=== block 1 ===
### src/rtl/lpc_pkg.sv
// Shared types and LAD nibble constants for the LPC target driver.
// The state enum and the SYNC/TAR codes live here.
package lpc_pkg;

   typedef enum logic [2:0] {
      IDLE,
      HTAR,
      SYNC,
      DATA,
      TTAR0,
      TTAR1,
      ERR
   } lpc_state_e;

   localparam logic [3:0] SYNC_READY = 4'h0;
   localparam logic [3:0] SYNC_LWAIT = 4'h6;
   localparam logic [3:0] SYNC_ERR   = 4'hA;
   localparam logic [3:0] TAR_NIB    = 4'hF;

endpackage

### src/rtl/lpc_target_driver_if.sv
// Cycle control, backend and LAD-drive signals of the LPC target driver.
// master is the decoder/backend side, slave is the driver itself.
interface lpc_target_driver_if #(
   parameter int MAX_BYTES = 4
);

   logic                   Start;
   logic                   Claim;
   logic                   Opcode;
   logic [1:0]             ByteCnt;
   logic                   WaitReq;
   logic [8*MAX_BYTES-1:0] DataRd;
   logic                   Abort;
   logic [3:0]             LpcOut;
   logic                   LpcOe;
   logic                   Busy;
   logic                   Done;

   modport master (
      output Start, Claim, Opcode, ByteCnt,
      output WaitReq, DataRd, Abort,
      input  LpcOut, LpcOe, Busy, Done
   );

   modport slave (
      input  Start, Claim, Opcode, ByteCnt,
      input  WaitReq, DataRd, Abort,
      output LpcOut, LpcOe, Busy, Done
   );

endinterface

### src/rtl/lpc_sync_timer.sv
// Saturating count of long-wait SYNC nibbles with its
// minimum-wait and error-limit compares.
module lpc_sync_timer #(
   parameter int WAIT_CYCLES = 0,
   parameter int MAX_WAIT    = 8,
   localparam int W = (MAX_WAIT > 0) ? $clog2(MAX_WAIT + 1) : 1
) (
   input  logic clk,
   input  logic rst_n,
   input  logic clr,
   input  logic inc,
   output logic min_met,
   output logic at_limit
);

   localparam int WMIN =
      (WAIT_CYCLES < MAX_WAIT) ? WAIT_CYCLES : MAX_WAIT;
   localparam logic [W-1:0] LIM  = W'(MAX_WAIT);
   localparam logic [W-1:0] MINC = W'(WMIN);

   logic [W-1:0] cnt_q;
   logic [W-1:0] cnt_d;

   // clr and inc together restart the count at one
   always_comb begin
      cnt_d = clr ? '0 : cnt_q;
      if (inc && cnt_d != LIM)
         cnt_d = cnt_d + W'(1);
   end

   always_ff @(posedge clk) begin
      if (!rst_n)
         cnt_q <= '0;
      else
         cnt_q <= cnt_d;
   end

   assign min_met  = cnt_q >= MINC;
   assign at_limit = cnt_q >= LIM;

endmodule

### src/rtl/lpc_target_driver.sv
// LPC target response sequencer: host TAR, SYNC, read data,
// target TAR, with long-wait timeout and host abort.
module lpc_target_driver
   import lpc_pkg::*;
#(
   parameter int MAX_BYTES   = 4,
   parameter int WAIT_CYCLES = 0,
   parameter int MAX_WAIT    = 8
) (
   input logic           LpcClock,
   input logic           PciReset,
   lpc_target_driver_if.slave bus
);

   localparam int NW = $clog2(2 * MAX_BYTES);
   localparam int DW = 8 * MAX_BYTES;

   lpc_state_e    state_q, state_d;
   logic          htar_q, htar_d;
   logic          op_q, op_d;
   logic [1:0]    bc_q, bc_d;
   logic [NW-1:0] nib_q, nib_d;
   logic [DW-1:0] data_q, data_d;
   logic [3:0]    out_q, out_d;
   logic          oe_q, oe_d;
   logic          busy_q, busy_d;
   logic          done_q, done_d;

   logic          tmr_clr;
   logic          tmr_inc;
   logic          min_met;
   logic          at_limit;
   logic          do_sync;
   logic [1:0]    bc_in;
   logic [NW-1:0] nib_inc;
   logic [NW-1:0] nib_last;

   lpc_sync_timer #(
      .WAIT_CYCLES (WAIT_CYCLES),
      .MAX_WAIT    (MAX_WAIT)
   ) u_timer (
      .clk      (LpcClock),
      .rst_n    (PciReset),
      .clr      (tmr_clr),
      .inc      (tmr_inc),
      .min_met  (min_met),
      .at_limit (at_limit)
   );

   assign bc_in = (int'(bus.ByteCnt) >= MAX_BYTES)
                ? 2'(MAX_BYTES - 1) : bus.ByteCnt;
   assign nib_inc  = nib_q + NW'(1);
   assign nib_last = NW'({bc_q, 1'b1});
   assign tmr_clr  = state_q != SYNC;

   always_comb begin
      state_d = state_q;
      htar_d  = htar_q;
      op_d    = op_q;
      bc_d    = bc_q;
      nib_d   = nib_q;
      data_d  = data_q;
      out_d   = 4'h0;
      oe_d    = 1'b0;
      done_d  = 1'b0;
      tmr_inc = 1'b0;
      do_sync = 1'b0;

      unique case (state_q)
         IDLE: begin
            if (bus.Start && bus.Claim) begin
               state_d = HTAR;
               htar_d  = 1'b0;
               op_d    = bus.Opcode;
               bc_d    = bc_in;
            end
         end
         HTAR: begin
            if (!htar_q)
               htar_d = 1'b1;
            else
               do_sync = 1'b1;
         end
         SYNC: begin
            if (out_q != SYNC_READY) begin
               do_sync = 1'b1;
            end else if (op_q) begin
               state_d = TTAR0;
               out_d   = TAR_NIB;
               oe_d    = 1'b1;
            end else begin
               state_d = DATA;
               nib_d   = '0;
               out_d   = data_q[3:0];
               oe_d    = 1'b1;
            end
         end
         DATA: begin
            oe_d = 1'b1;
            if (nib_q == nib_last) begin
               state_d = TTAR0;
               out_d   = TAR_NIB;
            end else begin
               nib_d = nib_inc;
               out_d = data_q[{nib_inc, 2'b00} +: 4];
            end
         end
         ERR: begin
            state_d = TTAR0;
            out_d   = TAR_NIB;
            oe_d    = 1'b1;
         end
         TTAR0: begin
            state_d = TTAR1;
            done_d  = 1'b1;
         end
         TTAR1: state_d = IDLE;
         default: state_d = IDLE;
      endcase

      // next SYNC nibble: timeout, long wait, or ready
      if (do_sync) begin
         state_d = SYNC;
         oe_d    = 1'b1;
         if (at_limit) begin
            state_d = ERR;
            out_d   = SYNC_ERR;
         end else if (bus.WaitReq || !min_met) begin
            out_d   = SYNC_LWAIT;
            tmr_inc = 1'b1;
         end else begin
            out_d  = SYNC_READY;
            data_d = bus.DataRd;
         end
      end

      if (bus.Abort) begin
         state_d = IDLE;
         out_d   = 4'h0;
         oe_d    = 1'b0;
         done_d  = 1'b0;
         tmr_inc = 1'b0;
      end

      busy_d = state_d != IDLE;
   end

   always_ff @(posedge LpcClock) begin
      if (!PciReset) begin
         state_q <= IDLE;
         htar_q  <= 1'b0;
         op_q    <= 1'b0;
         bc_q    <= '0;
         nib_q   <= '0;
         data_q  <= '0;
         out_q   <= 4'h0;
         oe_q    <= 1'b0;
         busy_q  <= 1'b0;
         done_q  <= 1'b0;
      end else begin
         state_q <= state_d;
         htar_q  <= htar_d;
         op_q    <= op_d;
         bc_q    <= bc_d;
         nib_q   <= nib_d;
         data_q  <= data_d;
         out_q   <= out_d;
         oe_q    <= oe_d;
         busy_q  <= busy_d;
         done_q  <= done_d;
      end
   end

   assign bus.LpcOut = out_q;
   assign bus.LpcOe  = oe_q;
   assign bus.Busy   = busy_q;
   assign bus.Done   = done_q;

endmodule

### src/flat_wrapper.sv
// flat-port wrapper written by rule: the top's interface ports become plain ports
module lpc_target_driver_flat import lpc_pkg::*;
#(
   parameter int MAX_BYTES   = 4,
   parameter int WAIT_CYCLES = 0,
   parameter int MAX_WAIT    = 8
)
  (LpcClock, PciReset, bus_Start, bus_Claim, bus_Opcode, bus_ByteCnt, bus_WaitReq, bus_DataRd, bus_Abort, bus_LpcOut, bus_LpcOe, bus_Busy, bus_Done);
  lpc_target_driver_if #(.MAX_BYTES(MAX_BYTES)) bus_i ();
  input logic LpcClock;
  input logic PciReset;
  input wire logic [$bits(bus_i.Start)-1:0] bus_Start;
  input wire logic [$bits(bus_i.Claim)-1:0] bus_Claim;
  input wire logic [$bits(bus_i.Opcode)-1:0] bus_Opcode;
  input wire logic [$bits(bus_i.ByteCnt)-1:0] bus_ByteCnt;
  input wire logic [$bits(bus_i.WaitReq)-1:0] bus_WaitReq;
  input wire logic [$bits(bus_i.DataRd)-1:0] bus_DataRd;
  input wire logic [$bits(bus_i.Abort)-1:0] bus_Abort;
  output wire logic [$bits(bus_i.LpcOut)-1:0] bus_LpcOut;
  output wire logic [$bits(bus_i.LpcOe)-1:0] bus_LpcOe;
  output wire logic [$bits(bus_i.Busy)-1:0] bus_Busy;
  output wire logic [$bits(bus_i.Done)-1:0] bus_Done;
  assign bus_i.Start = bus_Start;
  assign bus_i.Claim = bus_Claim;
  assign bus_i.Opcode = bus_Opcode;
  assign bus_i.ByteCnt = bus_ByteCnt;
  assign bus_i.WaitReq = bus_WaitReq;
  assign bus_i.DataRd = bus_DataRd;
  assign bus_i.Abort = bus_Abort;
  assign bus_LpcOut = bus_i.LpcOut;
  assign bus_LpcOe = bus_i.LpcOe;
  assign bus_Busy = bus_i.Busy;
  assign bus_Done = bus_i.Done;
  lpc_target_driver #(.MAX_BYTES(MAX_BYTES), .WAIT_CYCLES(WAIT_CYCLES), .MAX_WAIT(MAX_WAIT)) u_core (.LpcClock(LpcClock), .PciReset(PciReset), .bus(bus_i));
endmodule
### config.mk
export PLATFORM = sky130hd
export DESIGN_NAME = lpc_target_driver_flat
export DESIGN_NICKNAME = d
export VERILOG_FILES = /design/src/rtl/lpc_pkg.sv /design/src/rtl/lpc_target_driver_if.sv /design/src/rtl/lpc_sync_timer.sv /design/src/rtl/lpc_target_driver.sv /design/src/flat_wrapper.sv
export SDC_FILE = /design/constraint.sdc
export NUM_CORES = 1
export LEC_CHECK = 0
export ABC_AREA = 1
export CORE_MARGIN = 3
export CORE_UTILIZATION = 45
export CTS_BUF_LIST = sky130_fd_sc_hd__clkbuf_16
export CTS_CLUSTER_DIAMETER = 80
export DETAILED_ROUTE_END_ITERATION = 8
export MAX_ROUTING_LAYER = met4
export PLACE_DENSITY_LB_ADDON = 0.1
export SETUP_SLACK_MARGIN = 0.15
export SYNTH_ARGS = -nofsm -noshare
export SYNTH_HDL_FRONTEND = slang
export SYNTH_SLANG_ARGS = --single-unit
### constraint.sdc
create_clock -name LpcClock -period 1.7 [get_ports LpcClock]
set_input_delay 0.34 -clock LpcClock [delete_from_list [all_inputs] [get_ports LpcClock]]
set_output_delay 0.34 -clock LpcClock [all_outputs]
set_load 0.005 [all_outputs]
### Clock wiring as the flow saved it, block 1

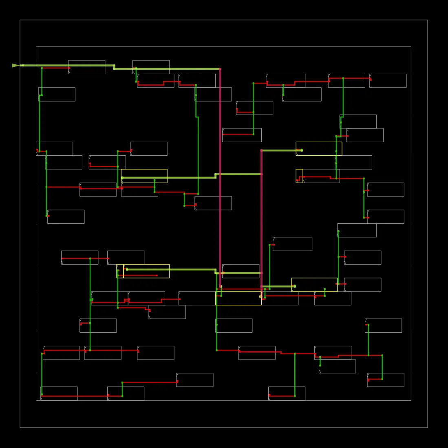
Skew-Pair Late Insertion Delay: 0.29 ns
skew final: 0.00606 ns
Clk power: 0.954 mW
# clk buffers: 5
Seq cells: 53

==> out/qor.csv <==
metric,value,unit
clk buf depth,2,
Syn. warnings,0,
outcome,"complete, no violations",
Final Net Count,479,
"Core Util, Final",63.2,%
dominant logic cell type in the layout,nand2_1,
pin count of the biggest net entering global routing,39,
Placed Area,3160,um^2
Startpoint Class,flop,
dpl ws,0.0293,ns
Via density,4.93,
pwr dens,716,nW/um^2
Pre-antenna DRT Iters,5,
FF-to-FF path depth,9,
global placement routability congestion,0.889,
number of library cell types mapped by synthesis,25,
Simple-Gate Fraction of Synth Area,26.6,%
flop2flop setup slack,0.25,ns
NonClk Buf Share,18.3,%
ys flops,53,
DRT met1 WL,3000,um
Worst setup startpoint,u_core.bus.LpcOut[2]$_SDFF_PP0_,
HP Start,u_core.data_q[22]$_SDFFE_PN0P_,
combinational cell power,0.184,mW
worst ir drop on vdd,0.000510,V
ao+oa area frac,18.2,%
Clock-cell share,3.96,%
Post-CTS Resized,1,
vias,2492,
### Met3 routing, block 1

(6 px per um)
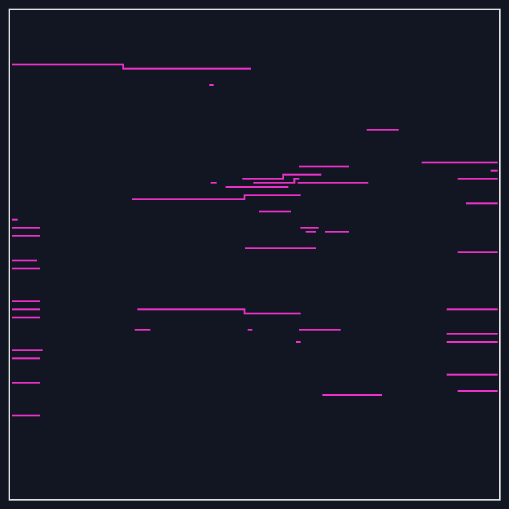
The longest straight run is 21.2 um. The wires run mostly horizontal. The layer carries 316 um of wire. 37 nets have wire on it. The layer holds 5.0% of the routed length.


=== block 2 ===
### Sequential cells coloured by netlist name, block 2

(3 px per um)
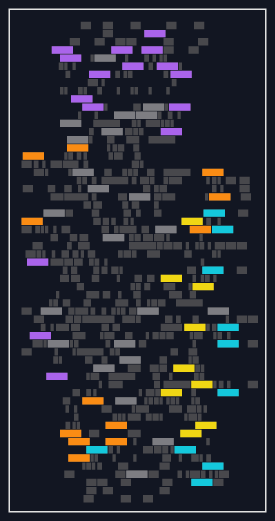
### Wiring heat map, block 2

(3 px per um) The die is cut into 17 by 33 equal tiles; black is low, pale yellow is high, scaled to the fullest tile. Values are wire area over tile area, all layers added.
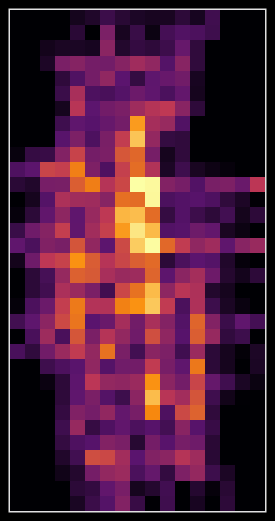
<file path="src/rtl/gray_weight_loader.sv">
// Double-buffered weight table writer for gray_filter: streams words into the inactive
// bank and flips the read bank only on a frame boundary once a full table is present.
module gray_weight_loader #(
  parameter int DW   = 12,
  parameter int AW   = 9,
  parameter int SUMW = 16
) (
  input  logic            i_Sys_clk,
  input  logic            i_Rst,
  input  logic            i_Frame_start,
  input  logic            i_Load_start,
  input  logic            i_Wr_valid,
  input  logic [DW-1:0]   i_Wr_data,
  output logic            o_Wr_ready,
  output logic            o_Ram_we,
  output logic [AW:0]     o_Ram_addr,
  output logic [DW-1:0]   o_Ram_wdata,
  output logic            o_Rd_bank,
  output logic            o_Load_done,
  output logic            o_Load_err,
  output logic [SUMW-1:0] o_Checksum
);

  typedef enum logic [1:0] {
    IDLE      = 2'd0,
    LOAD      = 2'd1,
    WAIT_SWAP = 2'd2
  } state_t;

  state_t            state_r, next_state_s;
  logic              wr_ready_r;
  logic              ram_we_r;
  logic [AW:0]       ram_addr_r;
  logic [DW-1:0]     ram_wdata_r;
  logic              rd_bank_r;
  logic              load_done_r;
  logic              load_err_r;
  logic [SUMW-1:0]   checksum_r;
  logic [AW-1:0]     index_r;
  logic [SUMW-1:0]   sum_r;

  logic              accept_s;
  logic              last_s;
  logic              restart_s;
  logic              swap_s;

  // Restart outranks both word accept and frame swap in the same cycle.
  assign accept_s = i_Wr_valid && wr_ready_r && !i_Load_start;
  assign last_s   = accept_s && (index_r == {AW{1'b1}});

  // Next-state and per-cycle event decode.
  always_comb begin
    next_state_s = state_r;
    restart_s    = 1'b0;
    swap_s       = 1'b0;
    case (state_r)
      IDLE: begin
        if (i_Load_start) begin
          next_state_s = LOAD;
        end else begin
          next_state_s = IDLE;
        end
      end
      LOAD: begin
        if (i_Load_start) begin
          next_state_s = LOAD;
          restart_s    = 1'b1;
        end else if (last_s) begin
          next_state_s = WAIT_SWAP;
        end else begin
          next_state_s = LOAD;
        end
      end
      WAIT_SWAP: begin
        if (i_Load_start) begin
          next_state_s = LOAD;
          restart_s    = 1'b1;
        end else if (i_Frame_start) begin
          next_state_s = IDLE;
          swap_s       = 1'b1;
        end else begin
          next_state_s = WAIT_SWAP;
        end
      end
      default: begin
        next_state_s = IDLE;
      end
    endcase
  end

  // State register and registered handshake.
  always_ff @(posedge i_Sys_clk) begin
    if (i_Rst) begin
      state_r    <= IDLE;
      wr_ready_r <= 1'b0;
    end else begin
      state_r    <= next_state_s;
      wr_ready_r <= (next_state_s == LOAD);
    end
  end

  // Load progress: write index and running checksum.
  always_ff @(posedge i_Sys_clk) begin
    if (i_Rst) begin
      index_r <= {AW{1'b0}};
      sum_r   <= {SUMW{1'b0}};
    end else if (i_Load_start) begin
      index_r <= {AW{1'b0}};
      sum_r   <= {SUMW{1'b0}};
    end else if (accept_s) begin
      index_r <= index_r + AW'(1);
      sum_r   <= sum_r + {{(SUMW-DW){1'b0}}, i_Wr_data};
    end
  end

  // RAM write port, always aimed at the bank the filter is not reading.
  always_ff @(posedge i_Sys_clk) begin
    if (i_Rst) begin
      ram_we_r    <= 1'b0;
      ram_addr_r  <= {(AW+1){1'b0}};
      ram_wdata_r <= {DW{1'b0}};
    end else begin
      ram_we_r <= accept_s;
      if (accept_s) begin
        ram_addr_r  <= {~rd_bank_r, index_r};
        ram_wdata_r <= i_Wr_data;
      end
    end
  end

  // Bank swap, status pulses and published checksum.
  always_ff @(posedge i_Sys_clk) begin
    if (i_Rst) begin
      rd_bank_r   <= 1'b0;
      load_done_r <= 1'b0;
      load_err_r  <= 1'b0;
      checksum_r  <= {SUMW{1'b0}};
    end else begin
      load_done_r <= swap_s;
      load_err_r  <= restart_s;
      if (swap_s) begin
        rd_bank_r  <= ~rd_bank_r;
        checksum_r <= sum_r;
      end
    end
  end

  assign o_Wr_ready  = wr_ready_r;
  assign o_Ram_we    = ram_we_r;
  assign o_Ram_addr  = ram_addr_r;
  assign o_Ram_wdata = ram_wdata_r;
  assign o_Rd_bank   = rd_bank_r;
  assign o_Load_done = load_done_r;
  assign o_Load_err  = load_err_r;
  assign o_Checksum  = checksum_r;

endmodule

</file>
<file path="config.mk">
export PLATFORM = sky130hd
export DESIGN_NAME = gray_weight_loader
export DESIGN_NICKNAME = d
export VERILOG_FILES = /design/src/rtl/gray_weight_loader.sv
export SDC_FILE = /design/constraint.sdc
export NUM_CORES = 1
export LEC_CHECK = 0
export CORE_AREA = 2 2 83 165
export CTS_CLUSTER_SIZE = 14
export DETAILED_ROUTE_END_ITERATION = 10
export DIE_AREA = 0 0 85 167
export MAX_ROUTING_LAYER = met4
export PLACE_DENSITY = 0.44
export SYNTH_ARGS = -nofsm -noshare
export SYNTH_HDL_FRONTEND = slang
export SYNTH_SLANG_ARGS = --single-unit
</file>
<file path="constraint.sdc">
create_clock -name i_Sys_clk -period 2.5 [get_ports i_Sys_clk]
set_input_delay 0.625 -clock i_Sys_clk [delete_from_list [all_inputs] [get_ports i_Sys_clk]]
set_output_delay 0.625 -clock i_Sys_clk [all_outputs]
set_load 0.01 [all_outputs]
</file>
==> out/qor.csv <==
metric,value,unit
die area,14200,um^2
GRT Total Usage,14.7,%
outcome,"complete, no violations",
"XOR Share, Synth",3.30,%
Std-Cell Rows,59,
routing usage on met1,13.9,%
fillers,1350,
HP Start,o_Ram_addr[7]$_SDFFE_PP0N_,
Non-Clock Buffer Count,97,
net switching power,0.595,mW
dominant logic cell type in the layout,nand2_1,
Post-CTS Setup Bufs,0,
Reg2Reg Capture Point,sum_r[14]$_SDFFE_PP0N_,
initial core utilization,24.7,%
first-pass GRT wire length,15600,um
pin count of the biggest net entering global routing,42,
number of library cell types mapped by synthesis,45,
Pint,2.06,mW
fraction of area in multi-input gates,37.7,%
ys flops,70,
fin crit period,2.44,ns
About 'Sequential cells coloured by netlist name' of block 2:
Purple stands for `o_Checksum`, sequential cells 16. Yellow stands for `index_r`, sequential cells 9. Cyan stands for `o_Ram_addr`, sequential cells 10. Orange stands for `o_Ram_wdata`, sequential cells 12.
Another 23 sequential cells are not coloured.

About 'Wiring heat map' of block 2:
13% of the tiles are over half the peak. The densest ninth of the die: centre. The mean over all tiles is 0.11. 26% of the tiles are nearly empty. The fullest tile reaches 0.45.


=== block 3 ===
`config.mk`:
```
export PLATFORM = sky130hd
export DESIGN_NAME = muldiv_unit
export DESIGN_NICKNAME = d
export VERILOG_FILES = /design/src/rtl/muldiv_unit.sv
export SDC_FILE = /design/constraint.sdc
export NUM_CORES = 1
export LEC_CHECK = 0
export ABC_AREA = 1
export CAP_MARGIN = 10
export CORE_ASPECT_RATIO = 0.8
export CORE_MARGIN = 10
export CORE_UTILIZATION = 40
export DETAILED_ROUTE_END_ITERATION = 7
export SLEW_MARGIN = 20
export SYNTH_ARGS = -nofsm -noshare
export SYNTH_HDL_FRONTEND = slang
export SYNTH_SLANG_ARGS = --single-unit
```
`constraint.sdc`:
```
create_clock -name clk -period 7.15 [get_ports clk]
set_input_delay 1.43 -clock clk [delete_from_list [all_inputs] [get_ports clk]]
set_output_delay 1.43 -clock clk [all_outputs]
set_load 0.05 [all_outputs]
```
`src/rtl/muldiv_unit.sv`:
```
// Iterative RV32M multiply/divide unit: radix-2 shift-add multiply and restoring
// divide, 32 iterations per operation, fixed 34-cycle request-to-result latency.
module muldiv_unit #(
  parameter int XLEN = 32,
  parameter int ITER = 32
) (
  input  logic            clk,
  input  logic            rst_n,
  input  logic            start,
  input  logic            MUL_en,
  input  logic            MULH_en,
  input  logic            MULHSU_en,
  input  logic            MULHU_en,
  input  logic            DIV_en,
  input  logic            DIVU_en,
  input  logic            REM_en,
  input  logic            REMU_en,
  input  logic [XLEN-1:0] rs1_val,
  input  logic [XLEN-1:0] rs2_val,
  input  logic [4:0]      rd_in,
  output logic            busy,
  output logic            result_valid,
  output logic [XLEN-1:0] result,
  output logic [4:0]      rd_out
);

  typedef enum logic [1:0] {
    S_IDLE,
    S_RUN,
    S_DONE
  } state_e;

  // Multiply ops occupy codes 0-3 so op[2] distinguishes multiply from divide.
  typedef enum logic [2:0] {
    OP_MUL,
    OP_MULH,
    OP_MULHSU,
    OP_MULHU,
    OP_DIV,
    OP_DIVU,
    OP_REM,
    OP_REMU
  } op_e;

  state_e      state, state_d;
  logic [5:0]  cnt;
  op_e         req_op, op_q;
  logic        any_en;
  logic        accept;

  logic [63:0] acc;
  logic [31:0] opb;
  logic [31:0] a_raw;
  logic [4:0]  rd_q;
  logic        neg_res, neg_rem, div_zero, div_ovf;

  logic        a_neg, b_neg;
  logic [31:0] a_mag, b_mag;
  logic [32:0] mul_sum;
  logic [63:0] mul_next;
  logic [33:0] div_trial;
  logic [63:0] div_next;
  logic [63:0] prod;
  logic [31:0] quot, rem, final_res;

  // Fixed-priority strobe decode.
  // NOTE: every always_comb output gets a default first so no path leaves it
  // unassigned and infers a latch.
  always_comb begin
    req_op = OP_MUL;
    any_en = 1'b1;
    if      (MUL_en)    req_op = OP_MUL;
    else if (MULH_en)   req_op = OP_MULH;
    else if (MULHSU_en) req_op = OP_MULHSU;
    else if (MULHU_en)  req_op = OP_MULHU;
    else if (DIV_en)    req_op = OP_DIV;
    else if (DIVU_en)   req_op = OP_DIVU;
    else if (REM_en)    req_op = OP_REM;
    else if (REMU_en)   req_op = OP_REMU;
    else                any_en = 1'b0;
  end

  assign accept = (state == S_IDLE) && start && any_en;
  assign busy   = (state != S_IDLE);

  always_comb begin
    state_d = state;
    case (state)
      S_IDLE:  if (accept) state_d = S_RUN;
      S_RUN:   if (cnt == 6'(ITER - 1)) state_d = S_DONE;
      S_DONE:  state_d = S_IDLE;
      default: state_d = S_IDLE;
    endcase
  end

  // Signed operands become magnitudes; the signs are folded back in at DONE.
  always_comb begin
    a_neg = rs1_val[31] && (req_op == OP_MULH || req_op == OP_MULHSU ||
                            req_op == OP_DIV  || req_op == OP_REM);
    b_neg = rs2_val[31] && (req_op == OP_MULH || req_op == OP_DIV ||
                            req_op == OP_REM);
    a_mag = a_neg ? (32'd0 - rs1_val) : rs1_val;
    b_mag = b_neg ? (32'd0 - rs2_val) : rs2_val;
  end

  // Multiply: acc = {partial high, remaining multiplier bits}.
  // Divide:   acc = {partial remainder, dividend bits shifting into quotient}.
  always_comb begin
    mul_sum   = {1'b0, acc[63:32]} + (acc[0] ? {1'b0, opb} : 33'd0);
    mul_next  = {mul_sum, acc[31:1]};
    div_trial = {1'b0, acc[63:31]} - {2'b00, opb};
    div_next  = div_trial[33] ? {acc[62:0], 1'b0}
                              : {div_trial[31:0], acc[30:0], 1'b1};
  end

  always_comb begin
    prod = neg_res ? (64'd0 - acc) : acc;
    quot = neg_res ? (32'd0 - acc[31:0]) : acc[31:0];
    rem  = neg_rem ? (32'd0 - acc[63:32]) : acc[63:32];
    case (op_q)
      OP_MUL:                        final_res = prod[31:0];
      OP_MULH, OP_MULHSU, OP_MULHU:  final_res = prod[63:32];
      OP_DIV, OP_DIVU:               final_res = quot;
      default:                       final_res = rem;
    endcase
    if (div_zero) begin
      if (op_q == OP_DIV || op_q == OP_DIVU)      final_res = 32'hFFFF_FFFF;
      else if (op_q == OP_REM || op_q == OP_REMU) final_res = a_raw;
    end else if (div_ovf) begin
      final_res = (op_q == OP_DIV) ? 32'h8000_0000 : 32'd0;
    end
  end

  // Control and visible outputs.
  always_ff @(posedge clk) begin
    if (!rst_n) begin
      state        <= S_IDLE;
      cnt          <= 6'd0;
      result_valid <= 1'b0;
      result       <= '0;
      rd_out       <= 5'd0;
    end else begin
      state        <= state_d;
      result_valid <= (state == S_DONE);
      if (accept)
        cnt <= 6'd0;
      else if (state == S_RUN)
        cnt <= cnt + 6'd1;
      if (state == S_DONE) begin
        result <= final_res;
        rd_out <= rd_q;
      end
    end
  end

  // NOTE: datapath registers carry no reset; they are always loaded at accept
  // before being read, and leaving them unreset keeps the reset net small.
  always_ff @(posedge clk) begin
    if (accept) begin
      op_q     <= req_op;
      rd_q     <= rd_in;
      a_raw    <= rs1_val;
      neg_res  <= a_neg ^ b_neg;
      neg_rem  <= a_neg;
      div_zero <= (rs2_val == 32'd0);
      div_ovf  <= (req_op == OP_DIV || req_op == OP_REM) &&
                  rs1_val == 32'h8000_0000 && rs2_val == 32'hFFFF_FFFF;
      if (!req_op[2]) begin
        acc <= {32'd0, b_mag};
        opb <= a_mag;
      end else begin
        acc <= {32'd0, a_mag};
        opb <= b_mag;
      end
    end else if (state == S_RUN) begin
      acc <= op_q[2] ? div_next : mul_next;
    end
  end

endmodule
```
### Drive-strength map, block 3

(2 px per um)
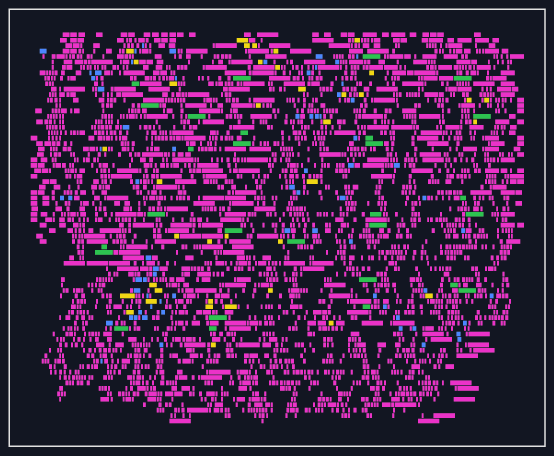
Yellow stands for x3 and x4, cells 38, share 1.2%. Magenta stands for x1 and smaller, cells 3167, share 96%. Green stands for x6 and larger, cells 28, share 0.85%. Blue stands for x2, cells 70, share 2.1%.

### Clock wiring as the flow saved it, block 3

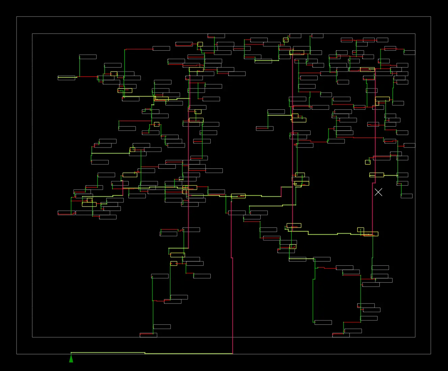
total CTS buffers: 17
skew final: 0.0126 ns
Skew-Pair Late Insertion Delay: 0.50 ns

### Met3 routing, block 3

(2 px per um)
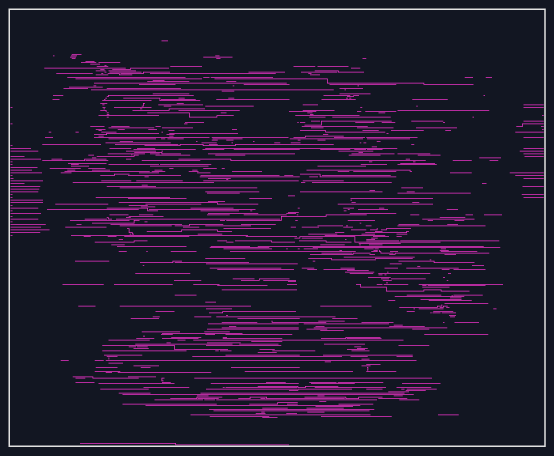
479 nets have wire on it. The layer holds 14% of the routed length. The layer carries 12400 um of wire. The longest straight run is 155 um. The wires run mostly horizontal.

==> out/qor.csv <==
metric,value,unit
Leading cell kind,logic gates,
Avg Inst Size Synth,6.03,um^2
Setup CP Type,input port to flop,
"Seq share, synth",26.2,%
combinational cell power,3.02,mW
Well Taps,629,
initial core utilization,40.4,%
DRC,4,
met3 Track Usage GR,8.00,%
failing checks,DRC,
Top reg by flops,acc,
global placement routability congestion,1.05,
Die Ht,218,um
NonClk Buf Share,6.08,%
commonest cells in the synthesized netlist,"nand2_1, nand3_1, nor2_1",
HP Start,rd_out[4]$_SDFFE_PN0P_,
Dominant Register Cell,edfxtp_1,
outcome,"finished, violations left",
CTS Root Cell,clkbuf_16,
Worst Setup EP,acc[20]$_DFFE_PP_,
clk buf depth,2,
pwr dens,264,nW/um^2
fin crit period,4.70,ns

=== block 4 ===
### Clock wiring as the flow saved it, block 4

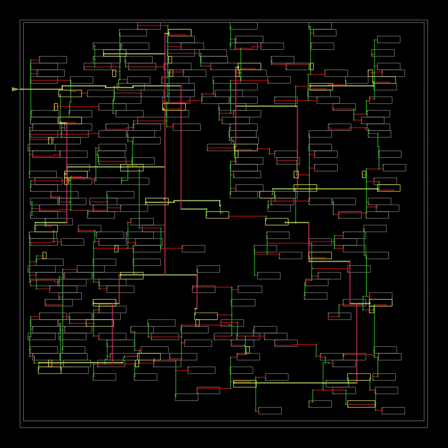
--- src/rtl/event_dispatcher_pkg.sv ---
// Shared types and widths for the event dispatcher and its FIFO.
package event_dispatcher_pkg;
  localparam int EVT_W = 32;
  localparam int CNT_W = 32;

  typedef enum logic [1:0] {IDLE, POST, WAIT_ACK, WAIT_DONE} disp_state_e;
endpackage

--- src/rtl/event_fifo.sv ---
// Circular-buffer event FIFO with occupancy count; storage itself is not reset.
module event_fifo #(
  parameter int DEPTH = 4,
  parameter int W     = 32
) (
  input  logic                     clock,
  input  logic                     reset,
  input  logic                     push,
  input  logic                     pop,
  input  logic [W-1:0]             din,
  output logic [W-1:0]             dout,
  output logic                     full,
  output logic                     empty,
  output logic [$clog2(DEPTH):0]   count
);
  localparam int AW = $clog2(DEPTH);

  logic [W-1:0]  mem [DEPTH];
  logic [AW-1:0] wr_ptr, rd_ptr;
  logic          do_push, do_pop;

  assign full    = count == (AW+1)'(DEPTH);
  assign empty   = count == '0;
  assign do_push = push && !full;
  assign do_pop  = pop && !empty;
  assign dout    = mem[rd_ptr];

  always_ff @(posedge clock) begin
    if (do_push) mem[wr_ptr] <= din;
  end

  always_ff @(posedge clock or posedge reset) begin
    if (reset) begin
      wr_ptr <= '0;
      rd_ptr <= '0;
      count  <= '0;
    end else begin
      if (do_push) wr_ptr <= wr_ptr + 1'b1;
      if (do_pop)  rd_ptr <= rd_ptr + 1'b1;
      // simultaneous push and pop leaves occupancy unchanged
      if (do_push && !do_pop)      count <= count + 1'b1;
      else if (do_pop && !do_push) count <= count - 1'b1;
    end
  end
endmodule

--- src/rtl/event_dispatcher.sv ---
// Queues incoming events and posts them one at a time to a CSR, waiting for
// the CSR receive counter to advance (with timeout) and then for processing.
module event_dispatcher
  import event_dispatcher_pkg::*;
#(
  parameter int DEPTH       = 4,
  parameter int ACK_TIMEOUT = 16
) (
  input  logic                   clock,
  input  logic                   reset,
  input  logic                   io_in_valid,
  output logic                   io_in_ready,
  input  logic [EVT_W-1:0]       io_in_type,
  input  logic                   io_has_event_rd,
  input  logic [CNT_W-1:0]       io_event_recv_cnt,
  input  logic [CNT_W-1:0]       io_event_processed_cnt,
  output logic                   io_has_event_wr,
  output logic [EVT_W-1:0]       io_event_type,
  output logic [$clog2(DEPTH):0] io_pending,
  output logic [CNT_W-1:0]       io_timeout_cnt,
  output logic                   io_err
);
  localparam int TW = $clog2(ACK_TIMEOUT) + 1;

  disp_state_e      state, state_nxt;
  logic [CNT_W-1:0] snap;
  logic [TW-1:0]    tmo;
  logic             full, empty, push, pop;
  logic [EVT_W-1:0] head;
  logic             csr_idle, acked, tmo_hit;

  assign io_in_ready     = !full;
  assign push            = io_in_valid && !full;
  assign csr_idle        = !io_has_event_rd && (io_event_recv_cnt == io_event_processed_cnt);
  assign acked           = io_event_recv_cnt != snap;
  assign tmo_hit         = tmo == TW'(ACK_TIMEOUT - 1);
  assign io_has_event_wr = state == POST;

  event_fifo #(.DEPTH(DEPTH), .W(EVT_W)) u_fifo (
    .clock (clock),
    .reset (reset),
    .push  (push),
    .pop   (pop),
    .din   (io_in_type),
    .dout  (head),
    .full  (full),
    .empty (empty),
    .count (io_pending)
  );

  always_comb begin
    state_nxt = state;
    pop       = 1'b0;
    case (state)
      IDLE:      if (!empty && csr_idle) begin
                   pop       = 1'b1;
                   state_nxt = POST;
                 end
      POST:      state_nxt = WAIT_ACK;
      WAIT_ACK:  if (acked)        state_nxt = WAIT_DONE;
                 else if (tmo_hit) state_nxt = IDLE;
      WAIT_DONE: if (csr_idle)     state_nxt = IDLE;
      default:   state_nxt = IDLE;
    endcase
  end

  always_ff @(posedge clock or posedge reset) begin
    if (reset) begin
      state          <= IDLE;
      snap           <= '0;
      tmo            <= '0;
      io_event_type  <= '0;
      io_timeout_cnt <= '0;
      io_err         <= 1'b0;
    end else begin
      state <= state_nxt;
      if (pop) begin
        io_event_type <= head;
        snap          <= io_event_recv_cnt;
      end
      if (state == POST)          tmo <= '0;
      else if (state == WAIT_ACK) tmo <= tmo + 1'b1;
      // unacknowledged event is dropped; error stays set until reset
      if (state == WAIT_ACK && !acked && tmo_hit) begin
        io_timeout_cnt <= io_timeout_cnt + 1'b1;
        io_err         <= 1'b1;
      end
    end
  end
endmodule

--- config.mk ---
export PLATFORM = sky130hd
export DESIGN_NAME = event_dispatcher
export DESIGN_NICKNAME = d
export VERILOG_FILES = /design/src/rtl/event_dispatcher_pkg.sv /design/src/rtl/event_fifo.sv /design/src/rtl/event_dispatcher.sv
export SDC_FILE = /design/constraint.sdc
export NUM_CORES = 1
export LEC_CHECK = 0
export CAP_MARGIN = 10
export CORE_UTILIZATION = 40
export CTS_BUF_LIST = sky130_fd_sc_hd__clkbuf_16
export DETAILED_ROUTE_END_ITERATION = 7
export PLACE_DENSITY = 0.61
export SLEW_MARGIN = 20
export SYNTH_ARGS = -nofsm -noshare
export SYNTH_HDL_FRONTEND = slang
export SYNTH_HIERARCHICAL = 1
export SYNTH_SLANG_ARGS = --single-unit
export TNS_END_PERCENT = 30
--- constraint.sdc ---
create_clock -name clock -period 4.85 [get_ports clock]
set_clock_uncertainty 0.2 [all_clocks]
set_input_delay 0.7275 -clock clock [delete_from_list [all_inputs] [get_ports clock]]
set_output_delay 0.7275 -clock clock [all_outputs]
set_load 0.01 [all_outputs]
==> out/qor.csv <==
metric,value,unit
Via density,4.99,
outcome,"complete, no violations",
Syn Nets,737,
total CTS buffers,26,
fin crit period,3.66,ns
first-pass GRT wire length,34100,um
met3 Track Usage GR,3.48,%
Worst setup startpoint,io_event_recv_cnt[0],
Seq power,2.49,mW
Area Overhead vs Synth,26.2,%
drt wl/cell,18.9,um
# port buffers,169,
Top pwr grp,registers,
Reg2Reg Capture Point,u_fifo/count[1]$_DFFE_PP0P_,
Simple-Gate Fraction of Synth Area,6.74,%
min-delay worst type,flop to flop,
CP max FO,3,
max-cap violation count,0,
MI comb cells,342,
Notes on 'Clock wiring as the flow saved it' of block 4 above:
Skew-Pair Late Insertion Delay: 0.53 ns
Clock Sink Count: 239
# clk buffers: 26


=== block 5 ===
**config.mk**
```make
export PLATFORM = sky130hd
export DESIGN_NAME = prbs8_check
export DESIGN_NICKNAME = d
export VERILOG_FILES = /design/src/rtl/prbs8_check.sv
export SDC_FILE = /design/constraint.sdc
export NUM_CORES = 1
export LEC_CHECK = 0
export CAP_MARGIN = 30
export CORE_MARGIN = 2
export CORE_UTILIZATION = 60
export DETAILED_ROUTE_END_ITERATION = 7
export GPL_ROUTABILITY_DRIVEN = 0
export PLACE_DENSITY = 0.87
export SYNTH_ARGS = -nofsm -noshare
export SYNTH_HDL_FRONTEND = slang
export SYNTH_SLANG_ARGS = --single-unit
```
**constraint.sdc**
```tcl
create_clock -name clk -period 5.9 [get_ports clk]
set_input_delay 0.885 -clock clk [delete_from_list [all_inputs] [get_ports clk]]
set_output_delay 0.885 -clock clk [all_outputs]
set_load 0.1 [all_outputs]
```
**src/rtl/prbs8_check.sv**
```systemverilog
// prbs8_check: 8-lane PRBS31 (x^31+x^28+1) checker.
// Per-lane search/verify/lock FSM with windowed loss-of-lock.
module prbs8_check #(
  parameter int VERIFY_LEN = 64,
  parameter int LOSS_ERRS  = 8,
  parameter int LOSS_WIN   = 256
) (
  input  logic        clk,
  input  logic        rst_n,
  input  logic        en,
  input  logic [7:0]  signal_in,
  input  logic        err_clr,
  output logic [7:0]  lock,
  output logic [7:0]  err_pulse,
  output logic [15:0] err_cnt
);

  localparam int MW = $clog2(VERIFY_LEN + 1);
  localparam int BW = $clog2(LOSS_ERRS + 1);
  localparam int WW = $clog2(LOSS_WIN);

  typedef enum logic [1:0] {
    SEARCH,
    VERIFY,
    LOCKED
  } state_t;

  logic [7:0]  lock_d;
  logic [7:0]  pulse_d;
  logic [3:0]  pc;
  logic [16:0] sum;
  logic [15:0] cnt_d;

  for (genvar i = 0; i < 8; i++) begin : g_lane
    state_t        st_q, st_d;
    logic [30:0]   h_q, h_d;
    logic [4:0]    fill_q, fill_d;
    logic [MW-1:0] m_q, m_d;
    logic [BW-1:0] bad_q, bad_d;
    logic [WW-1:0] win_q, win_d;
    logic          r, p, mis;
    logic [30:0]   hs;

    assign r   = signal_in[7-i];
    assign p   = h_q[30] ^ h_q[27];
    assign mis = r ^ p;
    assign hs  = {h_q[29:0], r};

    always_ff @(posedge clk) begin
      if (!rst_n) begin
        st_q   <= SEARCH;
        h_q    <= '0;
        fill_q <= '0;
        m_q    <= '0;
        bad_q  <= '0;
        win_q  <= '0;
      end else begin
        st_q   <= st_d;
        h_q    <= h_d;
        fill_q <= fill_d;
        m_q    <= m_d;
        bad_q  <= bad_d;
        win_q  <= win_d;
      end
    end

    always_comb begin
      st_d   = st_q;
      h_d    = h_q;
      fill_d = fill_q;
      m_d    = m_q;
      bad_d  = bad_q;
      win_d  = win_q;
      if (en) begin
        unique case (st_q)
          SEARCH: begin
            h_d = hs;
            if (fill_q == 5'd30) begin
              st_d   = VERIFY;
              fill_d = '0;
              m_d    = '0;
            end else begin
              fill_d = fill_q + 5'd1;
            end
          end
          VERIFY: begin
            h_d = hs;
            if (mis) begin
              st_d   = SEARCH;
              fill_d = '0;
            end else if (m_q == MW'(VERIFY_LEN - 1)) begin
              // an all-zero history is a dead line, not a PRBS
              st_d   = (hs == '0) ? SEARCH : LOCKED;
              fill_d = '0;
              m_d    = '0;
              bad_d  = '0;
              win_d  = '0;
            end else begin
              m_d = m_q + 1'b1;
            end
          end
          LOCKED: begin
            h_d   = {h_q[29:0], p};
            win_d = win_q + 1'b1;
            if (mis && bad_q == BW'(LOSS_ERRS - 1)) begin
              st_d   = SEARCH;
              fill_d = '0;
              bad_d  = '0;
              win_d  = '0;
            end else if (win_q == WW'(LOSS_WIN - 1)) begin
              bad_d = '0;
            end else if (mis) begin
              bad_d = bad_q + 1'b1;
            end
          end
          default: st_d = SEARCH;
        endcase
      end
    end

    assign lock_d[7-i]  = (st_d == LOCKED);
    assign pulse_d[7-i] = en && (st_q == LOCKED) && mis;
  end

  always_comb begin
    pc = '0;
    for (int k = 0; k < 8; k++) begin
      pc = pc + 4'(pulse_d[k]);
    end
  end

  assign sum   = {1'b0, err_cnt} + 17'(pc);
  assign cnt_d = sum[16] ? 16'hFFFF : sum[15:0];

  always_ff @(posedge clk) begin
    if (!rst_n) begin
      lock      <= '0;
      err_pulse <= '0;
      err_cnt   <= '0;
    end else begin
      lock      <= lock_d;
      err_pulse <= pulse_d;
      err_cnt   <= err_clr ? 16'h0000 : cnt_d;
    end
  end

endmodule
```
### Sequential cells coloured by netlist name, block 5

(2 px per um)
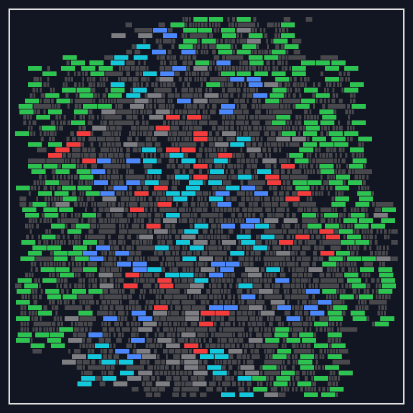
Red stands for `g_lane.fill_q`, sequential cells 40. Blue stands for `g_lane.m_q`, sequential cells 56. Green stands for `g_lane.h_q`, sequential cells 248, where widely spread. Cyan stands for `g_lane.win_q`, sequential cells 64.

==> out/qor.csv <==
metric,value,unit
Hold Path Cell Cnt,2,
HP Start,g_lane[0].m_q[6]$_SDFFE_PN0P_,
DR top layer,met4,
Post-Route WL,47500,um
layout cells sized above 1,5.32,%
endpoints failing hold,0,
hold worst-path end,g_lane[0].m_q[6]$_SDFFE_PN0P_,
adder share,5.07,%
Pint,5.14,mW
fin crit period,5.53,ns
fillers,2759,
met3 WL,1880,um
Seq power,3.33,mW
DRC,0,
outcome,"complete, no violations",
flop2flop setup slack,0.69,ns
biggest regs,"g_lane.h_q: 248 flops, g_lane.win_q: 64 flops, g_lane.m_q: 56 flops",
vias,18900,
initial core utilization,60.8,%
pwr dens,268,nW/um^2

=== block 6 ===
File: src/rtl/core_pkg.sv
// core_pkg: sequencer state encoding, memory access formats and the reset instruction
package core_pkg;

    typedef enum logic [2:0] {
        ST_FETCH,
        ST_EXEC,
        ST_MEM,
        ST_COMMIT,
        ST_FAULT
    } seq_state_t;

    localparam logic [2:0]  FMT_B    = 3'b000;
    localparam logic [2:0]  FMT_H    = 3'b001;
    localparam logic [2:0]  FMT_W    = 3'b010;
    localparam logic [2:0]  FMT_BU   = 3'b100;
    localparam logic [2:0]  FMT_HU   = 3'b101;
    localparam logic [31:0] NOP_INSN = 32'h00000013;

    // Halves need an even address, words a 4-byte aligned one; bytes never misalign
    function automatic logic misaligned(input logic [2:0] fmt, input logic [1:0] addr);
        return (fmt[1:0] == FMT_H[1:0] && addr[0]) || (fmt[1:0] == FMT_W[1:0] && addr != 2'b00);
    endfunction

endpackage

File: src/rtl/core_seq_timeout.sv
// seq_timeout: counts stalled bus-request cycles and flags the one that exhausts the budget
module seq_timeout #(
    parameter int TIMEOUT = 16
) (
    input  logic i_clk,
    input  logic i_rst,
    input  logic i_clr,
    input  logic i_en,
    output logic o_expired
);
    localparam int CW = (TIMEOUT < 2) ? 1 : $clog2(TIMEOUT);

    logic [CW-1:0] cnt;

    // Restart the budget on every state change so each transfer is timed on its own
    always_ff @(posedge i_clk or posedge i_rst)
        if (i_rst)
            cnt <= '0;
        else if (i_clr)
            cnt <= '0;
        else if (i_en)
            cnt <= cnt + CW'(1);

    assign o_expired = (TIMEOUT != 0) && i_en && (cnt == CW'(TIMEOUT - 1));

endmodule

File: src/rtl/core_seq.sv
// core_seq: multi-cycle fetch/execute/memory/commit sequencer sharing one bus port
module core_seq
    import core_pkg::*;
#(
    parameter int XLEN    = 32,
    parameter int TIMEOUT = 16
) (
    input  logic            i_clk,
    input  logic            i_rst,
    input  logic [XLEN-1:0] i_pc,
    input  logic [XLEN-1:0] i_alu_res,
    input  logic [XLEN-1:0] i_rs2,
    input  logic [2:0]      i_mem_fmt,
    input  logic            i_mem_w_en,
    input  logic            i_mem_r_en,
    input  logic            i_reg_w_en,
    output logic            o_bus_req,
    output logic            o_bus_we,
    output logic [XLEN-1:0] o_bus_addr,
    output logic [XLEN-1:0] o_bus_wdata,
    output logic [2:0]      o_bus_fmt,
    input  logic            i_bus_ack,
    input  logic [XLEN-1:0] i_bus_rdata,
    input  logic            i_bus_err,
    output logic [31:0]     o_ir,
    output logic [XLEN-1:0] o_load_data,
    output logic            o_pc_en,
    output logic            o_reg_w_en,
    output logic            o_fault
);
    seq_state_t state, state_nx;
    logic       pc_bad, ldst, ldst_bad, stall, expired, fail;

    assign pc_bad   = i_pc[1:0] != 2'b00;
    assign ldst     = i_mem_r_en || i_mem_w_en;
    assign ldst_bad = (i_mem_r_en && i_mem_w_en) || misaligned(i_mem_fmt, i_alu_res[1:0]);

    // Reset gates the request directly so it drops the moment reset rises
    assign o_bus_req   = !i_rst && ((state == ST_FETCH && !pc_bad) || state == ST_MEM);
    assign o_bus_we    = state == ST_MEM && i_mem_w_en;
    assign o_bus_addr  = state == ST_MEM ? i_alu_res : i_pc;
    assign o_bus_wdata = i_rs2;
    assign o_bus_fmt   = state == ST_MEM ? i_mem_fmt : FMT_W;

    assign o_pc_en    = !i_rst && state == ST_COMMIT;
    assign o_reg_w_en = o_pc_en && i_reg_w_en;
    assign o_fault    = state == ST_FAULT;

    assign stall = o_bus_req && !i_bus_ack;
    assign fail  = o_bus_req && (i_bus_err || expired);

    seq_timeout #(.TIMEOUT(TIMEOUT)) u_timeout (
        .i_clk    (i_clk),
        .i_rst    (i_rst),
        .i_clr    (state_nx != state),
        .i_en     (stall),
        .o_expired(expired)
    );

    // Next state: a bus error outranks an ack arriving in the same cycle
    always_comb begin
        state_nx = state;
        unique case (state)
            ST_FETCH:  state_nx = (pc_bad || fail) ? ST_FAULT : i_bus_ack ? ST_EXEC : ST_FETCH;
            ST_EXEC:   state_nx = !ldst ? ST_COMMIT : ldst_bad ? ST_FAULT : ST_MEM;
            ST_MEM:    state_nx = fail ? ST_FAULT : i_bus_ack ? ST_COMMIT : ST_MEM;
            ST_COMMIT: state_nx = ST_FETCH;
            default:   state_nx = ST_FAULT;
        endcase
    end

    // State register; FAULT holds until reset
    always_ff @(posedge i_clk or posedge i_rst)
        if (i_rst)
            state <= ST_FETCH;
        else
            state <= state_nx;

    // Instruction register captures only a clean fetch completion
    always_ff @(posedge i_clk or posedge i_rst)
        if (i_rst)
            o_ir <= NOP_INSN;
        else if (state == ST_FETCH && state_nx == ST_EXEC)
            o_ir <= i_bus_rdata[31:0];

    // Load data captures only a clean load completion
    always_ff @(posedge i_clk or posedge i_rst)
        if (i_rst)
            o_load_data <= '0;
        else if (state == ST_MEM && state_nx == ST_COMMIT && i_mem_r_en)
            o_load_data <= i_bus_rdata;

endmodule
File: config.mk
export PLATFORM = sky130hd
export DESIGN_NAME = core_seq
export DESIGN_NICKNAME = d
export VERILOG_FILES = /design/src/rtl/core_pkg.sv /design/src/rtl/core_seq_timeout.sv /design/src/rtl/core_seq.sv
export SDC_FILE = /design/constraint.sdc
export NUM_CORES = 1
export LEC_CHECK = 0
export ABC_AREA = 1
export CORE_MARGIN = 8
export CORE_UTILIZATION = 38
export CTS_CLUSTER_SIZE = 30
export DETAILED_ROUTE_END_ITERATION = 12
export PLACE_DENSITY_LB_ADDON = 0.1
export SETUP_SLACK_MARGIN = 0.05
export SLEW_MARGIN = 20
export SYNTH_ARGS = -nofsm -noshare
export SYNTH_HDL_FRONTEND = slang
export SYNTH_SLANG_ARGS = --single-unit
export TNS_END_PERCENT = 30
File: constraint.sdc
create_clock -name i_clk -period 11.9 [get_ports i_clk]
set_clock_uncertainty 0.2 [all_clocks]
set_input_delay 3.57 -clock i_clk [delete_from_list [all_inputs] [get_ports i_clk]]
set_output_delay 3.57 -clock i_clk [all_outputs]
set_load 0.05 [all_outputs]
### Wiring heat map, block 6

(3 px per um) The die is cut into 23 by 23 equal tiles; black is low, pale yellow is high, scaled to the fullest tile. Values are wire area over tile area, all layers added.
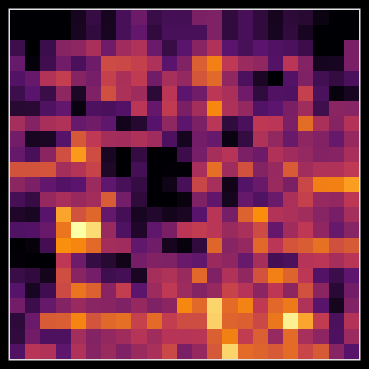
The mean over all tiles is 0.14. 6.2% of the tiles are nearly empty. The fullest tile reaches 0.41. 21% of the tiles are over half the peak.

==> out/qor.csv <==
metric,value,unit
Std-Cell Rows,36,
vias in the first global route,3466,
Top Ports,274,
yosys stat area,3830,um^2
outcome,"complete, no violations",
max-slew violations,0,
Largest cells by area,"dfrtp_1, nand2_1, o21ai_2",
endpoints failing hold,0,
Post-Syn Area,3830,um^2
dominant logic cell type in the layout,clkdlybuf4s50_1,
worst ir drop on vdd,0.0000619,V
"Cell Chain, Critical Path",clkdlybuf4s50_1 -> nor4_1 -> and2_1 -> clkdlybuf4s50_1,
"EDFF count, synth",0,
Tcrit/Tclk final,76.4,%
htree depth,3,
Syn Nets,597,
overall power,0.560,mW
DR top layer,met4,
DRT met1 WL,5090,um
Die Ht,116,um
# diodes,0,
fin crit period,9.09,ns
hold worst-path end,o_ir[4]$_DFFE_PP1P_,
die area,13500,um^2
### Met3 routing, block 6

(4 px per um)
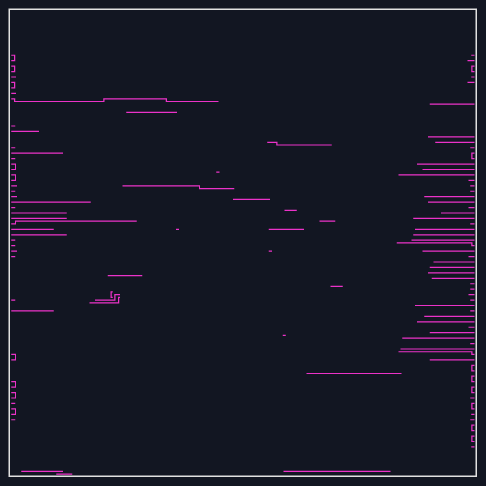
97 nets have wire on it. The longest straight run is 30.1 um. The wires run mostly horizontal. The layer holds 6.7% of the routed length.


=== block 7 ===
### Clock wiring as the flow saved it, block 7

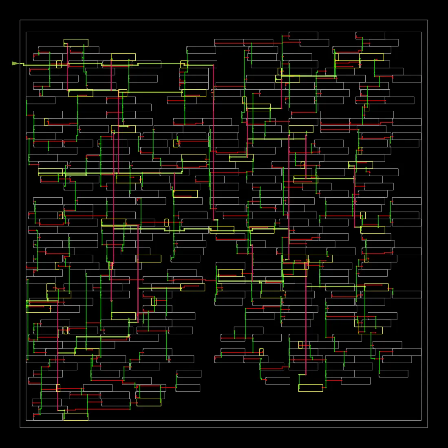
### Wiring heat map, block 7

(2 px per um) The die is cut into 31 by 31 equal tiles; black is low, pale yellow is high, scaled to the fullest tile. Values are wire area over tile area, all layers added.
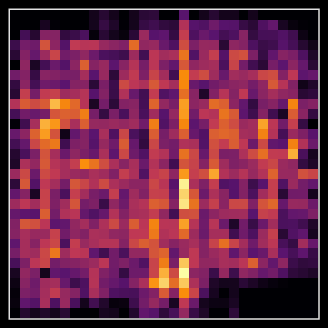
### Drive-strength map, block 7

(3 px per um)
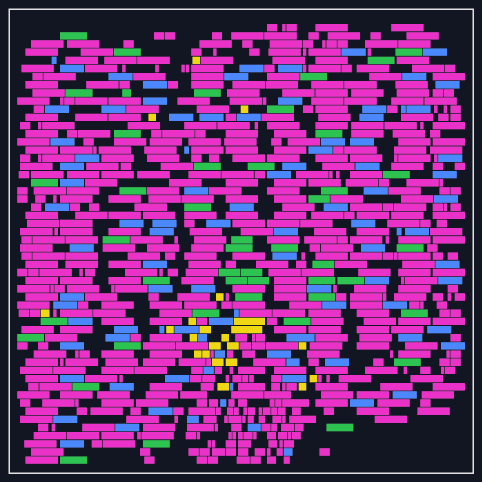
### config.mk
export PLATFORM = sky130hd
export DESIGN_NAME = request_buffer
export DESIGN_NICKNAME = d
export VERILOG_FILES = /design/src/rtl/request_buffer.sv
export VERILOG_INCLUDE_DIRS = /design/src /design/src/rtl
export SDC_FILE = /design/constraint.sdc
export NUM_CORES = 1
export LEC_CHECK = 0
export CORE_MARGIN = 2
export CORE_UTILIZATION = 58
export CTS_CLUSTER_SIZE = 25
export DETAILED_ROUTE_END_ITERATION = 8
export GPL_ROUTABILITY_DRIVEN = 1
export GPL_TIMING_DRIVEN = 1
export HOLD_SLACK_MARGIN = 0.03
export PLACE_DENSITY = 0.76
export SKIP_LAST_GASP = 1
export SLEW_MARGIN = 25
export SYNTH_ARGS = -nofsm -noshare
export SYNTH_HDL_FRONTEND = slang
export SYNTH_SLANG_ARGS = --single-unit
### constraint.sdc
create_clock -name clk -period 4.76 [get_ports clk]
set_input_delay 0.952 -clock clk [delete_from_list [all_inputs] [get_ports clk]]
set_output_delay 0.952 -clock clk [all_outputs]
set_load 0.03 [all_outputs]
### src/rtl/defines.vh
// Shared field widths for the memory request path.
`ifndef ADDRESS_WIDTH
`define ADDRESS_WIDTH 32
`endif
`ifndef ID_WIDTH
`define ID_WIDTH 8
`endif

### src/rtl/request_buffer.sv
// First-word-fall-through request buffer between the address-offset stage and memory.
// Optional macro REQUEST_BUFFER_ISSUE_COUNT_EN adds a 16-bit issued-request counter.
`include "defines.vh"

module request_buffer #(
  parameter int unsigned DEPTH = 8
) (
  input  logic                      clk,
  input  logic                      reset,
  input  logic [`ADDRESS_WIDTH-1:0] in_address,
  input  logic [`ID_WIDTH-1:0]      in_id,
  input  logic                      in_valid,
  output logic                      out_stall,
  input  logic                      flush,
  output logic [`ADDRESS_WIDTH-1:0] mem_address,
  output logic [`ID_WIDTH-1:0]      mem_id,
  output logic                      mem_valid,
  input  logic                      mem_ready,
  output logic [$clog2(DEPTH):0]    count
`ifdef REQUEST_BUFFER_ISSUE_COUNT_EN
  ,
  output logic [15:0]               issue_count
`endif
);

  localparam int unsigned PW = $clog2(DEPTH);
  localparam int unsigned CW = PW + 1;

  typedef enum logic [1:0] {
    IDLE  = 2'd0,
    BUSY  = 2'd1,
    FLUSH = 2'd2
  } state_t;

  state_t                    r_state;
  logic [PW-1:0]             r_wptr;
  logic [PW-1:0]             r_rptr;
  logic [CW-1:0]             r_count;
  logic [`ADDRESS_WIDTH-1:0] r_addr [DEPTH];
  logic [`ID_WIDTH-1:0]      r_id   [DEPTH];

  logic          w_push;
  logic          w_pop;
  logic          w_nonempty;
  logic [CW-1:0] w_count_after_pop;
  logic [CW-1:0] w_count_next;

  always_comb begin
    w_nonempty        = (r_count != '0);
    out_stall         = (r_count == CW'(DEPTH)) || flush || (r_state == FLUSH);
    mem_valid         = w_nonempty && (r_state != FLUSH);
    w_push            = in_valid && !out_stall;
    w_pop             = mem_valid && mem_ready;
    w_count_after_pop = r_count - CW'(w_pop);
    w_count_next      = w_count_after_pop + CW'(w_push);
    // Storage is not reset; an empty buffer presents zeros instead of stale data.
    mem_address       = w_nonempty ? r_addr[r_rptr] : '0;
    mem_id            = w_nonempty ? r_id[r_rptr]   : '0;
    count             = r_count;
  end

  always_ff @(posedge clk) begin
    if (w_push) begin
      r_addr[r_wptr] <= in_address;
      r_id[r_wptr]   <= in_id;
    end
  end

  always_ff @(posedge clk or posedge reset) begin
    if (reset) begin
      r_state <= IDLE;
      r_wptr  <= '0;
      r_rptr  <= '0;
      r_count <= '0;
    end else begin
      case (r_state)
        IDLE, BUSY: begin
          r_wptr  <= r_wptr + PW'(w_push);
          r_rptr  <= r_rptr + PW'(w_pop);
          r_count <= w_count_next;
          // A flush stalls upstream, so no push can coincide with it.
          if (flush && (w_count_after_pop != '0))
            r_state <= FLUSH;
          else if (w_count_next == '0)
            r_state <= IDLE;
          else
            r_state <= BUSY;
        end
        FLUSH: begin
          if (w_nonempty) begin
            r_rptr  <= r_rptr + PW'(1);
            r_count <= r_count - CW'(1);
          end
          if (r_count <= CW'(1))
            r_state <= IDLE;
        end
        default: r_state <= IDLE;
      endcase
    end
  end

`ifdef REQUEST_BUFFER_ISSUE_COUNT_EN
  logic [15:0] r_issue_count;

  always_ff @(posedge clk or posedge reset) begin
    if (reset)
      r_issue_count <= '0;
    else if (w_pop)
      r_issue_count <= r_issue_count + 16'd1;
  end

  assign issue_count = r_issue_count;
`endif

endmodule
==> out/qor.csv <==
metric,value,unit
outcome,"complete, no violations",
NonClk Buf Share,7.31,%
CTS tree,yes,
relative slew slack,45.8,%
overall power,9.73,mW
MI comb cells,238,
r2r startpoint,count[1]$_DFFE_PP0P_,
initial antenna violation count,0,
maximum clock rate,239,MHz
Max stage delay on crit path,0.87,ns
yosys stat area,13100,um^2
Simple-Gate Fraction of Synth Area,2.73,%
# port buffers,90,
"Cell Chain, Critical Path",buf_4 -> mux4_2 -> mux2i_1 -> nor2_1 -> clkdlybuf4s50_1,
Top cells excl fill/tap,"edfxtp_1, clkdlybuf4s50_1, mux4_2",
fraction of area in multi-input gates,19.4,%
"CP delay by family, top",buffers and inverters,
core area,22000,um^2
min-delay worst type,flop to flop,
Area Overhead vs Synth,18.3,%
Reg power frac,38.7,%
OpenROAD warning count,28,
"Seq share, synth",75.8,%
met2 wire len,12700,um
Std-Cell Rows,54,
adder share,0.957,%
About 'Clock wiring as the flow saved it' of block 7:
# clk buffers: 47
Clk power: 2.47 mW
Seq cells: 332

About 'Wiring heat map' of block 7:
20% of the tiles are over half the peak. The mean over all tiles is 0.17. The fullest tile reaches 0.50. 7.6% of the tiles are nearly empty. The emptiest ninth of the die: lower right.

About 'Drive-strength map' of block 7:
Yellow stands for x3 and x4, cells 22, share 2.9%. Green stands for x6 and larger, cells 45, share 6.0%. Magenta stands for x1 and smaller, cells 586, share 78%. Blue stands for x2, cells 96, share 13%.


=== block 8 ===
### Clock wiring as the flow saved it, block 8

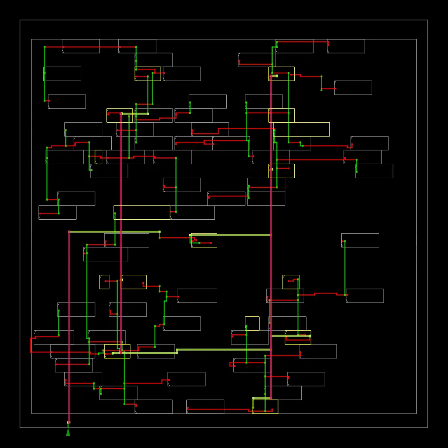
`src/rtl/snake_tick_scheduler.sv`:
```
// rtl/snake_tick_scheduler.sv - sub-tick/move-tick sequencer, turn arbiter and message-hold FSM for the snake datapath
// Optional key debounce filter is enabled with `define SNAKE_KEY_DEBOUNCE_EN.
module snake_tick_scheduler #(
    parameter int UNIT_CYCLES = 20000,
    parameter int DELAY_INIT  = 20,
    parameter int DELAY_MIN   = 10,
    parameter int BLINK_DIV   = 5,
    parameter int HOLD_TICKS  = 20,
    parameter int DELAY_W     = 8
) (
    input  logic               clockInp,
    input  logic               resetInp_n,
    input  logic [1:0]         KEY,
    input  logic               lose_evt,
    input  logic               win_evt,
    output logic               sub_tick,
    output logic               move_tick,
    output logic               turn_valid,
    output logic               turn_dir,
    output logic               msg_active,
    output logic               msg_clear,
    output logic [DELAY_W-1:0] delay_cur
);

    localparam int UW = (UNIT_CYCLES > 1) ? $clog2(UNIT_CYCLES) : 1;
    localparam int BW = (BLINK_DIV > 1) ? $clog2(BLINK_DIV) : 1;
    localparam int HW = (HOLD_TICKS > 1) ? $clog2(HOLD_TICKS) : 1;

    typedef enum logic {PLAY, HOLD} state_t;

    state_t             state;
    logic [UW-1:0]      unit_cnt;
    logic [DELAY_W-1:0] dly_cnt;
    logic [DELAY_W-1:0] dly_per;
    logic [BW-1:0]      blink_cnt;
    logic [HW-1:0]      hold_cnt;
    logic               lat_full;
    logic               lat_dir;

    logic [1:0] key_s1, key_s2, key_lvl, key_prev, key_fall;

    always_ff @(posedge clockInp) begin
        if (!resetInp_n) begin
            key_s1 <= 2'b11;
            key_s2 <= 2'b11;
        end else begin
            key_s1 <= KEY;
            key_s2 <= key_s1;
        end
    end

`ifdef SNAKE_KEY_DEBOUNCE_EN
    localparam int DEBOUNCE_SAMPLES = 50000;
    logic [15:0] stab_cnt [0:1];
    logic [1:0]  key_filt;

    // Count consecutive samples that disagree with the filtered level; adopt the new level once stable.
    always_ff @(posedge clockInp) begin
        for (int i = 0; i < 2; i++) begin
            if (!resetInp_n) begin
                stab_cnt[i] <= '0;
                key_filt[i] <= 1'b1;
            end else if (key_s2[i] == key_filt[i]) begin
                stab_cnt[i] <= '0;
            end else if (stab_cnt[i] == 16'(DEBOUNCE_SAMPLES - 1)) begin
                stab_cnt[i] <= '0;
                key_filt[i] <= key_s2[i];
            end else begin
                stab_cnt[i] <= stab_cnt[i] + 16'd1;
            end
        end
    end
    assign key_lvl = key_filt;
`else
    assign key_lvl = key_s2;
`endif

    always_ff @(posedge clockInp) begin
        if (!resetInp_n) key_prev <= 2'b11;
        else             key_prev <= key_lvl;
    end

    assign key_fall = key_prev & ~key_lvl;

    logic unit_wrap, sub_fire, evt, move_fire, press, press_dir;

    always_comb begin
        unit_wrap = (unit_cnt == UW'(UNIT_CYCLES - 1));
        sub_fire  = unit_wrap && (dly_cnt == dly_per - DELAY_W'(1));
        evt       = (state == PLAY) && (lose_evt || win_evt);
        move_fire = sub_fire && (state == PLAY) && !evt && (blink_cnt == BW'(BLINK_DIV - 1));
        press     = |key_fall;
        press_dir = !key_fall[0];
    end

    always_ff @(posedge clockInp) begin
        if (!resetInp_n) begin
            state      <= PLAY;
            unit_cnt   <= '0;
            dly_cnt    <= '0;
            dly_per    <= DELAY_W'(DELAY_INIT);
            blink_cnt  <= '0;
            hold_cnt   <= '0;
            lat_full   <= 1'b0;
            lat_dir    <= 1'b0;
            sub_tick   <= 1'b0;
            move_tick  <= 1'b0;
            turn_valid <= 1'b0;
            turn_dir   <= 1'b0;
            msg_active <= 1'b0;
            msg_clear  <= 1'b0;
            delay_cur  <= DELAY_W'(DELAY_INIT);
        end else begin
            sub_tick   <= sub_fire;
            move_tick  <= move_fire;
            turn_valid <= move_fire && lat_full;
            msg_clear  <= 1'b0;
            if (move_fire && lat_full) turn_dir <= lat_dir;

            // The period length is sampled at each sub-tick so a delay change never cuts the current period short.
            if (sub_fire) begin
                unit_cnt <= '0;
                dly_cnt  <= '0;
                dly_per  <= delay_cur;
            end else if (unit_wrap) begin
                unit_cnt <= '0;
                dly_cnt  <= dly_cnt + DELAY_W'(1);
            end else begin
                unit_cnt <= unit_cnt + UW'(1);
            end

            case (state)
                PLAY: begin
                    if (evt) begin
                        state      <= HOLD;
                        msg_active <= 1'b1;
                        hold_cnt   <= '0;
                        blink_cnt  <= '0;
                        lat_full   <= 1'b0;
                        if (lose_evt)
                            delay_cur <= DELAY_W'(DELAY_INIT);
                        else if (delay_cur > DELAY_W'(DELAY_MIN))
                            delay_cur <= delay_cur - DELAY_W'(1);
                    end else begin
                        if (sub_fire)
                            blink_cnt <= move_fire ? '0 : blink_cnt + BW'(1);
                        // A press on the move cycle refills the latch that is being emptied.
                        if (press && (!lat_full || move_fire)) begin
                            lat_full <= 1'b1;
                            lat_dir  <= press_dir;
                        end else if (move_fire) begin
                            lat_full <= 1'b0;
                        end
                    end
                end
                HOLD: begin
                    if (sub_fire) begin
                        if (hold_cnt == HW'(HOLD_TICKS - 1)) begin
                            state      <= PLAY;
                            msg_active <= 1'b0;
                            msg_clear  <= 1'b1;
                            hold_cnt   <= '0;
                        end else begin
                            hold_cnt <= hold_cnt + HW'(1);
                        end
                    end
                end
                default: state <= PLAY;
            endcase
        end
    end

endmodule

```
`config.mk`:
```
export PLATFORM = sky130hd
export DESIGN_NAME = snake_tick_scheduler
export DESIGN_NICKNAME = d
export VERILOG_FILES = /design/src/rtl/snake_tick_scheduler.sv
export SDC_FILE = /design/constraint.sdc
export NUM_CORES = 1
export LEC_CHECK = 0
export ABC_AREA = 1
export CAP_MARGIN = 15
export CORE_MARGIN = 2
export CORE_UTILIZATION = 53
export CTS_CLUSTER_SIZE = 8
export DETAILED_ROUTE_END_ITERATION = 8
export GPL_ROUTABILITY_DRIVEN = 0
export GPL_TIMING_DRIVEN = 0
export PLACE_DENSITY = 0.84
export SYNTH_ARGS = -nofsm -noshare
export SYNTH_HDL_FRONTEND = slang
export SYNTH_SLANG_ARGS = --single-unit
```
`constraint.sdc`:
```
create_clock -name clockInp -period 1.8 [get_ports clockInp]
set_input_delay 0.36 -clock clockInp [delete_from_list [all_inputs] [get_ports clockInp]]
set_output_delay 0.36 -clock clockInp [all_outputs]
set_load 0.02 [all_outputs]
```
==> out/qor.csv <==
metric,value,unit
Pre-antenna DRT Iters,4,
core area,5540,um^2
outcome,"finished, violations left",
skew final,0.0127,ns
chip width,79.9,um
final setup margin,-0.201,ns
max-cap violation count,0,
yosys stat area,3060,um^2
ys flops,62,
final setup fails,33,
failing checks,setup timing,
Worst setup startpoint,dly_per[1]$_SDFFE_PN0P_,
endpoints failing hold,0,
hold buffer count at cts,0,
fillers,356,
MI comb cells,285,
## Picture notes: 'Clock wiring as the flow saved it' of block 8
Clk power: 1.41 mW
Clock Sink Count: 62
total CTS buffers: 9


=== block 9 ===
<file path="src/rtl/pipelined_carry_adder.sv">
// pipelined_carry_adder: STAGES-segment pipelined ripple adder/subtractor with valid/ready flow; define PIPE_ADDER_OVERFLOW_EN to add the OF flag.
module pipelined_carry_adder #(
  parameter int DATA_WIDTH = 16,
  parameter int STAGES = 4
) (
  input  logic                  clk,
  input  logic                  rst,
  input  logic                  in_valid,
  output logic                  in_ready,
  input  logic [DATA_WIDTH-1:0] A,
  input  logic [DATA_WIDTH-1:0] B,
  input  logic                  Cin,
  input  logic                  SUB,
  output logic                  out_valid,
  input  logic                  out_ready,
  output logic [DATA_WIDTH-1:0] S,
  output logic                  CF
`ifdef PIPE_ADDER_OVERFLOW_EN
  ,
  output logic                  OF
`endif
);
  localparam int SEG = DATA_WIDTH / STAGES;
  logic adv;
  assign adv = !out_valid || out_ready;
  assign in_ready = adv;
  genvar k;
  for (k = 0; k < STAGES; k++) begin : g_stage
    localparam int RW = DATA_WIDTH - k * SEG;
    logic [RW-1:0] a_i, b_i;
    logic c_i, v_i, v_q, c_q;
    logic [SEG:0] r;
    logic [(k+1)*SEG-1:0] s_q, s_n;
    if (k == 0) begin : g_in
      assign a_i = A;
      assign b_i = B ^ {DATA_WIDTH{SUB}};
      assign c_i = SUB | Cin;
      assign v_i = in_valid;
      assign s_n = r[SEG-1:0];
    end else begin : g_in
      assign a_i = g_stage[k-1].g_fwd.a_q;
      assign b_i = g_stage[k-1].g_fwd.b_q;
      assign c_i = g_stage[k-1].c_q;
      assign v_i = g_stage[k-1].v_q;
      assign s_n = {r[SEG-1:0], g_stage[k-1].s_q};
    end
    assign r = {1'b0, a_i[SEG-1:0]} + {1'b0, b_i[SEG-1:0]} + {{SEG{1'b0}}, c_i};
    always_ff @(posedge clk or posedge rst)
      if (rst) begin
        v_q <= 1'b0;
        c_q <= 1'b0;
        s_q <= '0;
      end else if (adv) begin
        v_q <= v_i;
        c_q <= r[SEG];
        s_q <= s_n;
      end
    // only the operand slices still to be added travel forward
    if (k < STAGES - 1) begin : g_fwd
      logic [RW-SEG-1:0] a_q, b_q;
      always_ff @(posedge clk or posedge rst)
        if (rst) begin
          a_q <= '0;
          b_q <= '0;
        end else if (adv) begin
          a_q <= a_i[RW-1:SEG];
          b_q <= b_i[RW-1:SEG];
        end
    end
`ifdef PIPE_ADDER_OVERFLOW_EN
    if (k == STAGES - 1) begin : g_of
      logic of_q;
      always_ff @(posedge clk or posedge rst)
        if (rst) of_q <= 1'b0;
        else if (adv) of_q <= r[SEG] ^ (a_i[SEG-1] ^ b_i[SEG-1] ^ r[SEG-1]);
    end
`endif
  end
  assign out_valid = g_stage[STAGES-1].v_q;
  assign S = g_stage[STAGES-1].s_q;
  assign CF = g_stage[STAGES-1].c_q;
`ifdef PIPE_ADDER_OVERFLOW_EN
  assign OF = g_stage[STAGES-1].g_of.of_q;
`endif
endmodule

</file>
<file path="config.mk">
export PLATFORM = sky130hd
export DESIGN_NAME = pipelined_carry_adder
export DESIGN_NICKNAME = d
export VERILOG_FILES = /design/src/rtl/pipelined_carry_adder.sv
export SDC_FILE = /design/constraint.sdc
export NUM_CORES = 1
export LEC_CHECK = 0
export CORE_ASPECT_RATIO = 1.4
export CORE_MARGIN = 2
export CORE_UTILIZATION = 61
export CTS_BUF_LIST = sky130_fd_sc_hd__clkbuf_2 sky130_fd_sc_hd__clkbuf_4 sky130_fd_sc_hd__clkbuf_8
export DETAILED_ROUTE_END_ITERATION = 7
export GPL_TIMING_DRIVEN = 0
export MAX_ROUTING_LAYER = met4
export PLACE_DENSITY = 0.87
export SLEW_MARGIN = 30
export SYNTH_ARGS = -nofsm -noshare
export SYNTH_HDL_FRONTEND = slang
export SYNTH_SLANG_ARGS = --single-unit
export TNS_END_PERCENT = 10
</file>
<file path="constraint.sdc">
create_clock -name clk -period 4.9 [get_ports clk]
set_input_delay 0.98 -clock clk [delete_from_list [all_inputs] [get_ports clk]]
set_output_delay 0.98 -clock clk [all_outputs]
set_load 0.005 [all_outputs]
</file>
### Met3 routing, block 9

(4 px per um)
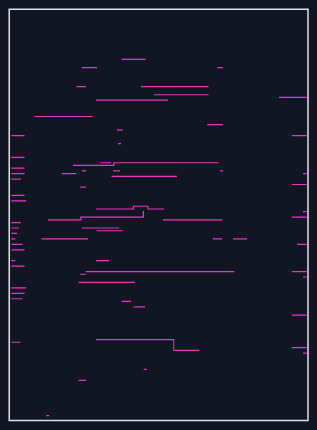
The wires run mostly horizontal. The layer carries 399 um of wire. The layer holds 4.6% of the routed length.

==> out/qor.csv <==
metric,value,unit
outcome,"complete, no violations",
drt wl/cell,14.1,um
cells in synth_stat.txt,449,
Placed Area,4920,um^2
Top Ports,57,
met3 WL,399,um
Top pwr grp,registers,
Required @ worst endpoint,3.92,ns
layout cells sized above 1,8.06,%
hold buffer count at cts,0,
Seq cells,96,
Final Net Count,574,
Syn. warnings,0,
vias in the first global route,3149,
htree depth,3,
commonest cells in the synthesized netlist,"nand2_1, dfrtp_1, o21ai_0",
ys async rst share,100,%
Reg area,2400,um^2
Skew-Pair Late Insertion Delay,0.36,ns
CP Depth,5,
ao+oa area frac,5.81,%
comb area leader,simple AND/OR/NAND/NOR gates,
Tcrit/Tclk final,71.7,%
number of library cell types mapped by synthesis,22,
Startpoint Class,input port,
overall power,2.98,mW

=== block 10 ===
### Met3 routing, block 10

(8 px per um)
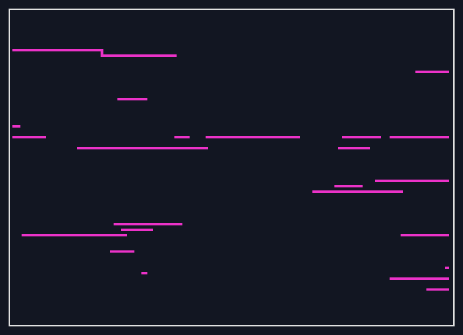
### Clock wiring as the flow saved it, block 10

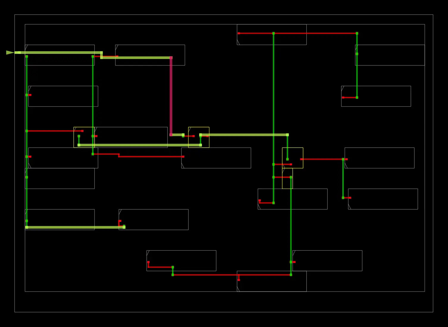
**src/rtl/parity_frame_gen_if.sv**
```systemverilog
// Valid/ready stream bundle for the parity frame generator: input words in,
// tagged data/parity words out.
`timescale 1ns/1ps
interface parity_frame_gen_if #(
  parameter int WIDTH = 3
);
  logic             in_valid;
  logic             in_ready;
  logic [WIDTH-1:0] in_data;
  logic             in_last;
  logic             out_valid;
  logic             out_ready;
  logic [WIDTH-1:0] out_data;
  logic             out_wpar;
  logic             out_is_parity;
  logic             out_trunc;

  // Generator side: consumes the input stream, produces the output stream.
  modport slave (
    input  in_valid, in_data, in_last, out_ready,
    output in_ready, out_valid, out_data, out_wpar, out_is_parity, out_trunc
  );

  // Source/sink side.
  modport master (
    output in_valid, in_data, in_last, out_ready,
    input  in_ready, out_valid, out_data, out_wpar, out_is_parity, out_trunc
  );
endinterface

```
**src/rtl/parity_frame_gen.sv**
```systemverilog
// Streaming parity generator: forwards words with a per-word parity bit and
// appends one column-parity word after each frame (odd/even chosen per frame).
`timescale 1ns/1ps
module parity_frame_gen #(
  parameter int WIDTH   = 3,
  parameter int MAX_LEN = 16
) (
  input  logic                 clk,
  input  logic                 rst_n,
  input  logic                 odd_sel,
  parity_frame_gen_if.slave    bus
);
  localparam int CW = $clog2(MAX_LEN + 1);

  typedef enum logic {
    PASS   = 1'b0,
    INSERT = 1'b1
  } state_t;

  state_t           state_q;
  logic [WIDTH-1:0] acc_q;
  logic [WIDTH-1:0] acc_d;
  logic [CW-1:0]    cnt_q;
  logic             mode_q;
  logic             mode_d;
  logic             trunc_q;

  logic             out_valid_q;
  logic [WIDTH-1:0] out_data_q;
  logic             out_wpar_q;
  logic             out_is_par_q;
  logic             out_trunc_q;

  logic             out_free;
  logic             in_ready;
  logic             in_fire;
  logic             first_word;
  logic             at_max;
  logic [WIDTH-1:0] par_word;

  // Handshake decode and next accumulator/mode for an accepted data word.
  always_comb begin
    out_free   = !out_valid_q || bus.out_ready;
    in_ready   = (state_q == PASS) && out_free;
    in_fire    = in_ready && bus.in_valid;
    first_word = (cnt_q == '0);
    mode_d     = first_word ? odd_sel : mode_q;
    acc_d      = (first_word ? '0 : acc_q) ^ bus.in_data;
    at_max     = (cnt_q == CW'(MAX_LEN - 1));
    par_word   = acc_q ^ {WIDTH{mode_q}};
  end

  // Frame FSM with registered output stage.
  always_ff @(posedge clk or negedge rst_n) begin
    if (!rst_n) begin
      state_q      <= PASS;
      acc_q        <= '0;
      cnt_q        <= '0;
      mode_q       <= 1'b1;
      trunc_q      <= 1'b0;
      out_valid_q  <= 1'b0;
      out_data_q   <= '0;
      out_wpar_q   <= 1'b0;
      out_is_par_q <= 1'b0;
      out_trunc_q  <= 1'b0;
    end else begin
      if (out_valid_q && bus.out_ready) begin
        out_valid_q <= 1'b0;
      end
      unique case (state_q)
        PASS: begin
          if (in_fire) begin
            out_valid_q  <= 1'b1;
            out_data_q   <= bus.in_data;
            out_wpar_q   <= (^bus.in_data) ^ mode_d;
            out_is_par_q <= 1'b0;
            out_trunc_q  <= 1'b0;
            acc_q        <= acc_d;
            cnt_q        <= cnt_q + CW'(1);
            mode_q       <= mode_d;
            if (bus.in_last) begin
              state_q <= INSERT;
              trunc_q <= 1'b0;
            end else if (at_max) begin
              state_q <= INSERT;
              trunc_q <= 1'b1;
            end
          end
        end
        INSERT: begin
          if (out_free) begin
            out_valid_q  <= 1'b1;
            out_data_q   <= par_word;
            out_wpar_q   <= (^par_word) ^ mode_q;
            out_is_par_q <= 1'b1;
            out_trunc_q  <= trunc_q;
            acc_q        <= '0;
            cnt_q        <= '0;
            state_q      <= PASS;
          end
        end
        default: state_q <= PASS;
      endcase
    end
  end

  assign bus.in_ready      = in_ready;
  assign bus.out_valid     = out_valid_q;
  assign bus.out_data      = out_data_q;
  assign bus.out_wpar      = out_wpar_q;
  assign bus.out_is_parity = out_is_par_q;
  assign bus.out_trunc     = out_trunc_q;
endmodule

```
**src/flat_wrapper.sv**
```systemverilog
// flat-port wrapper written by rule: the top's interface ports become plain ports
module parity_frame_gen_flat 
#(
  parameter int WIDTH   = 3,
  parameter int MAX_LEN = 16
)
  (clk, rst_n, odd_sel, bus_in_valid, bus_in_data, bus_in_last, bus_out_ready, bus_in_ready, bus_out_valid, bus_out_data, bus_out_wpar, bus_out_is_parity, bus_out_trunc);
  parity_frame_gen_if #(.WIDTH(WIDTH)) bus_i ();
  input  logic clk;
  input  logic rst_n;
  input  logic odd_sel;
  input wire logic [$bits(bus_i.in_valid)-1:0] bus_in_valid;
  input wire logic [$bits(bus_i.in_data)-1:0] bus_in_data;
  input wire logic [$bits(bus_i.in_last)-1:0] bus_in_last;
  input wire logic [$bits(bus_i.out_ready)-1:0] bus_out_ready;
  output wire logic [$bits(bus_i.in_ready)-1:0] bus_in_ready;
  output wire logic [$bits(bus_i.out_valid)-1:0] bus_out_valid;
  output wire logic [$bits(bus_i.out_data)-1:0] bus_out_data;
  output wire logic [$bits(bus_i.out_wpar)-1:0] bus_out_wpar;
  output wire logic [$bits(bus_i.out_is_parity)-1:0] bus_out_is_parity;
  output wire logic [$bits(bus_i.out_trunc)-1:0] bus_out_trunc;
  assign bus_i.in_valid = bus_in_valid;
  assign bus_i.in_data = bus_in_data;
  assign bus_i.in_last = bus_in_last;
  assign bus_i.out_ready = bus_out_ready;
  assign bus_in_ready = bus_i.in_ready;
  assign bus_out_valid = bus_i.out_valid;
  assign bus_out_data = bus_i.out_data;
  assign bus_out_wpar = bus_i.out_wpar;
  assign bus_out_is_parity = bus_i.out_is_parity;
  assign bus_out_trunc = bus_i.out_trunc;
  parity_frame_gen #(.WIDTH(WIDTH), .MAX_LEN(MAX_LEN)) u_core (.clk(clk), .rst_n(rst_n), .odd_sel(odd_sel), .bus(bus_i));
endmodule
```
**config.mk**
```make
export PLATFORM = sky130hd
export DESIGN_NAME = parity_frame_gen_flat
export DESIGN_NICKNAME = d
export VERILOG_FILES = /design/src/rtl/parity_frame_gen_if.sv /design/src/rtl/parity_frame_gen.sv /design/src/flat_wrapper.sv
export SDC_FILE = /design/constraint.sdc
export NUM_CORES = 1
export LEC_CHECK = 0
export ABC_AREA = 0
export CORE_ASPECT_RATIO = 0.7
export CORE_UTILIZATION = 51
export CTS_CLUSTER_DIAMETER = 120
export DETAILED_ROUTE_END_ITERATION = 8
export PLACE_DENSITY_LB_ADDON = 0.05
export SYNTH_ARGS = -nofsm -noshare
export SYNTH_HDL_FRONTEND = slang
export SYNTH_SLANG_ARGS = --single-unit
export TNS_END_PERCENT = 1
```
**constraint.sdc**
```tcl
create_clock -name clk -period 2.05 [get_ports clk]
set_input_delay 0.41 -clock clk [delete_from_list [all_inputs] [get_ports clk]]
set_output_delay 0.41 -clock clk [all_outputs]
set_load 0.02 [all_outputs]
```
==> out/qor.csv <==
metric,value,unit
max-slew violations,0,
leakage power,0.523,nW
Seq/total area,36.8,%
# clk buffers,4,
met3 Track Usage GR,8.25,%
Comb power frac,42.2,%
"Seq share, synth",44.4,%
"Data arrival, critical path",1.98,ns
Combinational Area,509,um^2
largest area contributor in the netlist,dfrtp_1,
outcome,"complete, no violations",
CP max FO,7,
drt wl/cell,14.4,um
Post-Route WL,2170,um
total CTS buffers,3,
Leading cell kind,logic gates,
Top Ports,17,
grt total ovfl,0,
final setup fails,0,
final setup TNS,0,ns
endpoints failing hold,0,
Notes on 'Met3 routing' of block 10 above:
The layer holds 6.7% of the routed length. The layer carries 144 um of wire.

Notes on 'Clock wiring as the flow saved it' of block 10 above:
Skew-Pair Late Insertion Delay: 0.30 ns
skew final: 0.0152 ns
Clk power: 0.188 mW


=== block 11 ===
### Clock wiring as the flow saved it, block 11

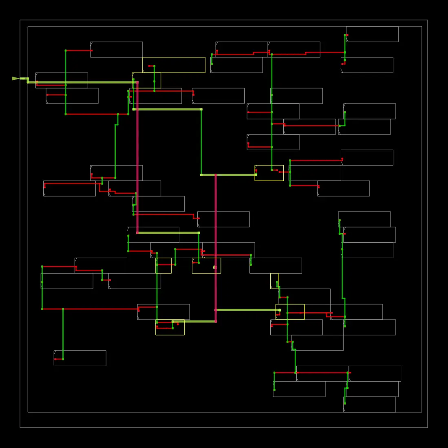
`config.mk`:
```
export PLATFORM = sky130hd
export DESIGN_NAME = text_ram_arbiter
export DESIGN_NICKNAME = d
export VERILOG_FILES = /design/src/rtl/text_ram_arbiter.sv
export SDC_FILE = /design/constraint.sdc
export NUM_CORES = 1
export LEC_CHECK = 0
export ABC_AREA = 1
export CAP_MARGIN = 20
export CORE_UTILIZATION = 51
export CTS_CLUSTER_SIZE = 20
export DETAILED_ROUTE_END_ITERATION = 10
export HOLD_SLACK_MARGIN = 0.02
export PLACE_DENSITY = 0.84
export SLEW_MARGIN = 20
export SYNTH_ARGS = -nofsm -noshare
export SYNTH_HDL_FRONTEND = slang
export SYNTH_SLANG_ARGS = --single-unit
```
`constraint.sdc`:
```
create_clock -name clk -period 4.8 [get_ports clk]
set_clock_uncertainty 0.2 [all_clocks]
set_input_delay 0.96 -clock clk [delete_from_list [all_inputs] [get_ports clk]]
set_output_delay 0.96 -clock clk [all_outputs]
set_load 0.02 [all_outputs]
```
`src/rtl/text_ram_arbiter.sv`:
```
// Arbitrates the text-overlay character RAM between display fetch, the host write port
// and the screen-clear sweep. Fixed priority: display > clear > host.
//
// state   | meaning
// --------+-----------------------------------------------------------
// S_IDLE  | no sweep running; host writes may be granted
// S_CLEAR | sweep writes CLR_CHAR to 0..COLS*ROWS-1, stalled by display
module text_ram_arbiter #(
    parameter int                COLS     = 40,
    parameter int                ROWS     = 40,
    parameter int                ADDR_W   = 11,
    parameter int                DATA_W   = 7,
    parameter logic [DATA_W-1:0] CLR_CHAR = 7'h20
) (
    input  logic              clk,
    input  logic              rst,
    input  logic              disp_req,
    input  logic [5:0]        disp_col,
    input  logic [5:0]        disp_row,
    output logic              disp_valid,
    output logic [DATA_W-1:0] disp_data,
    input  logic              wr_req,
    input  logic [ADDR_W-1:0] wr_addr,
    input  logic [DATA_W-1:0] wr_data,
    output logic              wr_ack,
    output logic              wr_err,
    input  logic              clr_start,
    output logic              busy,
    output logic              clr_done,
    output logic [ADDR_W-1:0] ram_addr,
    output logic              ram_we,
    output logic [DATA_W-1:0] ram_wdata,
    input  logic [DATA_W-1:0] ram_rdata
);

    localparam int                CELLS     = COLS * ROWS;
    localparam logic [ADDR_W-1:0] LAST_ADDR = ADDR_W'(CELLS - 1);

    typedef enum logic {
        S_IDLE,
        S_CLEAR
    } state_t;

    state_t            state;
    state_t            state_nxt;
    logic [ADDR_W-1:0] clr_cnt;
    logic              clr_last;
    logic              gnt_disp;
    logic              gnt_clr;
    logic              gnt_host;
    logic [ADDR_W-1:0] disp_addr;
    logic              disp_oob;
    logic              wr_in_range;
    logic              pipe_v1;
    logic              pipe_v2;
    logic              pipe_oob1;
    logic              pipe_oob2;

    assign disp_addr   = ADDR_W'(disp_row) * ADDR_W'(COLS) + ADDR_W'(disp_col);
    assign disp_oob    = (32'(disp_col) >= 32'(COLS)) || (32'(disp_row) >= 32'(ROWS));
    assign wr_in_range = 32'(wr_addr) < 32'(CELLS);
    assign clr_last    = (clr_cnt == LAST_ADDR);

    always_ff @(posedge clk or posedge rst) begin
        if (rst) begin
            state <= S_IDLE;
        end else begin
            state <= state_nxt;
        end
    end

    always_comb begin
        state_nxt = state;
        case (state)
            S_IDLE:  if (clr_start) state_nxt = S_CLEAR;
            S_CLEAR: if (gnt_clr && clr_last) state_nxt = S_IDLE;
            default: state_nxt = S_IDLE;
        endcase
    end

    // wr_ack in the grant term keeps a still-held request from being served twice.
    always_comb begin
        busy     = (state == S_CLEAR);
        gnt_disp = disp_req;
        gnt_clr  = !disp_req && (state == S_CLEAR);
        gnt_host = !disp_req && (state == S_IDLE) && wr_req && !wr_ack;
    end

    always_ff @(posedge clk or posedge rst) begin
        if (rst) begin
            ram_addr  <= '0;
            ram_we    <= 1'b0;
            ram_wdata <= '0;
        end else begin
            ram_we <= 1'b0;
            if (gnt_disp) begin
                ram_addr <= disp_addr;
            end else if (gnt_clr) begin
                ram_addr  <= clr_cnt;
                ram_we    <= 1'b1;
                ram_wdata <= CLR_CHAR;
            end else if (gnt_host) begin
                ram_addr  <= wr_addr;
                ram_we    <= wr_in_range;
                ram_wdata <= wr_data;
            end
        end
    end

    always_ff @(posedge clk or posedge rst) begin
        if (rst) begin
            clr_cnt  <= '0;
            clr_done <= 1'b0;
        end else begin
            clr_done <= gnt_clr && clr_last;
            if ((state == S_IDLE) && clr_start) begin
                clr_cnt <= '0;
            end else if (gnt_clr) begin
                clr_cnt <= clr_last ? '0 : clr_cnt + 1'b1;
            end
        end
    end

    always_ff @(posedge clk or posedge rst) begin
        if (rst) begin
            wr_ack <= 1'b0;
            wr_err <= 1'b0;
        end else begin
            wr_ack <= gnt_host;
            wr_err <= gnt_host && !wr_in_range;
        end
    end

    // Out-of-range tiles still occupy a read slot so output timing never shifts.
    always_ff @(posedge clk or posedge rst) begin
        if (rst) begin
            pipe_v1    <= 1'b0;
            pipe_v2    <= 1'b0;
            pipe_oob1  <= 1'b0;
            pipe_oob2  <= 1'b0;
            disp_valid <= 1'b0;
            disp_data  <= '0;
        end else begin
            pipe_v1    <= disp_req;
            pipe_oob1  <= disp_oob;
            pipe_v2    <= pipe_v1;
            pipe_oob2  <= pipe_oob1;
            disp_valid <= pipe_v2;
            disp_data  <= (pipe_v2 && !pipe_oob2) ? ram_rdata : '0;
        end
    end

endmodule

```
==> out/qor.csv <==
metric,value,unit
maximum clock rate,314,MHz
DRC,0,
outcome,"complete, no violations",
busiest grt layer,met2,
Via density,5.28,
Reg power frac,44.9,%
OpenROAD warning count,26,
ao+oa area frac,16.3,%
Startpoint Class,input port,
"Core Util, Final",71.4,%
Seq/total area,34.1,%
worst ir drop on vdd,0.000262,V
net switching power,0.344,mW
Worst setup startpoint,disp_row[1],
ys async rst share,100,%
vias,2185,
cells in synth_stat.txt,271,
max-slew violations,0,
Post-CTS Resized,0,
CTS tree,yes,
biggest regs,"clr_cnt: 11 flops, ram_addr: 11 flops",
max-cap violation count,0,
Final Net Count,402,
Top pwr grp,registers,
"most used cell, CP",nand2_1,
overall power,1.08,mW
fraction of area in multi-input gates,34.2,%
htree depth,2,
About 'Clock wiring as the flow saved it' of block 11:
# clk buffers: 6
total CTS buffers: 5
Clock Sink Count: 46
Clk power: 0.286 mW
Skew-Pair Late Insertion Delay: 0.30 ns


=== block 12 ===
### Clock wiring as the flow saved it, block 12

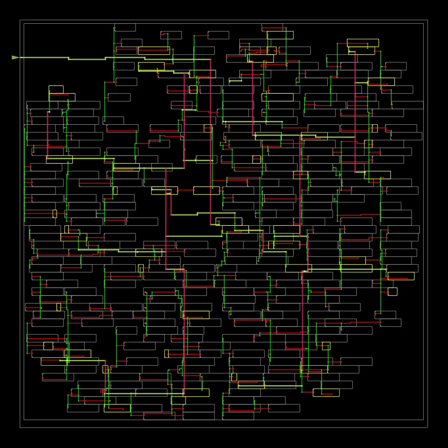
<file path="config.mk">
export PLATFORM = sky130hd
export DESIGN_NAME = pc_trace
export DESIGN_NICKNAME = d
export VERILOG_FILES = /design/src/rtl/pc_trace.sv
export SDC_FILE = /design/constraint.sdc
export NUM_CORES = 1
export LEC_CHECK = 0
export CORE_UTILIZATION = 60
export CTS_CLUSTER_SIZE = 16
export DETAILED_ROUTE_END_ITERATION = 10
export GPL_ROUTABILITY_DRIVEN = 0
export PLACE_DENSITY = 0.83
export SETUP_SLACK_MARGIN = 0.4
export SYNTH_ARGS = -nofsm -noshare
export SYNTH_HDL_FRONTEND = slang
export SYNTH_SLANG_ARGS = --single-unit
</file>
<file path="constraint.sdc">
create_clock -name clk -period 5.5 [get_ports clk]
set_input_delay 0.55 -clock clk [delete_from_list [all_inputs] [get_ports clk]]
set_output_delay 0.55 -clock clk [all_outputs]
set_load 0.01 [all_outputs]
</file>
<file path="src/rtl/pc_trace.sv">
// pc_trace: branch-trace recorder for the yfcpu program counter.
//
// Watches the core's PC on every clock edge. Sequential steps (pc+1, with
// wrap) and holds (pc unchanged) are not recorded; any other change is a
// discontinuity and is pushed as a {from, to} pair into a small FIFO that a
// debug port drains with a request/valid handshake. A run of unchanged PCs
// is reported as a halted core.
//
// Ports
//   clk       in   system clock, all state changes on the rising edge
//   rst       in   synchronous active-high reset
//   pc        in   PC_W  program counter sampled every edge
//   trace_en  in   1 = record discontinuities
//   clr       in   synchronous FIFO flush, also clears overflow
//   rd_req    in   pop request
//   rd_data   out  2*PC_W  popped entry {from, to}
//   rd_valid  out  one-cycle strobe qualifying rd_data
//   empty     out  FIFO holds no entries
//   full      out  FIFO holds DEPTH entries
//   count     out  current occupancy
//   overflow  out  sticky: at least one event was dropped
//   halted    out  PC frozen for at least HALT_CYC compares
module pc_trace #(
  parameter int PC_W     = 8,
  parameter int DEPTH    = 16,
  parameter int HALT_CYC = 4
) (
  input  logic                     clk,
  input  logic                     rst,
  input  logic [PC_W-1:0]          pc,
  input  logic                     trace_en,
  input  logic                     clr,
  input  logic                     rd_req,
  output logic [2*PC_W-1:0]        rd_data,
  output logic                     rd_valid,
  output logic                     empty,
  output logic                     full,
  output logic [$clog2(DEPTH):0]   count,
  output logic                     overflow,
  output logic                     halted
);

  localparam int AW   = $clog2(DEPTH);
  localparam int CW   = AW + 1;
  localparam int HC_W = $clog2(HALT_CYC + 1);

  localparam logic [PC_W-1:0] PC_ONE  = PC_W'(1);
  localparam logic [CW-1:0]   CNT_MAX = CW'(DEPTH);
  localparam logic [HC_W-1:0] HC_MAX  = HC_W'(HALT_CYC);

  // Trace storage: no reset, so it maps onto block RAM.
  logic [2*PC_W-1:0] mem [DEPTH];

  logic [PC_W-1:0]   prev_pc_q;
  logic              primed_q;
  logic [AW-1:0]     wr_ptr_q;
  logic [AW-1:0]     rd_ptr_q;
  logic [CW-1:0]     count_q;
  logic [CW-1:0]     count_d;
  logic              empty_q;
  logic              full_q;
  logic              overflow_q;
  logic [2*PC_W-1:0] rd_data_q;
  logic              rd_valid_q;
  logic [HC_W-1:0]   hold_cnt_q;
  logic [HC_W-1:0]   hold_cnt_d;
  logic              halted_q;

  logic [PC_W-1:0]   seq_pc;
  logic              is_hold;
  logic              is_event;
  logic              push_req;
  logic              pop_ok;
  logic              push_ok;
  logic              drop;

  always_comb begin
    seq_pc   = prev_pc_q + PC_ONE;
    // Nothing is compared on the priming edge after reset.
    is_hold  = primed_q && (pc == prev_pc_q);
    is_event = primed_q && (pc != prev_pc_q) && (pc != seq_pc);

    // clr discards both the same-edge event and the same-edge pop.
    push_req = is_event && trace_en && !clr;
    pop_ok   = rd_req && !empty_q && !clr;
    // A full FIFO still accepts an event when a pop frees the slot on the
    // same edge; an empty FIFO never lets the pop see the same-edge push.
    push_ok  = push_req && (!full_q || pop_ok);
    drop     = push_req && !push_ok;

    count_d = count_q;
    case ({push_ok, pop_ok})
      2'b10:   count_d = count_q + CW'(1);
      2'b01:   count_d = count_q - CW'(1);
      default: count_d = count_q;
    endcase

    hold_cnt_d = hold_cnt_q;
    if (primed_q) begin
      if (is_hold) begin
        if (hold_cnt_q != HC_MAX) begin
          hold_cnt_d = hold_cnt_q + HC_W'(1);
        end
      end else begin
        hold_cnt_d = '0;
      end
    end
  end

  always_ff @(posedge clk) begin
    if (push_ok && !rst) begin
      mem[wr_ptr_q] <= {prev_pc_q, pc};
    end
  end

  always_ff @(posedge clk) begin
    if (rst) begin
      prev_pc_q  <= '0;
      primed_q   <= 1'b0;
      wr_ptr_q   <= '0;
      rd_ptr_q   <= '0;
      count_q    <= '0;
      empty_q    <= 1'b1;
      full_q     <= 1'b0;
      overflow_q <= 1'b0;
      rd_data_q  <= '0;
      rd_valid_q <= 1'b0;
      hold_cnt_q <= '0;
      halted_q   <= 1'b0;
    end else begin
      // PC tracking runs regardless of trace_en and clr, so re-enabling
      // the trace never reports a stale jump.
      prev_pc_q  <= pc;
      primed_q   <= 1'b1;
      hold_cnt_q <= hold_cnt_d;
      halted_q   <= (hold_cnt_d >= HC_MAX);

      if (clr) begin
        wr_ptr_q   <= '0;
        rd_ptr_q   <= '0;
        count_q    <= '0;
        empty_q    <= 1'b1;
        full_q     <= 1'b0;
        overflow_q <= 1'b0;
        rd_valid_q <= 1'b0;
      end else begin
        rd_valid_q <= pop_ok;
        if (pop_ok) begin
          rd_data_q <= mem[rd_ptr_q];
          rd_ptr_q  <= rd_ptr_q + AW'(1);
        end
        if (push_ok) begin
          wr_ptr_q <= wr_ptr_q + AW'(1);
        end
        if (drop) begin
          overflow_q <= 1'b1;
        end
        count_q <= count_d;
        empty_q <= (count_d == '0);
        full_q  <= (count_d == CNT_MAX);
      end
    end
  end

  assign rd_data  = rd_data_q;
  assign rd_valid = rd_valid_q;
  assign empty    = empty_q;
  assign full     = full_q;
  assign count    = count_q;
  assign overflow = overflow_q;
  assign halted   = halted_q;

endmodule
</file>
==> out/qor.csv <==
metric,value,unit
outcome,"complete, no violations",
Worst path slowest cell,dfxtp_1,
initial DRC count,643,
MI comb cells,293,
"CTS clk-pin slew, worst paths",0.06,ns
commonest cells in the synthesized netlist,"edfxtp_1, mux4_2, dfxtp_1",
hold worst-path end,rd_data[4]$_SDFFE_PP0P_,
fillers,1164,
largest area contributor in the netlist,edfxtp_1,
final setup fails,0,
DRC,0,
met3 WL,1910,um
FF-to-FF path depth,13,
CP max FO,21,
Worst setup startpoint,prev_pc_q[1]$_SDFF_PP0_,
chip width,143,um
Pint,3.78,mW
"Core Util, Final",71.1,%
Reg2Reg Capture Point,full$_SDFF_PP0_,
dpl ws,0.893,ns
yosys stat area,11900,um^2
DRT met1 WL,9900,um
Seq/total area,62.3,%
Setup CP Type,flop to flop,
Post-Syn Area,11900,um^2
Top cell area share,64.7,%
Clock-cell share,7.57,%
Notes on 'Clock wiring as the flow saved it' of block 12 above:
skew final: 0.0138 ns
# clk buffers: 38
Clk power: 2.12 mW
Clock Sink Count: 301


=== block 13 ===
### Drive-strength map, block 13

(3 px per um)
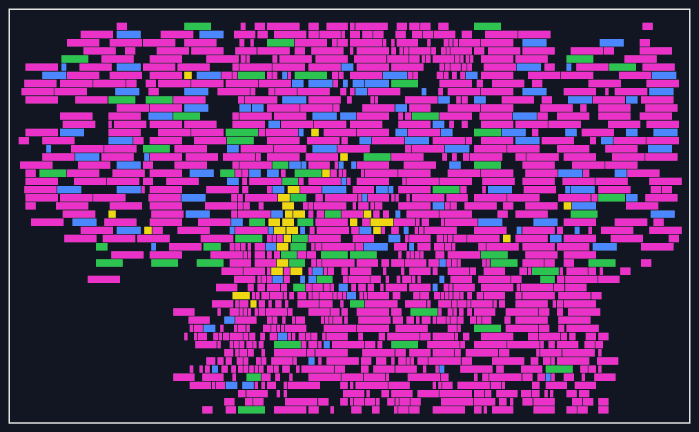
### Met3 routing, block 13

(3 px per um)
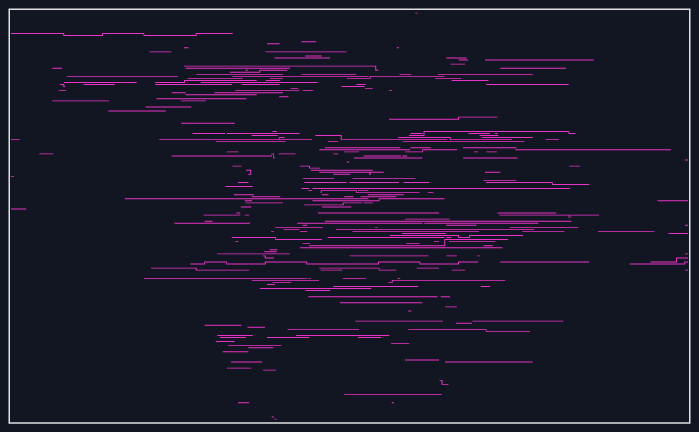
### config.mk
export PLATFORM = sky130hd
export DESIGN_NAME = scandoubler_vidin_writer
export DESIGN_NICKNAME = d
export VERILOG_FILES = /design/src/rtl/scandoubler_pkg.sv /design/src/rtl/scandoubler_burst_buf.sv /design/src/rtl/scandoubler_vidin_writer.sv
export SDC_FILE = /design/constraint.sdc
export NUM_CORES = 1
export LEC_CHECK = 0
export CAP_MARGIN = 5
export CORE_ASPECT_RATIO = 0.6
export CORE_MARGIN = 2
export CORE_UTILIZATION = 53
export DETAILED_ROUTE_END_ITERATION = 10
export GPL_TIMING_DRIVEN = 0
export PLACE_DENSITY = 0.79
export SLEW_MARGIN = 40
export SYNTH_ARGS = -nofsm -noshare
export SYNTH_HDL_FRONTEND = slang
export SYNTH_SLANG_ARGS = --single-unit
### constraint.sdc
create_clock -name clk_96 -period 6 [get_ports clk_96]
set_input_delay 0.6 -clock clk_96 [delete_from_list [all_inputs] [get_ports clk_96]]
set_output_delay 0.6 -clock clk_96 [all_outputs]
set_load 0.05 [all_outputs]
### src/rtl/scandoubler_pkg.sv
// Shared constants and types for the scandoubler video-capture write path.
// Burst geometry, read-side state encoding and the burst tag layout.
package scandoubler_pkg;

   localparam int BURST_WORDS = 8;
   localparam int COL_W_DEF   = 11;
   localparam int ROW_W_DEF   = 11;

   typedef enum logic [1:0] {
      RD_IDLE = 2'd0,
      RD_REQ  = 2'd1,
      RD_GAP  = 2'd2
   } rd_state_t;

   typedef struct packed {
      logic [1:0]           frame;
      logic [ROW_W_DEF-1:0] row;
      logic [COL_W_DEF-1:0] col;
   } burst_tag_t;

endpackage

### src/rtl/scandoubler_burst_buf.sv
// Two-bank ping-pong burst store: per-bank word data, valid mask, full flag and tag.
// Words never written since the bank was last emptied read back as 0x0000 (line padding).
module scandoubler_burst_buf
   import scandoubler_pkg::*;
#(
   parameter int WORDS = 8,
   parameter int TAG_W = 24
) (
   input  logic                     clk_96,
   input  logic                     reset,
   input  logic                     i_wr_en,
   input  logic                     i_wr_bank,
   input  logic [$clog2(WORDS)-1:0] i_wr_ptr,
   input  logic [15:0]              i_wr_data,
   input  logic                     i_mark_full,
   input  logic                     i_full_bank,
   input  logic [TAG_W-1:0]         i_full_tag,
   input  logic                     i_rd_bank,
   input  logic [$clog2(WORDS)-1:0] i_rd_ptr,
   input  logic                     i_mark_empty,
   output logic [15:0]              o_rd_data,
   output logic [TAG_W-1:0]         o_rd_tag,
   output logic [1:0]               o_full
);

   logic [15:0]      r_mem   [2][WORDS];
   logic [WORDS-1:0] r_valid [2];
   logic [TAG_W-1:0] r_tag   [2];
   logic [1:0]       r_full;

   always_ff @(posedge clk_96) begin
      if (i_wr_en) r_mem[i_wr_bank][i_wr_ptr] <= i_wr_data;
   end

   // Write/empty and full/empty never hit the same bank in one cycle, so the
   // per-bank updates below are independent.
   always_ff @(posedge clk_96) begin
      if (reset) begin
         r_valid[0] <= '0;
         r_valid[1] <= '0;
         r_tag[0]   <= '0;
         r_tag[1]   <= '0;
         r_full     <= '0;
      end else begin
         for (int b = 0; b < 2; b++) begin
            if (i_wr_en && (i_wr_bank == 1'(b))) r_valid[b][i_wr_ptr] <= 1'b1;
            if (i_mark_empty && (i_rd_bank == 1'(b))) begin
               r_valid[b] <= '0;
               r_full[b]  <= 1'b0;
            end
            if (i_mark_full && (i_full_bank == 1'(b))) begin
               r_full[b] <= 1'b1;
               r_tag[b]  <= i_full_tag;
            end
         end
      end
   end

   assign o_rd_data = r_valid[i_rd_bank][i_rd_ptr] ? r_mem[i_rd_bank][i_rd_ptr] : 16'h0000;
   assign o_rd_tag  = r_tag[i_rd_bank];
   assign o_full    = r_full;

endmodule

### src/rtl/scandoubler_vidin_writer.sv
// Packs the pixel-word stream into 8-word tagged bursts and streams them to the
// SDRAM controller's vidin port.
module scandoubler_vidin_writer
   import scandoubler_pkg::*;
#(
   parameter int BURST_WORDS = scandoubler_pkg::BURST_WORDS,
   parameter int COL_W       = scandoubler_pkg::COL_W_DEF,
   parameter int ROW_W       = scandoubler_pkg::ROW_W_DEF
) (
   input  logic             clk_96,
   input  logic             reset,
   input  logic             pix_ce,
   input  logic [15:0]      pix_d,
   input  logic             line_start,
   input  logic             frame_start,
   output logic             vidin_req,
   output logic [1:0]       vidin_frame,
   output logic [ROW_W-1:0] vidin_row,
   output logic [COL_W-1:0] vidin_col,
   output logic [15:0]      vidin_d,
   input  logic             vidin_ack,
   output logic             overflow,
   output rd_state_t        dbg_rd_state
);

   localparam int PTR_W = $clog2(BURST_WORDS);
   localparam int TAG_W = 2 + ROW_W + COL_W;
   localparam logic [PTR_W-1:0] LAST_PTR = PTR_W'(BURST_WORDS - 1);

   logic             r_wr_bank;
   logic [PTR_W-1:0] r_wr_ptr;
   logic [COL_W-1:0] r_col;
   logic [ROW_W-1:0] r_row;
   logic [1:0]       r_frame;
   logic             r_overflow;

   logic             w_brk, w_pad, w_bank, w_accept, w_drop, w_last;
   logic [PTR_W-1:0] w_ptr;
   logic [COL_W-1:0] w_col;
   logic [ROW_W-1:0] w_row;
   logic [1:0]       w_frame;
   logic             w_mark_full, w_full_bank;
   logic [TAG_W-1:0] w_full_tag;
   logic [1:0]       w_full;
   logic [15:0]      w_rd_data;
   logic [TAG_W-1:0] w_rd_tag;

   // Line/frame break is applied before the same-cycle pixel: the w_* values
   // describe the write position after any padding of the partial bank.
   assign w_brk       = line_start | frame_start;
   assign w_pad       = w_brk && (r_wr_ptr != '0);
   assign w_bank      = w_pad ? ~r_wr_bank : r_wr_bank;
   assign w_ptr       = w_pad ? '0 : r_wr_ptr;
   assign w_row       = frame_start ? '0 : (line_start ? r_row + ROW_W'(1) : r_row);
   assign w_col       = w_brk ? '0 : r_col;
   assign w_frame     = frame_start ? r_frame + 2'd1 : r_frame;
   assign w_accept    = pix_ce && !w_full[w_bank];
   assign w_drop      = pix_ce && w_full[w_bank];
   assign w_last      = w_accept && (w_ptr == LAST_PTR);
   assign w_mark_full = w_pad | w_last;
   assign w_full_bank = w_pad ? r_wr_bank : w_bank;
   assign w_full_tag  = w_pad ? {r_frame, r_row, r_col} : {w_frame, w_row, w_col};

   always_ff @(posedge clk_96) begin
      if (reset) begin
         r_wr_bank  <= 1'b0;
         r_wr_ptr   <= '0;
         r_col      <= '0;
         r_row      <= '0;
         r_frame    <= '0;
         r_overflow <= 1'b0;
      end else begin
         r_wr_bank <= w_last ? ~w_bank : w_bank;
         r_wr_ptr  <= w_last ? '0 : (w_accept ? w_ptr + PTR_W'(1) : w_ptr);
         r_col     <= w_last ? w_col + COL_W'(BURST_WORDS) : w_col;
         r_row     <= w_row;
         r_frame   <= w_frame;
         if (w_drop) r_overflow <= 1'b1;
      end
   end

   // Read side. Handshake: vidin_req is a valid that stays high for the whole
   // burst; each cycle with vidin_ack high consumes one word, and that word
   // appears on vidin_d in the following cycle. Req drops after the 8th ack.
   rd_state_t        r_rd_state, w_state_nxt;
   logic             r_rd_bank, w_rd_bank_nxt;
   logic [PTR_W-1:0] r_rd_cnt, w_rd_cnt_nxt;
   logic             r_req, w_req_nxt;
   logic [TAG_W-1:0] r_tag, w_tag_nxt;
   logic [15:0]      r_d, w_d_nxt;
   logic             w_mark_empty;

   always_comb begin
      w_state_nxt   = r_rd_state;
      w_rd_bank_nxt = r_rd_bank;
      w_rd_cnt_nxt  = r_rd_cnt;
      w_req_nxt     = r_req;
      w_tag_nxt     = r_tag;
      w_d_nxt       = r_d;
      w_mark_empty  = 1'b0;
      case (r_rd_state)
         RD_IDLE: begin
            if (w_full[r_rd_bank]) begin
               w_tag_nxt    = w_rd_tag;
               w_rd_cnt_nxt = '0;
               w_req_nxt    = 1'b1;
               w_state_nxt  = RD_REQ;
            end
         end
         RD_REQ: begin
            if (vidin_ack) begin
               w_d_nxt      = w_rd_data;
               w_rd_cnt_nxt = r_rd_cnt + PTR_W'(1);
               if (r_rd_cnt == LAST_PTR) begin
                  w_req_nxt     = 1'b0;
                  w_mark_empty  = 1'b1;
                  w_rd_bank_nxt = ~r_rd_bank;
                  w_state_nxt   = RD_GAP;
               end
            end
         end
         RD_GAP:  w_state_nxt = RD_IDLE;
         default: begin
            w_state_nxt = RD_IDLE;
            w_req_nxt   = 1'b0;
         end
      endcase
   end

   always_ff @(posedge clk_96) begin
      if (reset) begin
         r_rd_state <= RD_IDLE;
         r_rd_bank  <= 1'b0;
         r_rd_cnt   <= '0;
         r_req      <= 1'b0;
         r_tag      <= '0;
         r_d        <= '0;
      end else begin
         r_rd_state <= w_state_nxt;
         r_rd_bank  <= w_rd_bank_nxt;
         r_rd_cnt   <= w_rd_cnt_nxt;
         r_req      <= w_req_nxt;
         r_tag      <= w_tag_nxt;
         r_d        <= w_d_nxt;
      end
   end

   scandoubler_burst_buf #(
      .WORDS (BURST_WORDS),
      .TAG_W (TAG_W)
   ) u_buf (
      .clk_96       (clk_96),
      .reset        (reset),
      .i_wr_en      (w_accept),
      .i_wr_bank    (w_bank),
      .i_wr_ptr     (w_ptr),
      .i_wr_data    (pix_d),
      .i_mark_full  (w_mark_full),
      .i_full_bank  (w_full_bank),
      .i_full_tag   (w_full_tag),
      .i_rd_bank    (r_rd_bank),
      .i_rd_ptr     (r_rd_cnt),
      .i_mark_empty (w_mark_empty),
      .o_rd_data    (w_rd_data),
      .o_rd_tag     (w_rd_tag),
      .o_full       (w_full)
   );

   assign vidin_req                          = r_req;
   assign {vidin_frame, vidin_row, vidin_col} = r_tag;
   assign vidin_d                            = r_d;
   assign overflow                           = r_overflow;
   assign dbg_rd_state                       = r_rd_state;

endmodule

==> out/qor.csv <==
metric,value,unit
outcome,"complete, no violations",
yosys stat area,15700,um^2
Avg Inst Size Synth,15.6,um^2
fin crit period,3.91,ns
Seq power,3.08,mW
synthesized instance count,1005,
initial core utilization,54.3,%
Reg area,11100,um^2
Combinational Area,4440,um^2
largest area contributor in the netlist,edfxtp_1,
fillers,2033,
max-slew violations,0,
DR top layer,met4,
pin count of the biggest net entering global routing,25,
Placed Area,17200,um^2
met3 WL,3920,um
"most used cell, CP",ha_1,
"mux frac, synth",12.6,%
"Seq share, synth",70.7,%
biggest regs,"u_buf.r_mem: 256 flops, u_buf.r_tag: 48 flops, r_tag: 24 flops",
CP Depth,10,
Setup CP Type,input port to flop,
Notes on 'Drive-strength map' of block 13 above:
Yellow stands for x3 and x4, cells 28, share 2.4%. Green stands for x6 and larger, cells 58, share 5.0%. Blue stands for x2, cells 130, share 11%. Magenta stands for x1 and smaller, cells 941, share 81%.

Notes on 'Met3 routing' of block 13 above:
155 nets have wire on it. The layer carries 3920 um of wire. The wires run mostly horizontal.


=== block 14 ===
### Clock wiring as the flow saved it, block 14

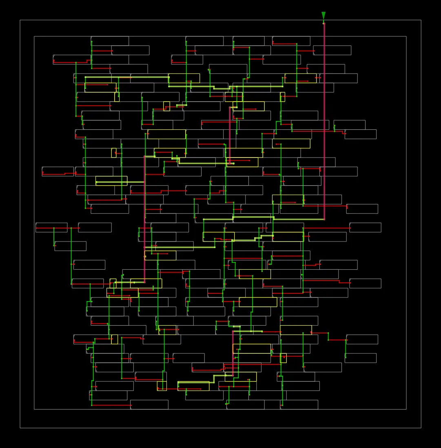
### Sequential cells coloured by netlist name, block 14

(3 px per um)
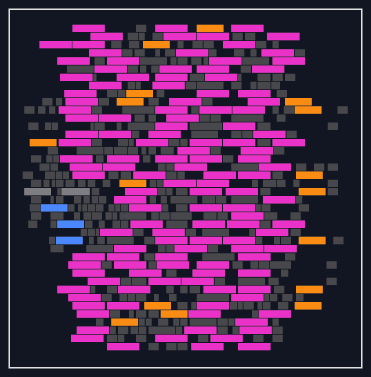
===== src/rtl/ram_n_clr.sv =====
// Single-port RAM with a registered read port and a hardware clear sequencer.
// Every word is zeroed, one per clock, after reset or on request.
module ram_n_clr #(
   parameter int WIDTH  = 16,
   parameter int ADDR_W = 3
) (
   input  logic              clk,
   input  logic              rst_n,
   input  logic [WIDTH-1:0]  in,
   input  logic [ADDR_W-1:0] address,
   input  logic              load,
   input  logic              clear,
   output logic [WIDTH-1:0]  out,
   output logic              out_valid,
   output logic              busy
);

   localparam int DEPTH = 2 ** ADDR_W;

   typedef enum logic {
      ST_CLEAR = 1'b0,
      ST_IDLE  = 1'b1
   } state_t;

   state_t              state;
   state_t              state_nxt;
   logic [ADDR_W-1:0]   ptr;
   logic                ptr_last;

   logic                wr_en;
   logic [ADDR_W-1:0]   wr_addr;
   logic [WIDTH-1:0]    wr_data;
   logic                rd_en;

   logic [WIDTH-1:0]    mem [DEPTH];

   // Write-first: a read of the address being written returns the new data.
   function automatic logic [WIDTH-1:0] rd_select(input logic              we,
                                                  input logic [WIDTH-1:0] wdata,
                                                  input logic [WIDTH-1:0] rdata);
      return we ? wdata : rdata;
   endfunction

   assign ptr_last = (ptr == ADDR_W'(DEPTH - 1));

   // ---- state register ----
   always_ff @(posedge clk or negedge rst_n) begin
      if (!rst_n) begin
         state <= ST_CLEAR;
      end else begin
         state <= state_nxt;
      end
   end

   // ---- next-state logic ----
   always_comb begin
      state_nxt = state;
      case (state)
         ST_CLEAR: if (ptr_last) state_nxt = ST_IDLE;
         ST_IDLE:  if (clear)    state_nxt = ST_CLEAR;
         default:                state_nxt = ST_CLEAR;
      endcase
   end

   // ---- output / write-port decode ----
   always_comb begin
      busy    = 1'b0;
      wr_en   = 1'b0;
      wr_addr = address;
      wr_data = in;
      rd_en   = 1'b0;
      case (state)
         ST_CLEAR: begin
            busy    = 1'b1;
            wr_en   = 1'b1;
            wr_addr = ptr;
            wr_data = '0;
         end
         ST_IDLE: begin
            // A clear request owns the edge: no user write, no read.
            wr_en = load & ~clear;
            rd_en = ~clear;
         end
         default: begin
            busy = 1'b1;
         end
      endcase
   end

   // Sweep pointer only advances while clearing; it rests at 0 otherwise.
   always_ff @(posedge clk or negedge rst_n) begin
      if (!rst_n) begin
         ptr <= '0;
      end else if (state == ST_CLEAR) begin
         ptr <= ptr + 1'b1;
      end else begin
         ptr <= '0;
      end
   end

   // ---- storage array (single write port, no reset) ----
   always_ff @(posedge clk) begin
      if (wr_en) begin
         mem[wr_addr] <= wr_data;
      end
   end

   // ---- registered read port ----
   always_ff @(posedge clk or negedge rst_n) begin
      if (!rst_n) begin
         out       <= '0;
         out_valid <= 1'b0;
      end else if (rd_en) begin
         out       <= rd_select(wr_en, wr_data, mem[address]);
         out_valid <= 1'b1;
      end else begin
         out       <= '0;
         out_valid <= 1'b0;
      end
   end

endmodule

===== config.mk =====
export PLATFORM = sky130hd
export DESIGN_NAME = ram_n_clr
export DESIGN_NICKNAME = d
export VERILOG_FILES = /design/src/rtl/ram_n_clr.sv
export SDC_FILE = /design/constraint.sdc
export NUM_CORES = 1
export LEC_CHECK = 0
export CORE_AREA = 4 4 113 115
export DETAILED_ROUTE_END_ITERATION = 6
export DIE_AREA = 0 0 117 119
export MAX_ROUTING_LAYER = met4
export PLACE_DENSITY = 0.73
export SETUP_SLACK_MARGIN = 0.2
export SLEW_MARGIN = 20
export SYNTH_ARGS = -nofsm -noshare
export SYNTH_HDL_FRONTEND = slang
export SYNTH_SLANG_ARGS = --single-unit
export TNS_END_PERCENT = 50

===== constraint.sdc =====
create_clock -name clk -period 2 [get_ports clk]
set_clock_uncertainty 0.05 [all_clocks]
set_input_delay 0.3 -clock clk [delete_from_list [all_inputs] [get_ports clk]]
set_output_delay 0.3 -clock clk [all_outputs]
set_load 0.005 [all_outputs]

==> out/qor.csv <==
metric,value,unit
outcome,"complete, no violations",
hold buffer count at cts,0,
overall power,10.8,mW
Required @ worst endpoint,2.07,ns
ao+oa area frac,7.08,%
adder share,0.408,%
"most used cell, CP",buf_4,
maximum clock rate,585,MHz
buffers plus inverters on the worst setup path,3,
smallest hold slack,0.201,ns
die area,13900,um^2
final setup TNS,0,ns
Placed Area,6810,um^2
Area Overhead vs Synth,22.0,%
dpl ws,0.0644,ns
## Picture notes: 'Clock wiring as the flow saved it' of block 14
total CTS buffers: 17
Clk power: 3.44 mW
Clock Sink Count: 149
Skew-Pair Late Insertion Delay: 0.41 ns
Seq cells: 149

## Picture notes: 'Sequential cells coloured by netlist name' of block 14
Magenta stands for `mem`, sequential cells 128. Blue stands for `ptr`, sequential cells 3. Orange stands for `out`, sequential cells 16.
Another 2 sequential cells are not coloured.


=== block 15 ===
### Clock wiring as the flow saved it, block 15

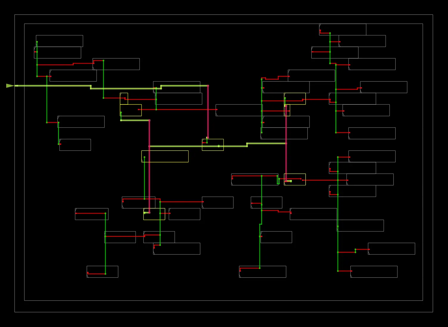
### Wiring heat map, block 15

(4 px per um) The die is cut into 20 by 14 equal tiles; black is low, pale yellow is high, scaled to the fullest tile. Values are wire area over tile area, all layers added.
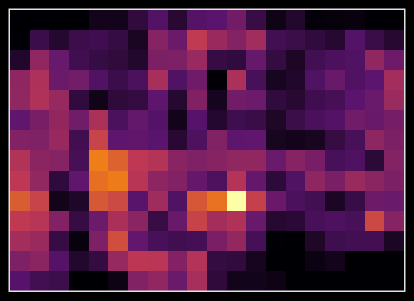
**src/rtl/mem_pkg.sv**
```systemverilog
// Shared types and geometry for the main-memory arbiter: FSM states, owner
// encoding, block size and the address masks used to form fill/write addresses.
package mem_pkg;

  localparam int ADDR_W      = 16;
  localparam int DATA_W      = 16;
  localparam int BLOCK_WORDS = 8;
  localparam int LATENCY     = 4;
  localparam int IDX_W       = $clog2(BLOCK_WORDS);
  localparam int OFF_W       = IDX_W + 1;
  localparam int ISS_W       = IDX_W + 1;

  localparam logic [ADDR_W-1:0] BLOCK_MASK = ~ADDR_W'((1 << OFF_W) - 1);
  localparam logic [ADDR_W-1:0] WORD_MASK  = ~ADDR_W'(1);

  typedef enum logic [1:0] {
    IDLE  = 2'd0,
    FILL  = 2'd1,
    WRITE = 2'd2,
    DONE  = 2'd3
  } state_t;

  typedef enum logic {
    OWN_I = 1'b0,
    OWN_D = 1'b1
  } owner_t;

endpackage

```
**src/rtl/fill_counter.sv**
```systemverilog
// Up-counter with synchronous clear, count enable and a terminal-count flag
// that is high while the count equals TERM.
module fill_counter #(
  parameter int WIDTH = 3,
  parameter int TERM  = 7
) (
  input  logic             clk,
  input  logic             rst,
  input  logic             i_clr,
  input  logic             i_en,
  output logic [WIDTH-1:0] o_count,
  output logic             o_tc
);

  logic [WIDTH-1:0] r_count;

  always_ff @(posedge clk) begin
    if (rst || i_clr) begin
      r_count <= '0;
    end else if (i_en) begin
      r_count <= r_count + WIDTH'(1);
    end
  end

  assign o_count = r_count;
  assign o_tc    = (r_count == WIDTH'(TERM));

endmodule

```
**src/rtl/mem_arbiter.sv**
```systemverilog
// Shares the multi-cycle main memory between the I-cache miss path and the
// D-cache miss/write-through path; D has fixed priority, no preemption.
module mem_arbiter
  import mem_pkg::*;
(
  input  logic              clk,
  input  logic              rst,
  input  logic              i_req,
  input  logic [ADDR_W-1:0] i_addr,
  input  logic              d_req,
  input  logic              d_wr,
  input  logic [ADDR_W-1:0] d_addr,
  input  logic [DATA_W-1:0] d_wdata,
  output logic              mem_en,
  output logic              mem_wr,
  output logic [ADDR_W-1:0] mem_addr,
  output logic [DATA_W-1:0] mem_wdata,
  input  logic [DATA_W-1:0] mem_rdata,
  input  logic              mem_data_valid,
  output logic [DATA_W-1:0] fill_data,
  output logic [IDX_W-1:0]  fill_idx,
  output logic              i_fill_we,
  output logic              d_fill_we,
  output logic              i_done,
  output logic              d_done,
  output logic              busy
);

  state_t            r_state;
  state_t            w_next;
  owner_t            r_owner;
  logic [ADDR_W-1:0] r_addr;
  logic [DATA_W-1:0] r_wdata;

  logic              w_grant;
  logic              w_cnt_clr;
  logic              w_iss_en;
  logic              w_ret_en;
  logic [ISS_W-1:0]  w_iss_cnt;
  logic              w_iss_tc;
  logic [IDX_W-1:0]  w_ret_cnt;
  logic              w_ret_tc;

  assign w_grant   = (r_state == IDLE) && (d_req || i_req);
  assign w_cnt_clr = (r_state != FILL);
  assign w_iss_en  = (r_state == FILL) && !w_iss_tc;
  assign w_ret_en  = (r_state == FILL) && mem_data_valid;
  assign busy      = (r_state != IDLE);

  // Issue and return counts run independently so returns overlap issue.
  fill_counter #(.WIDTH(ISS_W), .TERM(BLOCK_WORDS)) u_iss_cnt (
    .clk     (clk),
    .rst     (rst),
    .i_clr   (w_cnt_clr),
    .i_en    (w_iss_en),
    .o_count (w_iss_cnt),
    .o_tc    (w_iss_tc)
  );

  fill_counter #(.WIDTH(IDX_W), .TERM(BLOCK_WORDS - 1)) u_ret_cnt (
    .clk     (clk),
    .rst     (rst),
    .i_clr   (w_cnt_clr),
    .i_en    (w_ret_en),
    .o_count (w_ret_cnt),
    .o_tc    (w_ret_tc)
  );

  always_ff @(posedge clk) begin
    if (rst) begin
      r_state <= IDLE;
      r_owner <= OWN_I;
    end else begin
      r_state <= w_next;
      if (w_grant) begin
        r_owner <= d_req ? OWN_D : OWN_I;
      end
    end
  end

  // Address holds the block base for fills or the aligned word for writes.
  always_ff @(posedge clk) begin
    if (w_grant) begin
      if (d_req) begin
        r_addr <= d_wr ? (d_addr & WORD_MASK) : (d_addr & BLOCK_MASK);
      end else begin
        r_addr <= i_addr & BLOCK_MASK;
      end
      r_wdata <= d_wdata;
    end
  end

  always_comb begin
    w_next    = r_state;
    mem_en    = 1'b0;
    mem_wr    = 1'b0;
    mem_addr  = '0;
    mem_wdata = '0;
    fill_data = '0;
    fill_idx  = '0;
    i_fill_we = 1'b0;
    d_fill_we = 1'b0;
    i_done    = 1'b0;
    d_done    = 1'b0;
    unique case (r_state)
      IDLE: begin
        if (d_req) begin
          w_next = d_wr ? WRITE : FILL;
        end else if (i_req) begin
          w_next = FILL;
        end
      end
      FILL: begin
        if (w_iss_en) begin
          mem_en   = 1'b1;
          mem_addr = r_addr | (ADDR_W'(w_iss_cnt) << 1);
        end
        if (mem_data_valid) begin
          fill_data = mem_rdata;
          fill_idx  = w_ret_cnt;
          i_fill_we = (r_owner == OWN_I);
          d_fill_we = (r_owner == OWN_D);
          if (w_ret_tc) begin
            w_next = DONE;
          end
        end
      end
      WRITE: begin
        mem_en    = 1'b1;
        mem_wr    = 1'b1;
        mem_addr  = r_addr;
        mem_wdata = r_wdata;
        w_next    = DONE;
      end
      DONE: begin
        i_done = (r_owner == OWN_I);
        d_done = (r_owner == OWN_D);
        w_next = IDLE;
      end
      default: w_next = IDLE;
    endcase
  end

endmodule

```
**config.mk**
```make
export PLATFORM = sky130hd
export DESIGN_NAME = mem_arbiter
export DESIGN_NICKNAME = d
export VERILOG_FILES = /design/src/rtl/mem_pkg.sv /design/src/rtl/fill_counter.sv /design/src/rtl/mem_arbiter.sv
export SDC_FILE = /design/constraint.sdc
export NUM_CORES = 1
export LEC_CHECK = 0
export CORE_ASPECT_RATIO = 0.7
export CORE_MARGIN = 2
export CORE_UTILIZATION = 34
export DETAILED_ROUTE_END_ITERATION = 8
export PLACE_DENSITY = 0.89
export SETUP_SLACK_MARGIN = 0.05
export SLEW_MARGIN = 20
export SYNTH_ARGS = -nofsm -noshare
export SYNTH_HDL_FRONTEND = slang
export SYNTH_SLANG_ARGS = --single-unit
```
**constraint.sdc**
```tcl
create_clock -name clk -period 2.5 [get_ports clk]
set_input_delay 0.5 -clock clk [delete_from_list [all_inputs] [get_ports clk]]
set_output_delay 0.5 -clock clk [all_outputs]
set_load 0.01 [all_outputs]
```
==> out/qor.csv <==
metric,value,unit
core area,6130,um^2
htree depth,2,
Top Ports,128,
Post-CTS Setup Bufs,3,
initial core utilization,34.7,%
endpoints failing hold,0,
Clock-cell share,2.98,%
Comb power frac,42.5,%
Reg2Reg Capture Point,r_state[1]$_SDFFE_PP0P_,
outcome,"complete, no violations",
dominant logic cell type in the layout,clkdlybuf4s50_1,
RSZ-0062 raised after global routing,yes,
global placement routability congestion,0.726,
Top pwr grp,combinational logic,
Pint,1.87,mW
dpl ws,0.0224,ns
Avg Inst Size Synth,11.8,um^2
busiest grt layer,met2,
Post-Route WL,5620,um
met3 WL,396,um
Well Taps,78,
met2 wire len,2620,um
DR top layer,met4,
placed insts,376,
## Picture notes: 'Clock wiring as the flow saved it' of block 15
total CTS buffers: 5
# clk buffers: 6

## Picture notes: 'Wiring heat map' of block 15
The mean over all tiles is 0.13. The emptiest ninth of the die: lower right. The densest ninth of the die: middle left. The fullest tile reaches 0.53.



==> notes/layouts.md <==
Pictures saved along the way, in no particular order.

Met3 routing.
image #1
(2 px per um)
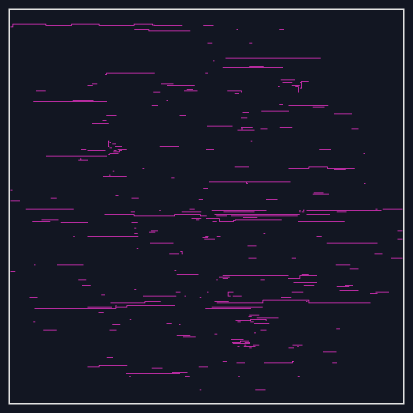
image #2
(4 px per um)
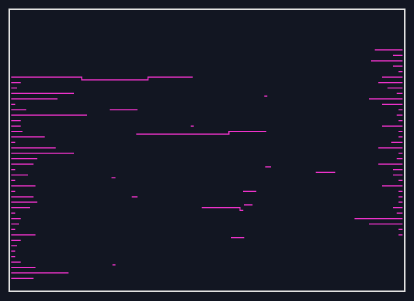
image #3
(3 px per um)
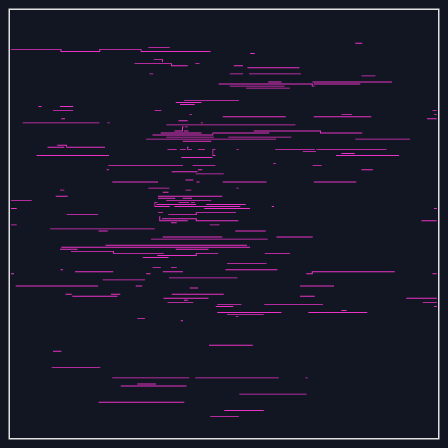
image #4
(6 px per um)
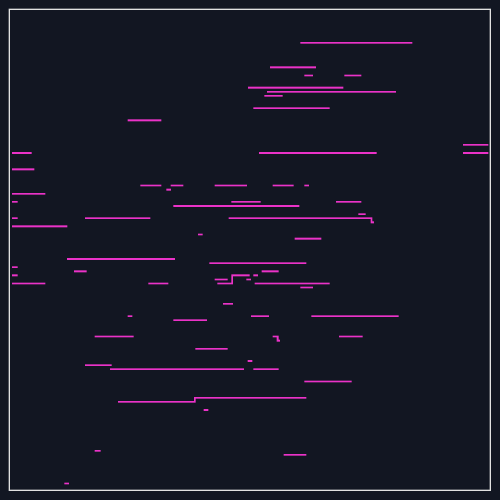
image #5
(6 px per um)
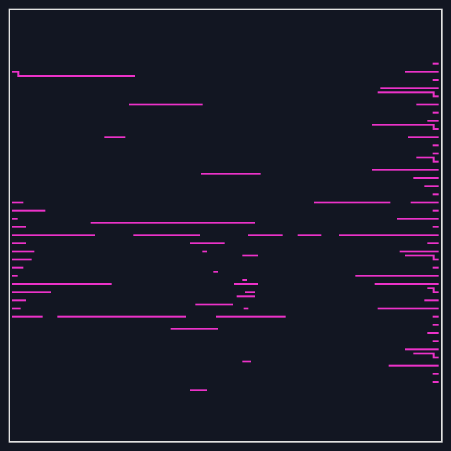
image #6
(3 px per um)
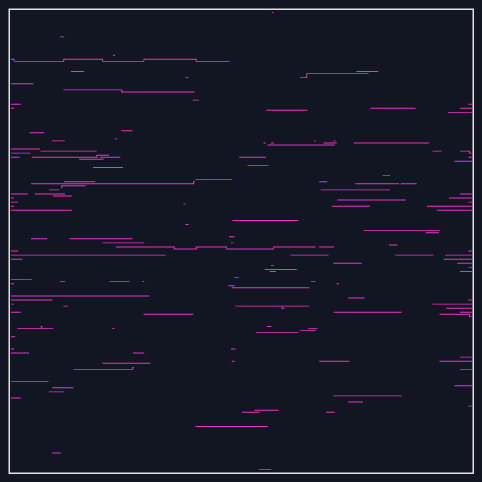
block 11 -> image #5
block 8 -> image #4
block 7 -> image #6
block 15 -> image #2
block 5 -> image #1
block 12 -> image #3
- smallest die: image #5


==> gallery <==
Sequential cells coloured by netlist name.
(a)
(3 px per um)
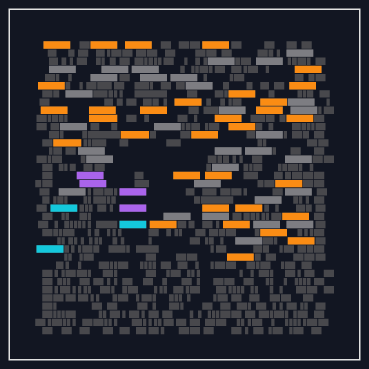
(b)
(4 px per um)
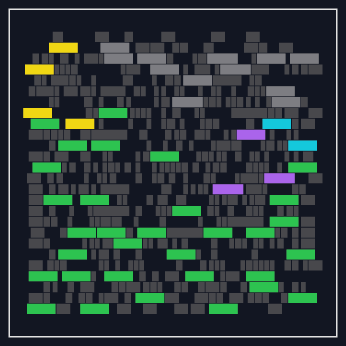
(c)
(1.5 px per um)
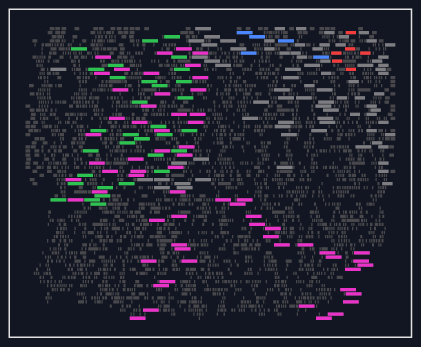
(d)
(2 px per um)
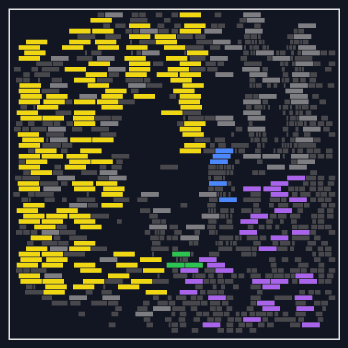
(e)
(2 px per um)
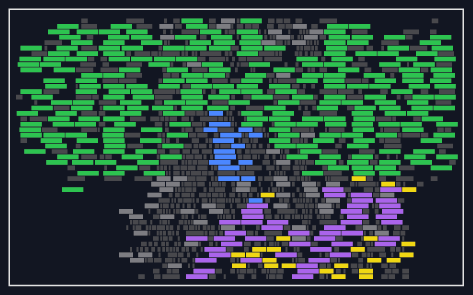
(f)
(2 px per um)
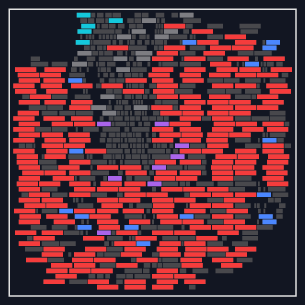
block 1: (b)
block 4: (d)
block 6: (a)
block 3: (c)
block 12: (f)
block 13: (e)
- most sequential cells: (e)
- most cells: (c)

Key to (d):
Green stands for `u_fifo/count`, sequential cells 3. Purple stands for `snap`, sequential cells 32, where lower right. Yellow stands for `u_fifo/mem`, sequential cells 128. Blue stands for `tmo`, sequential cells 5.

Power is estimated from default activity; no workload was simulated.
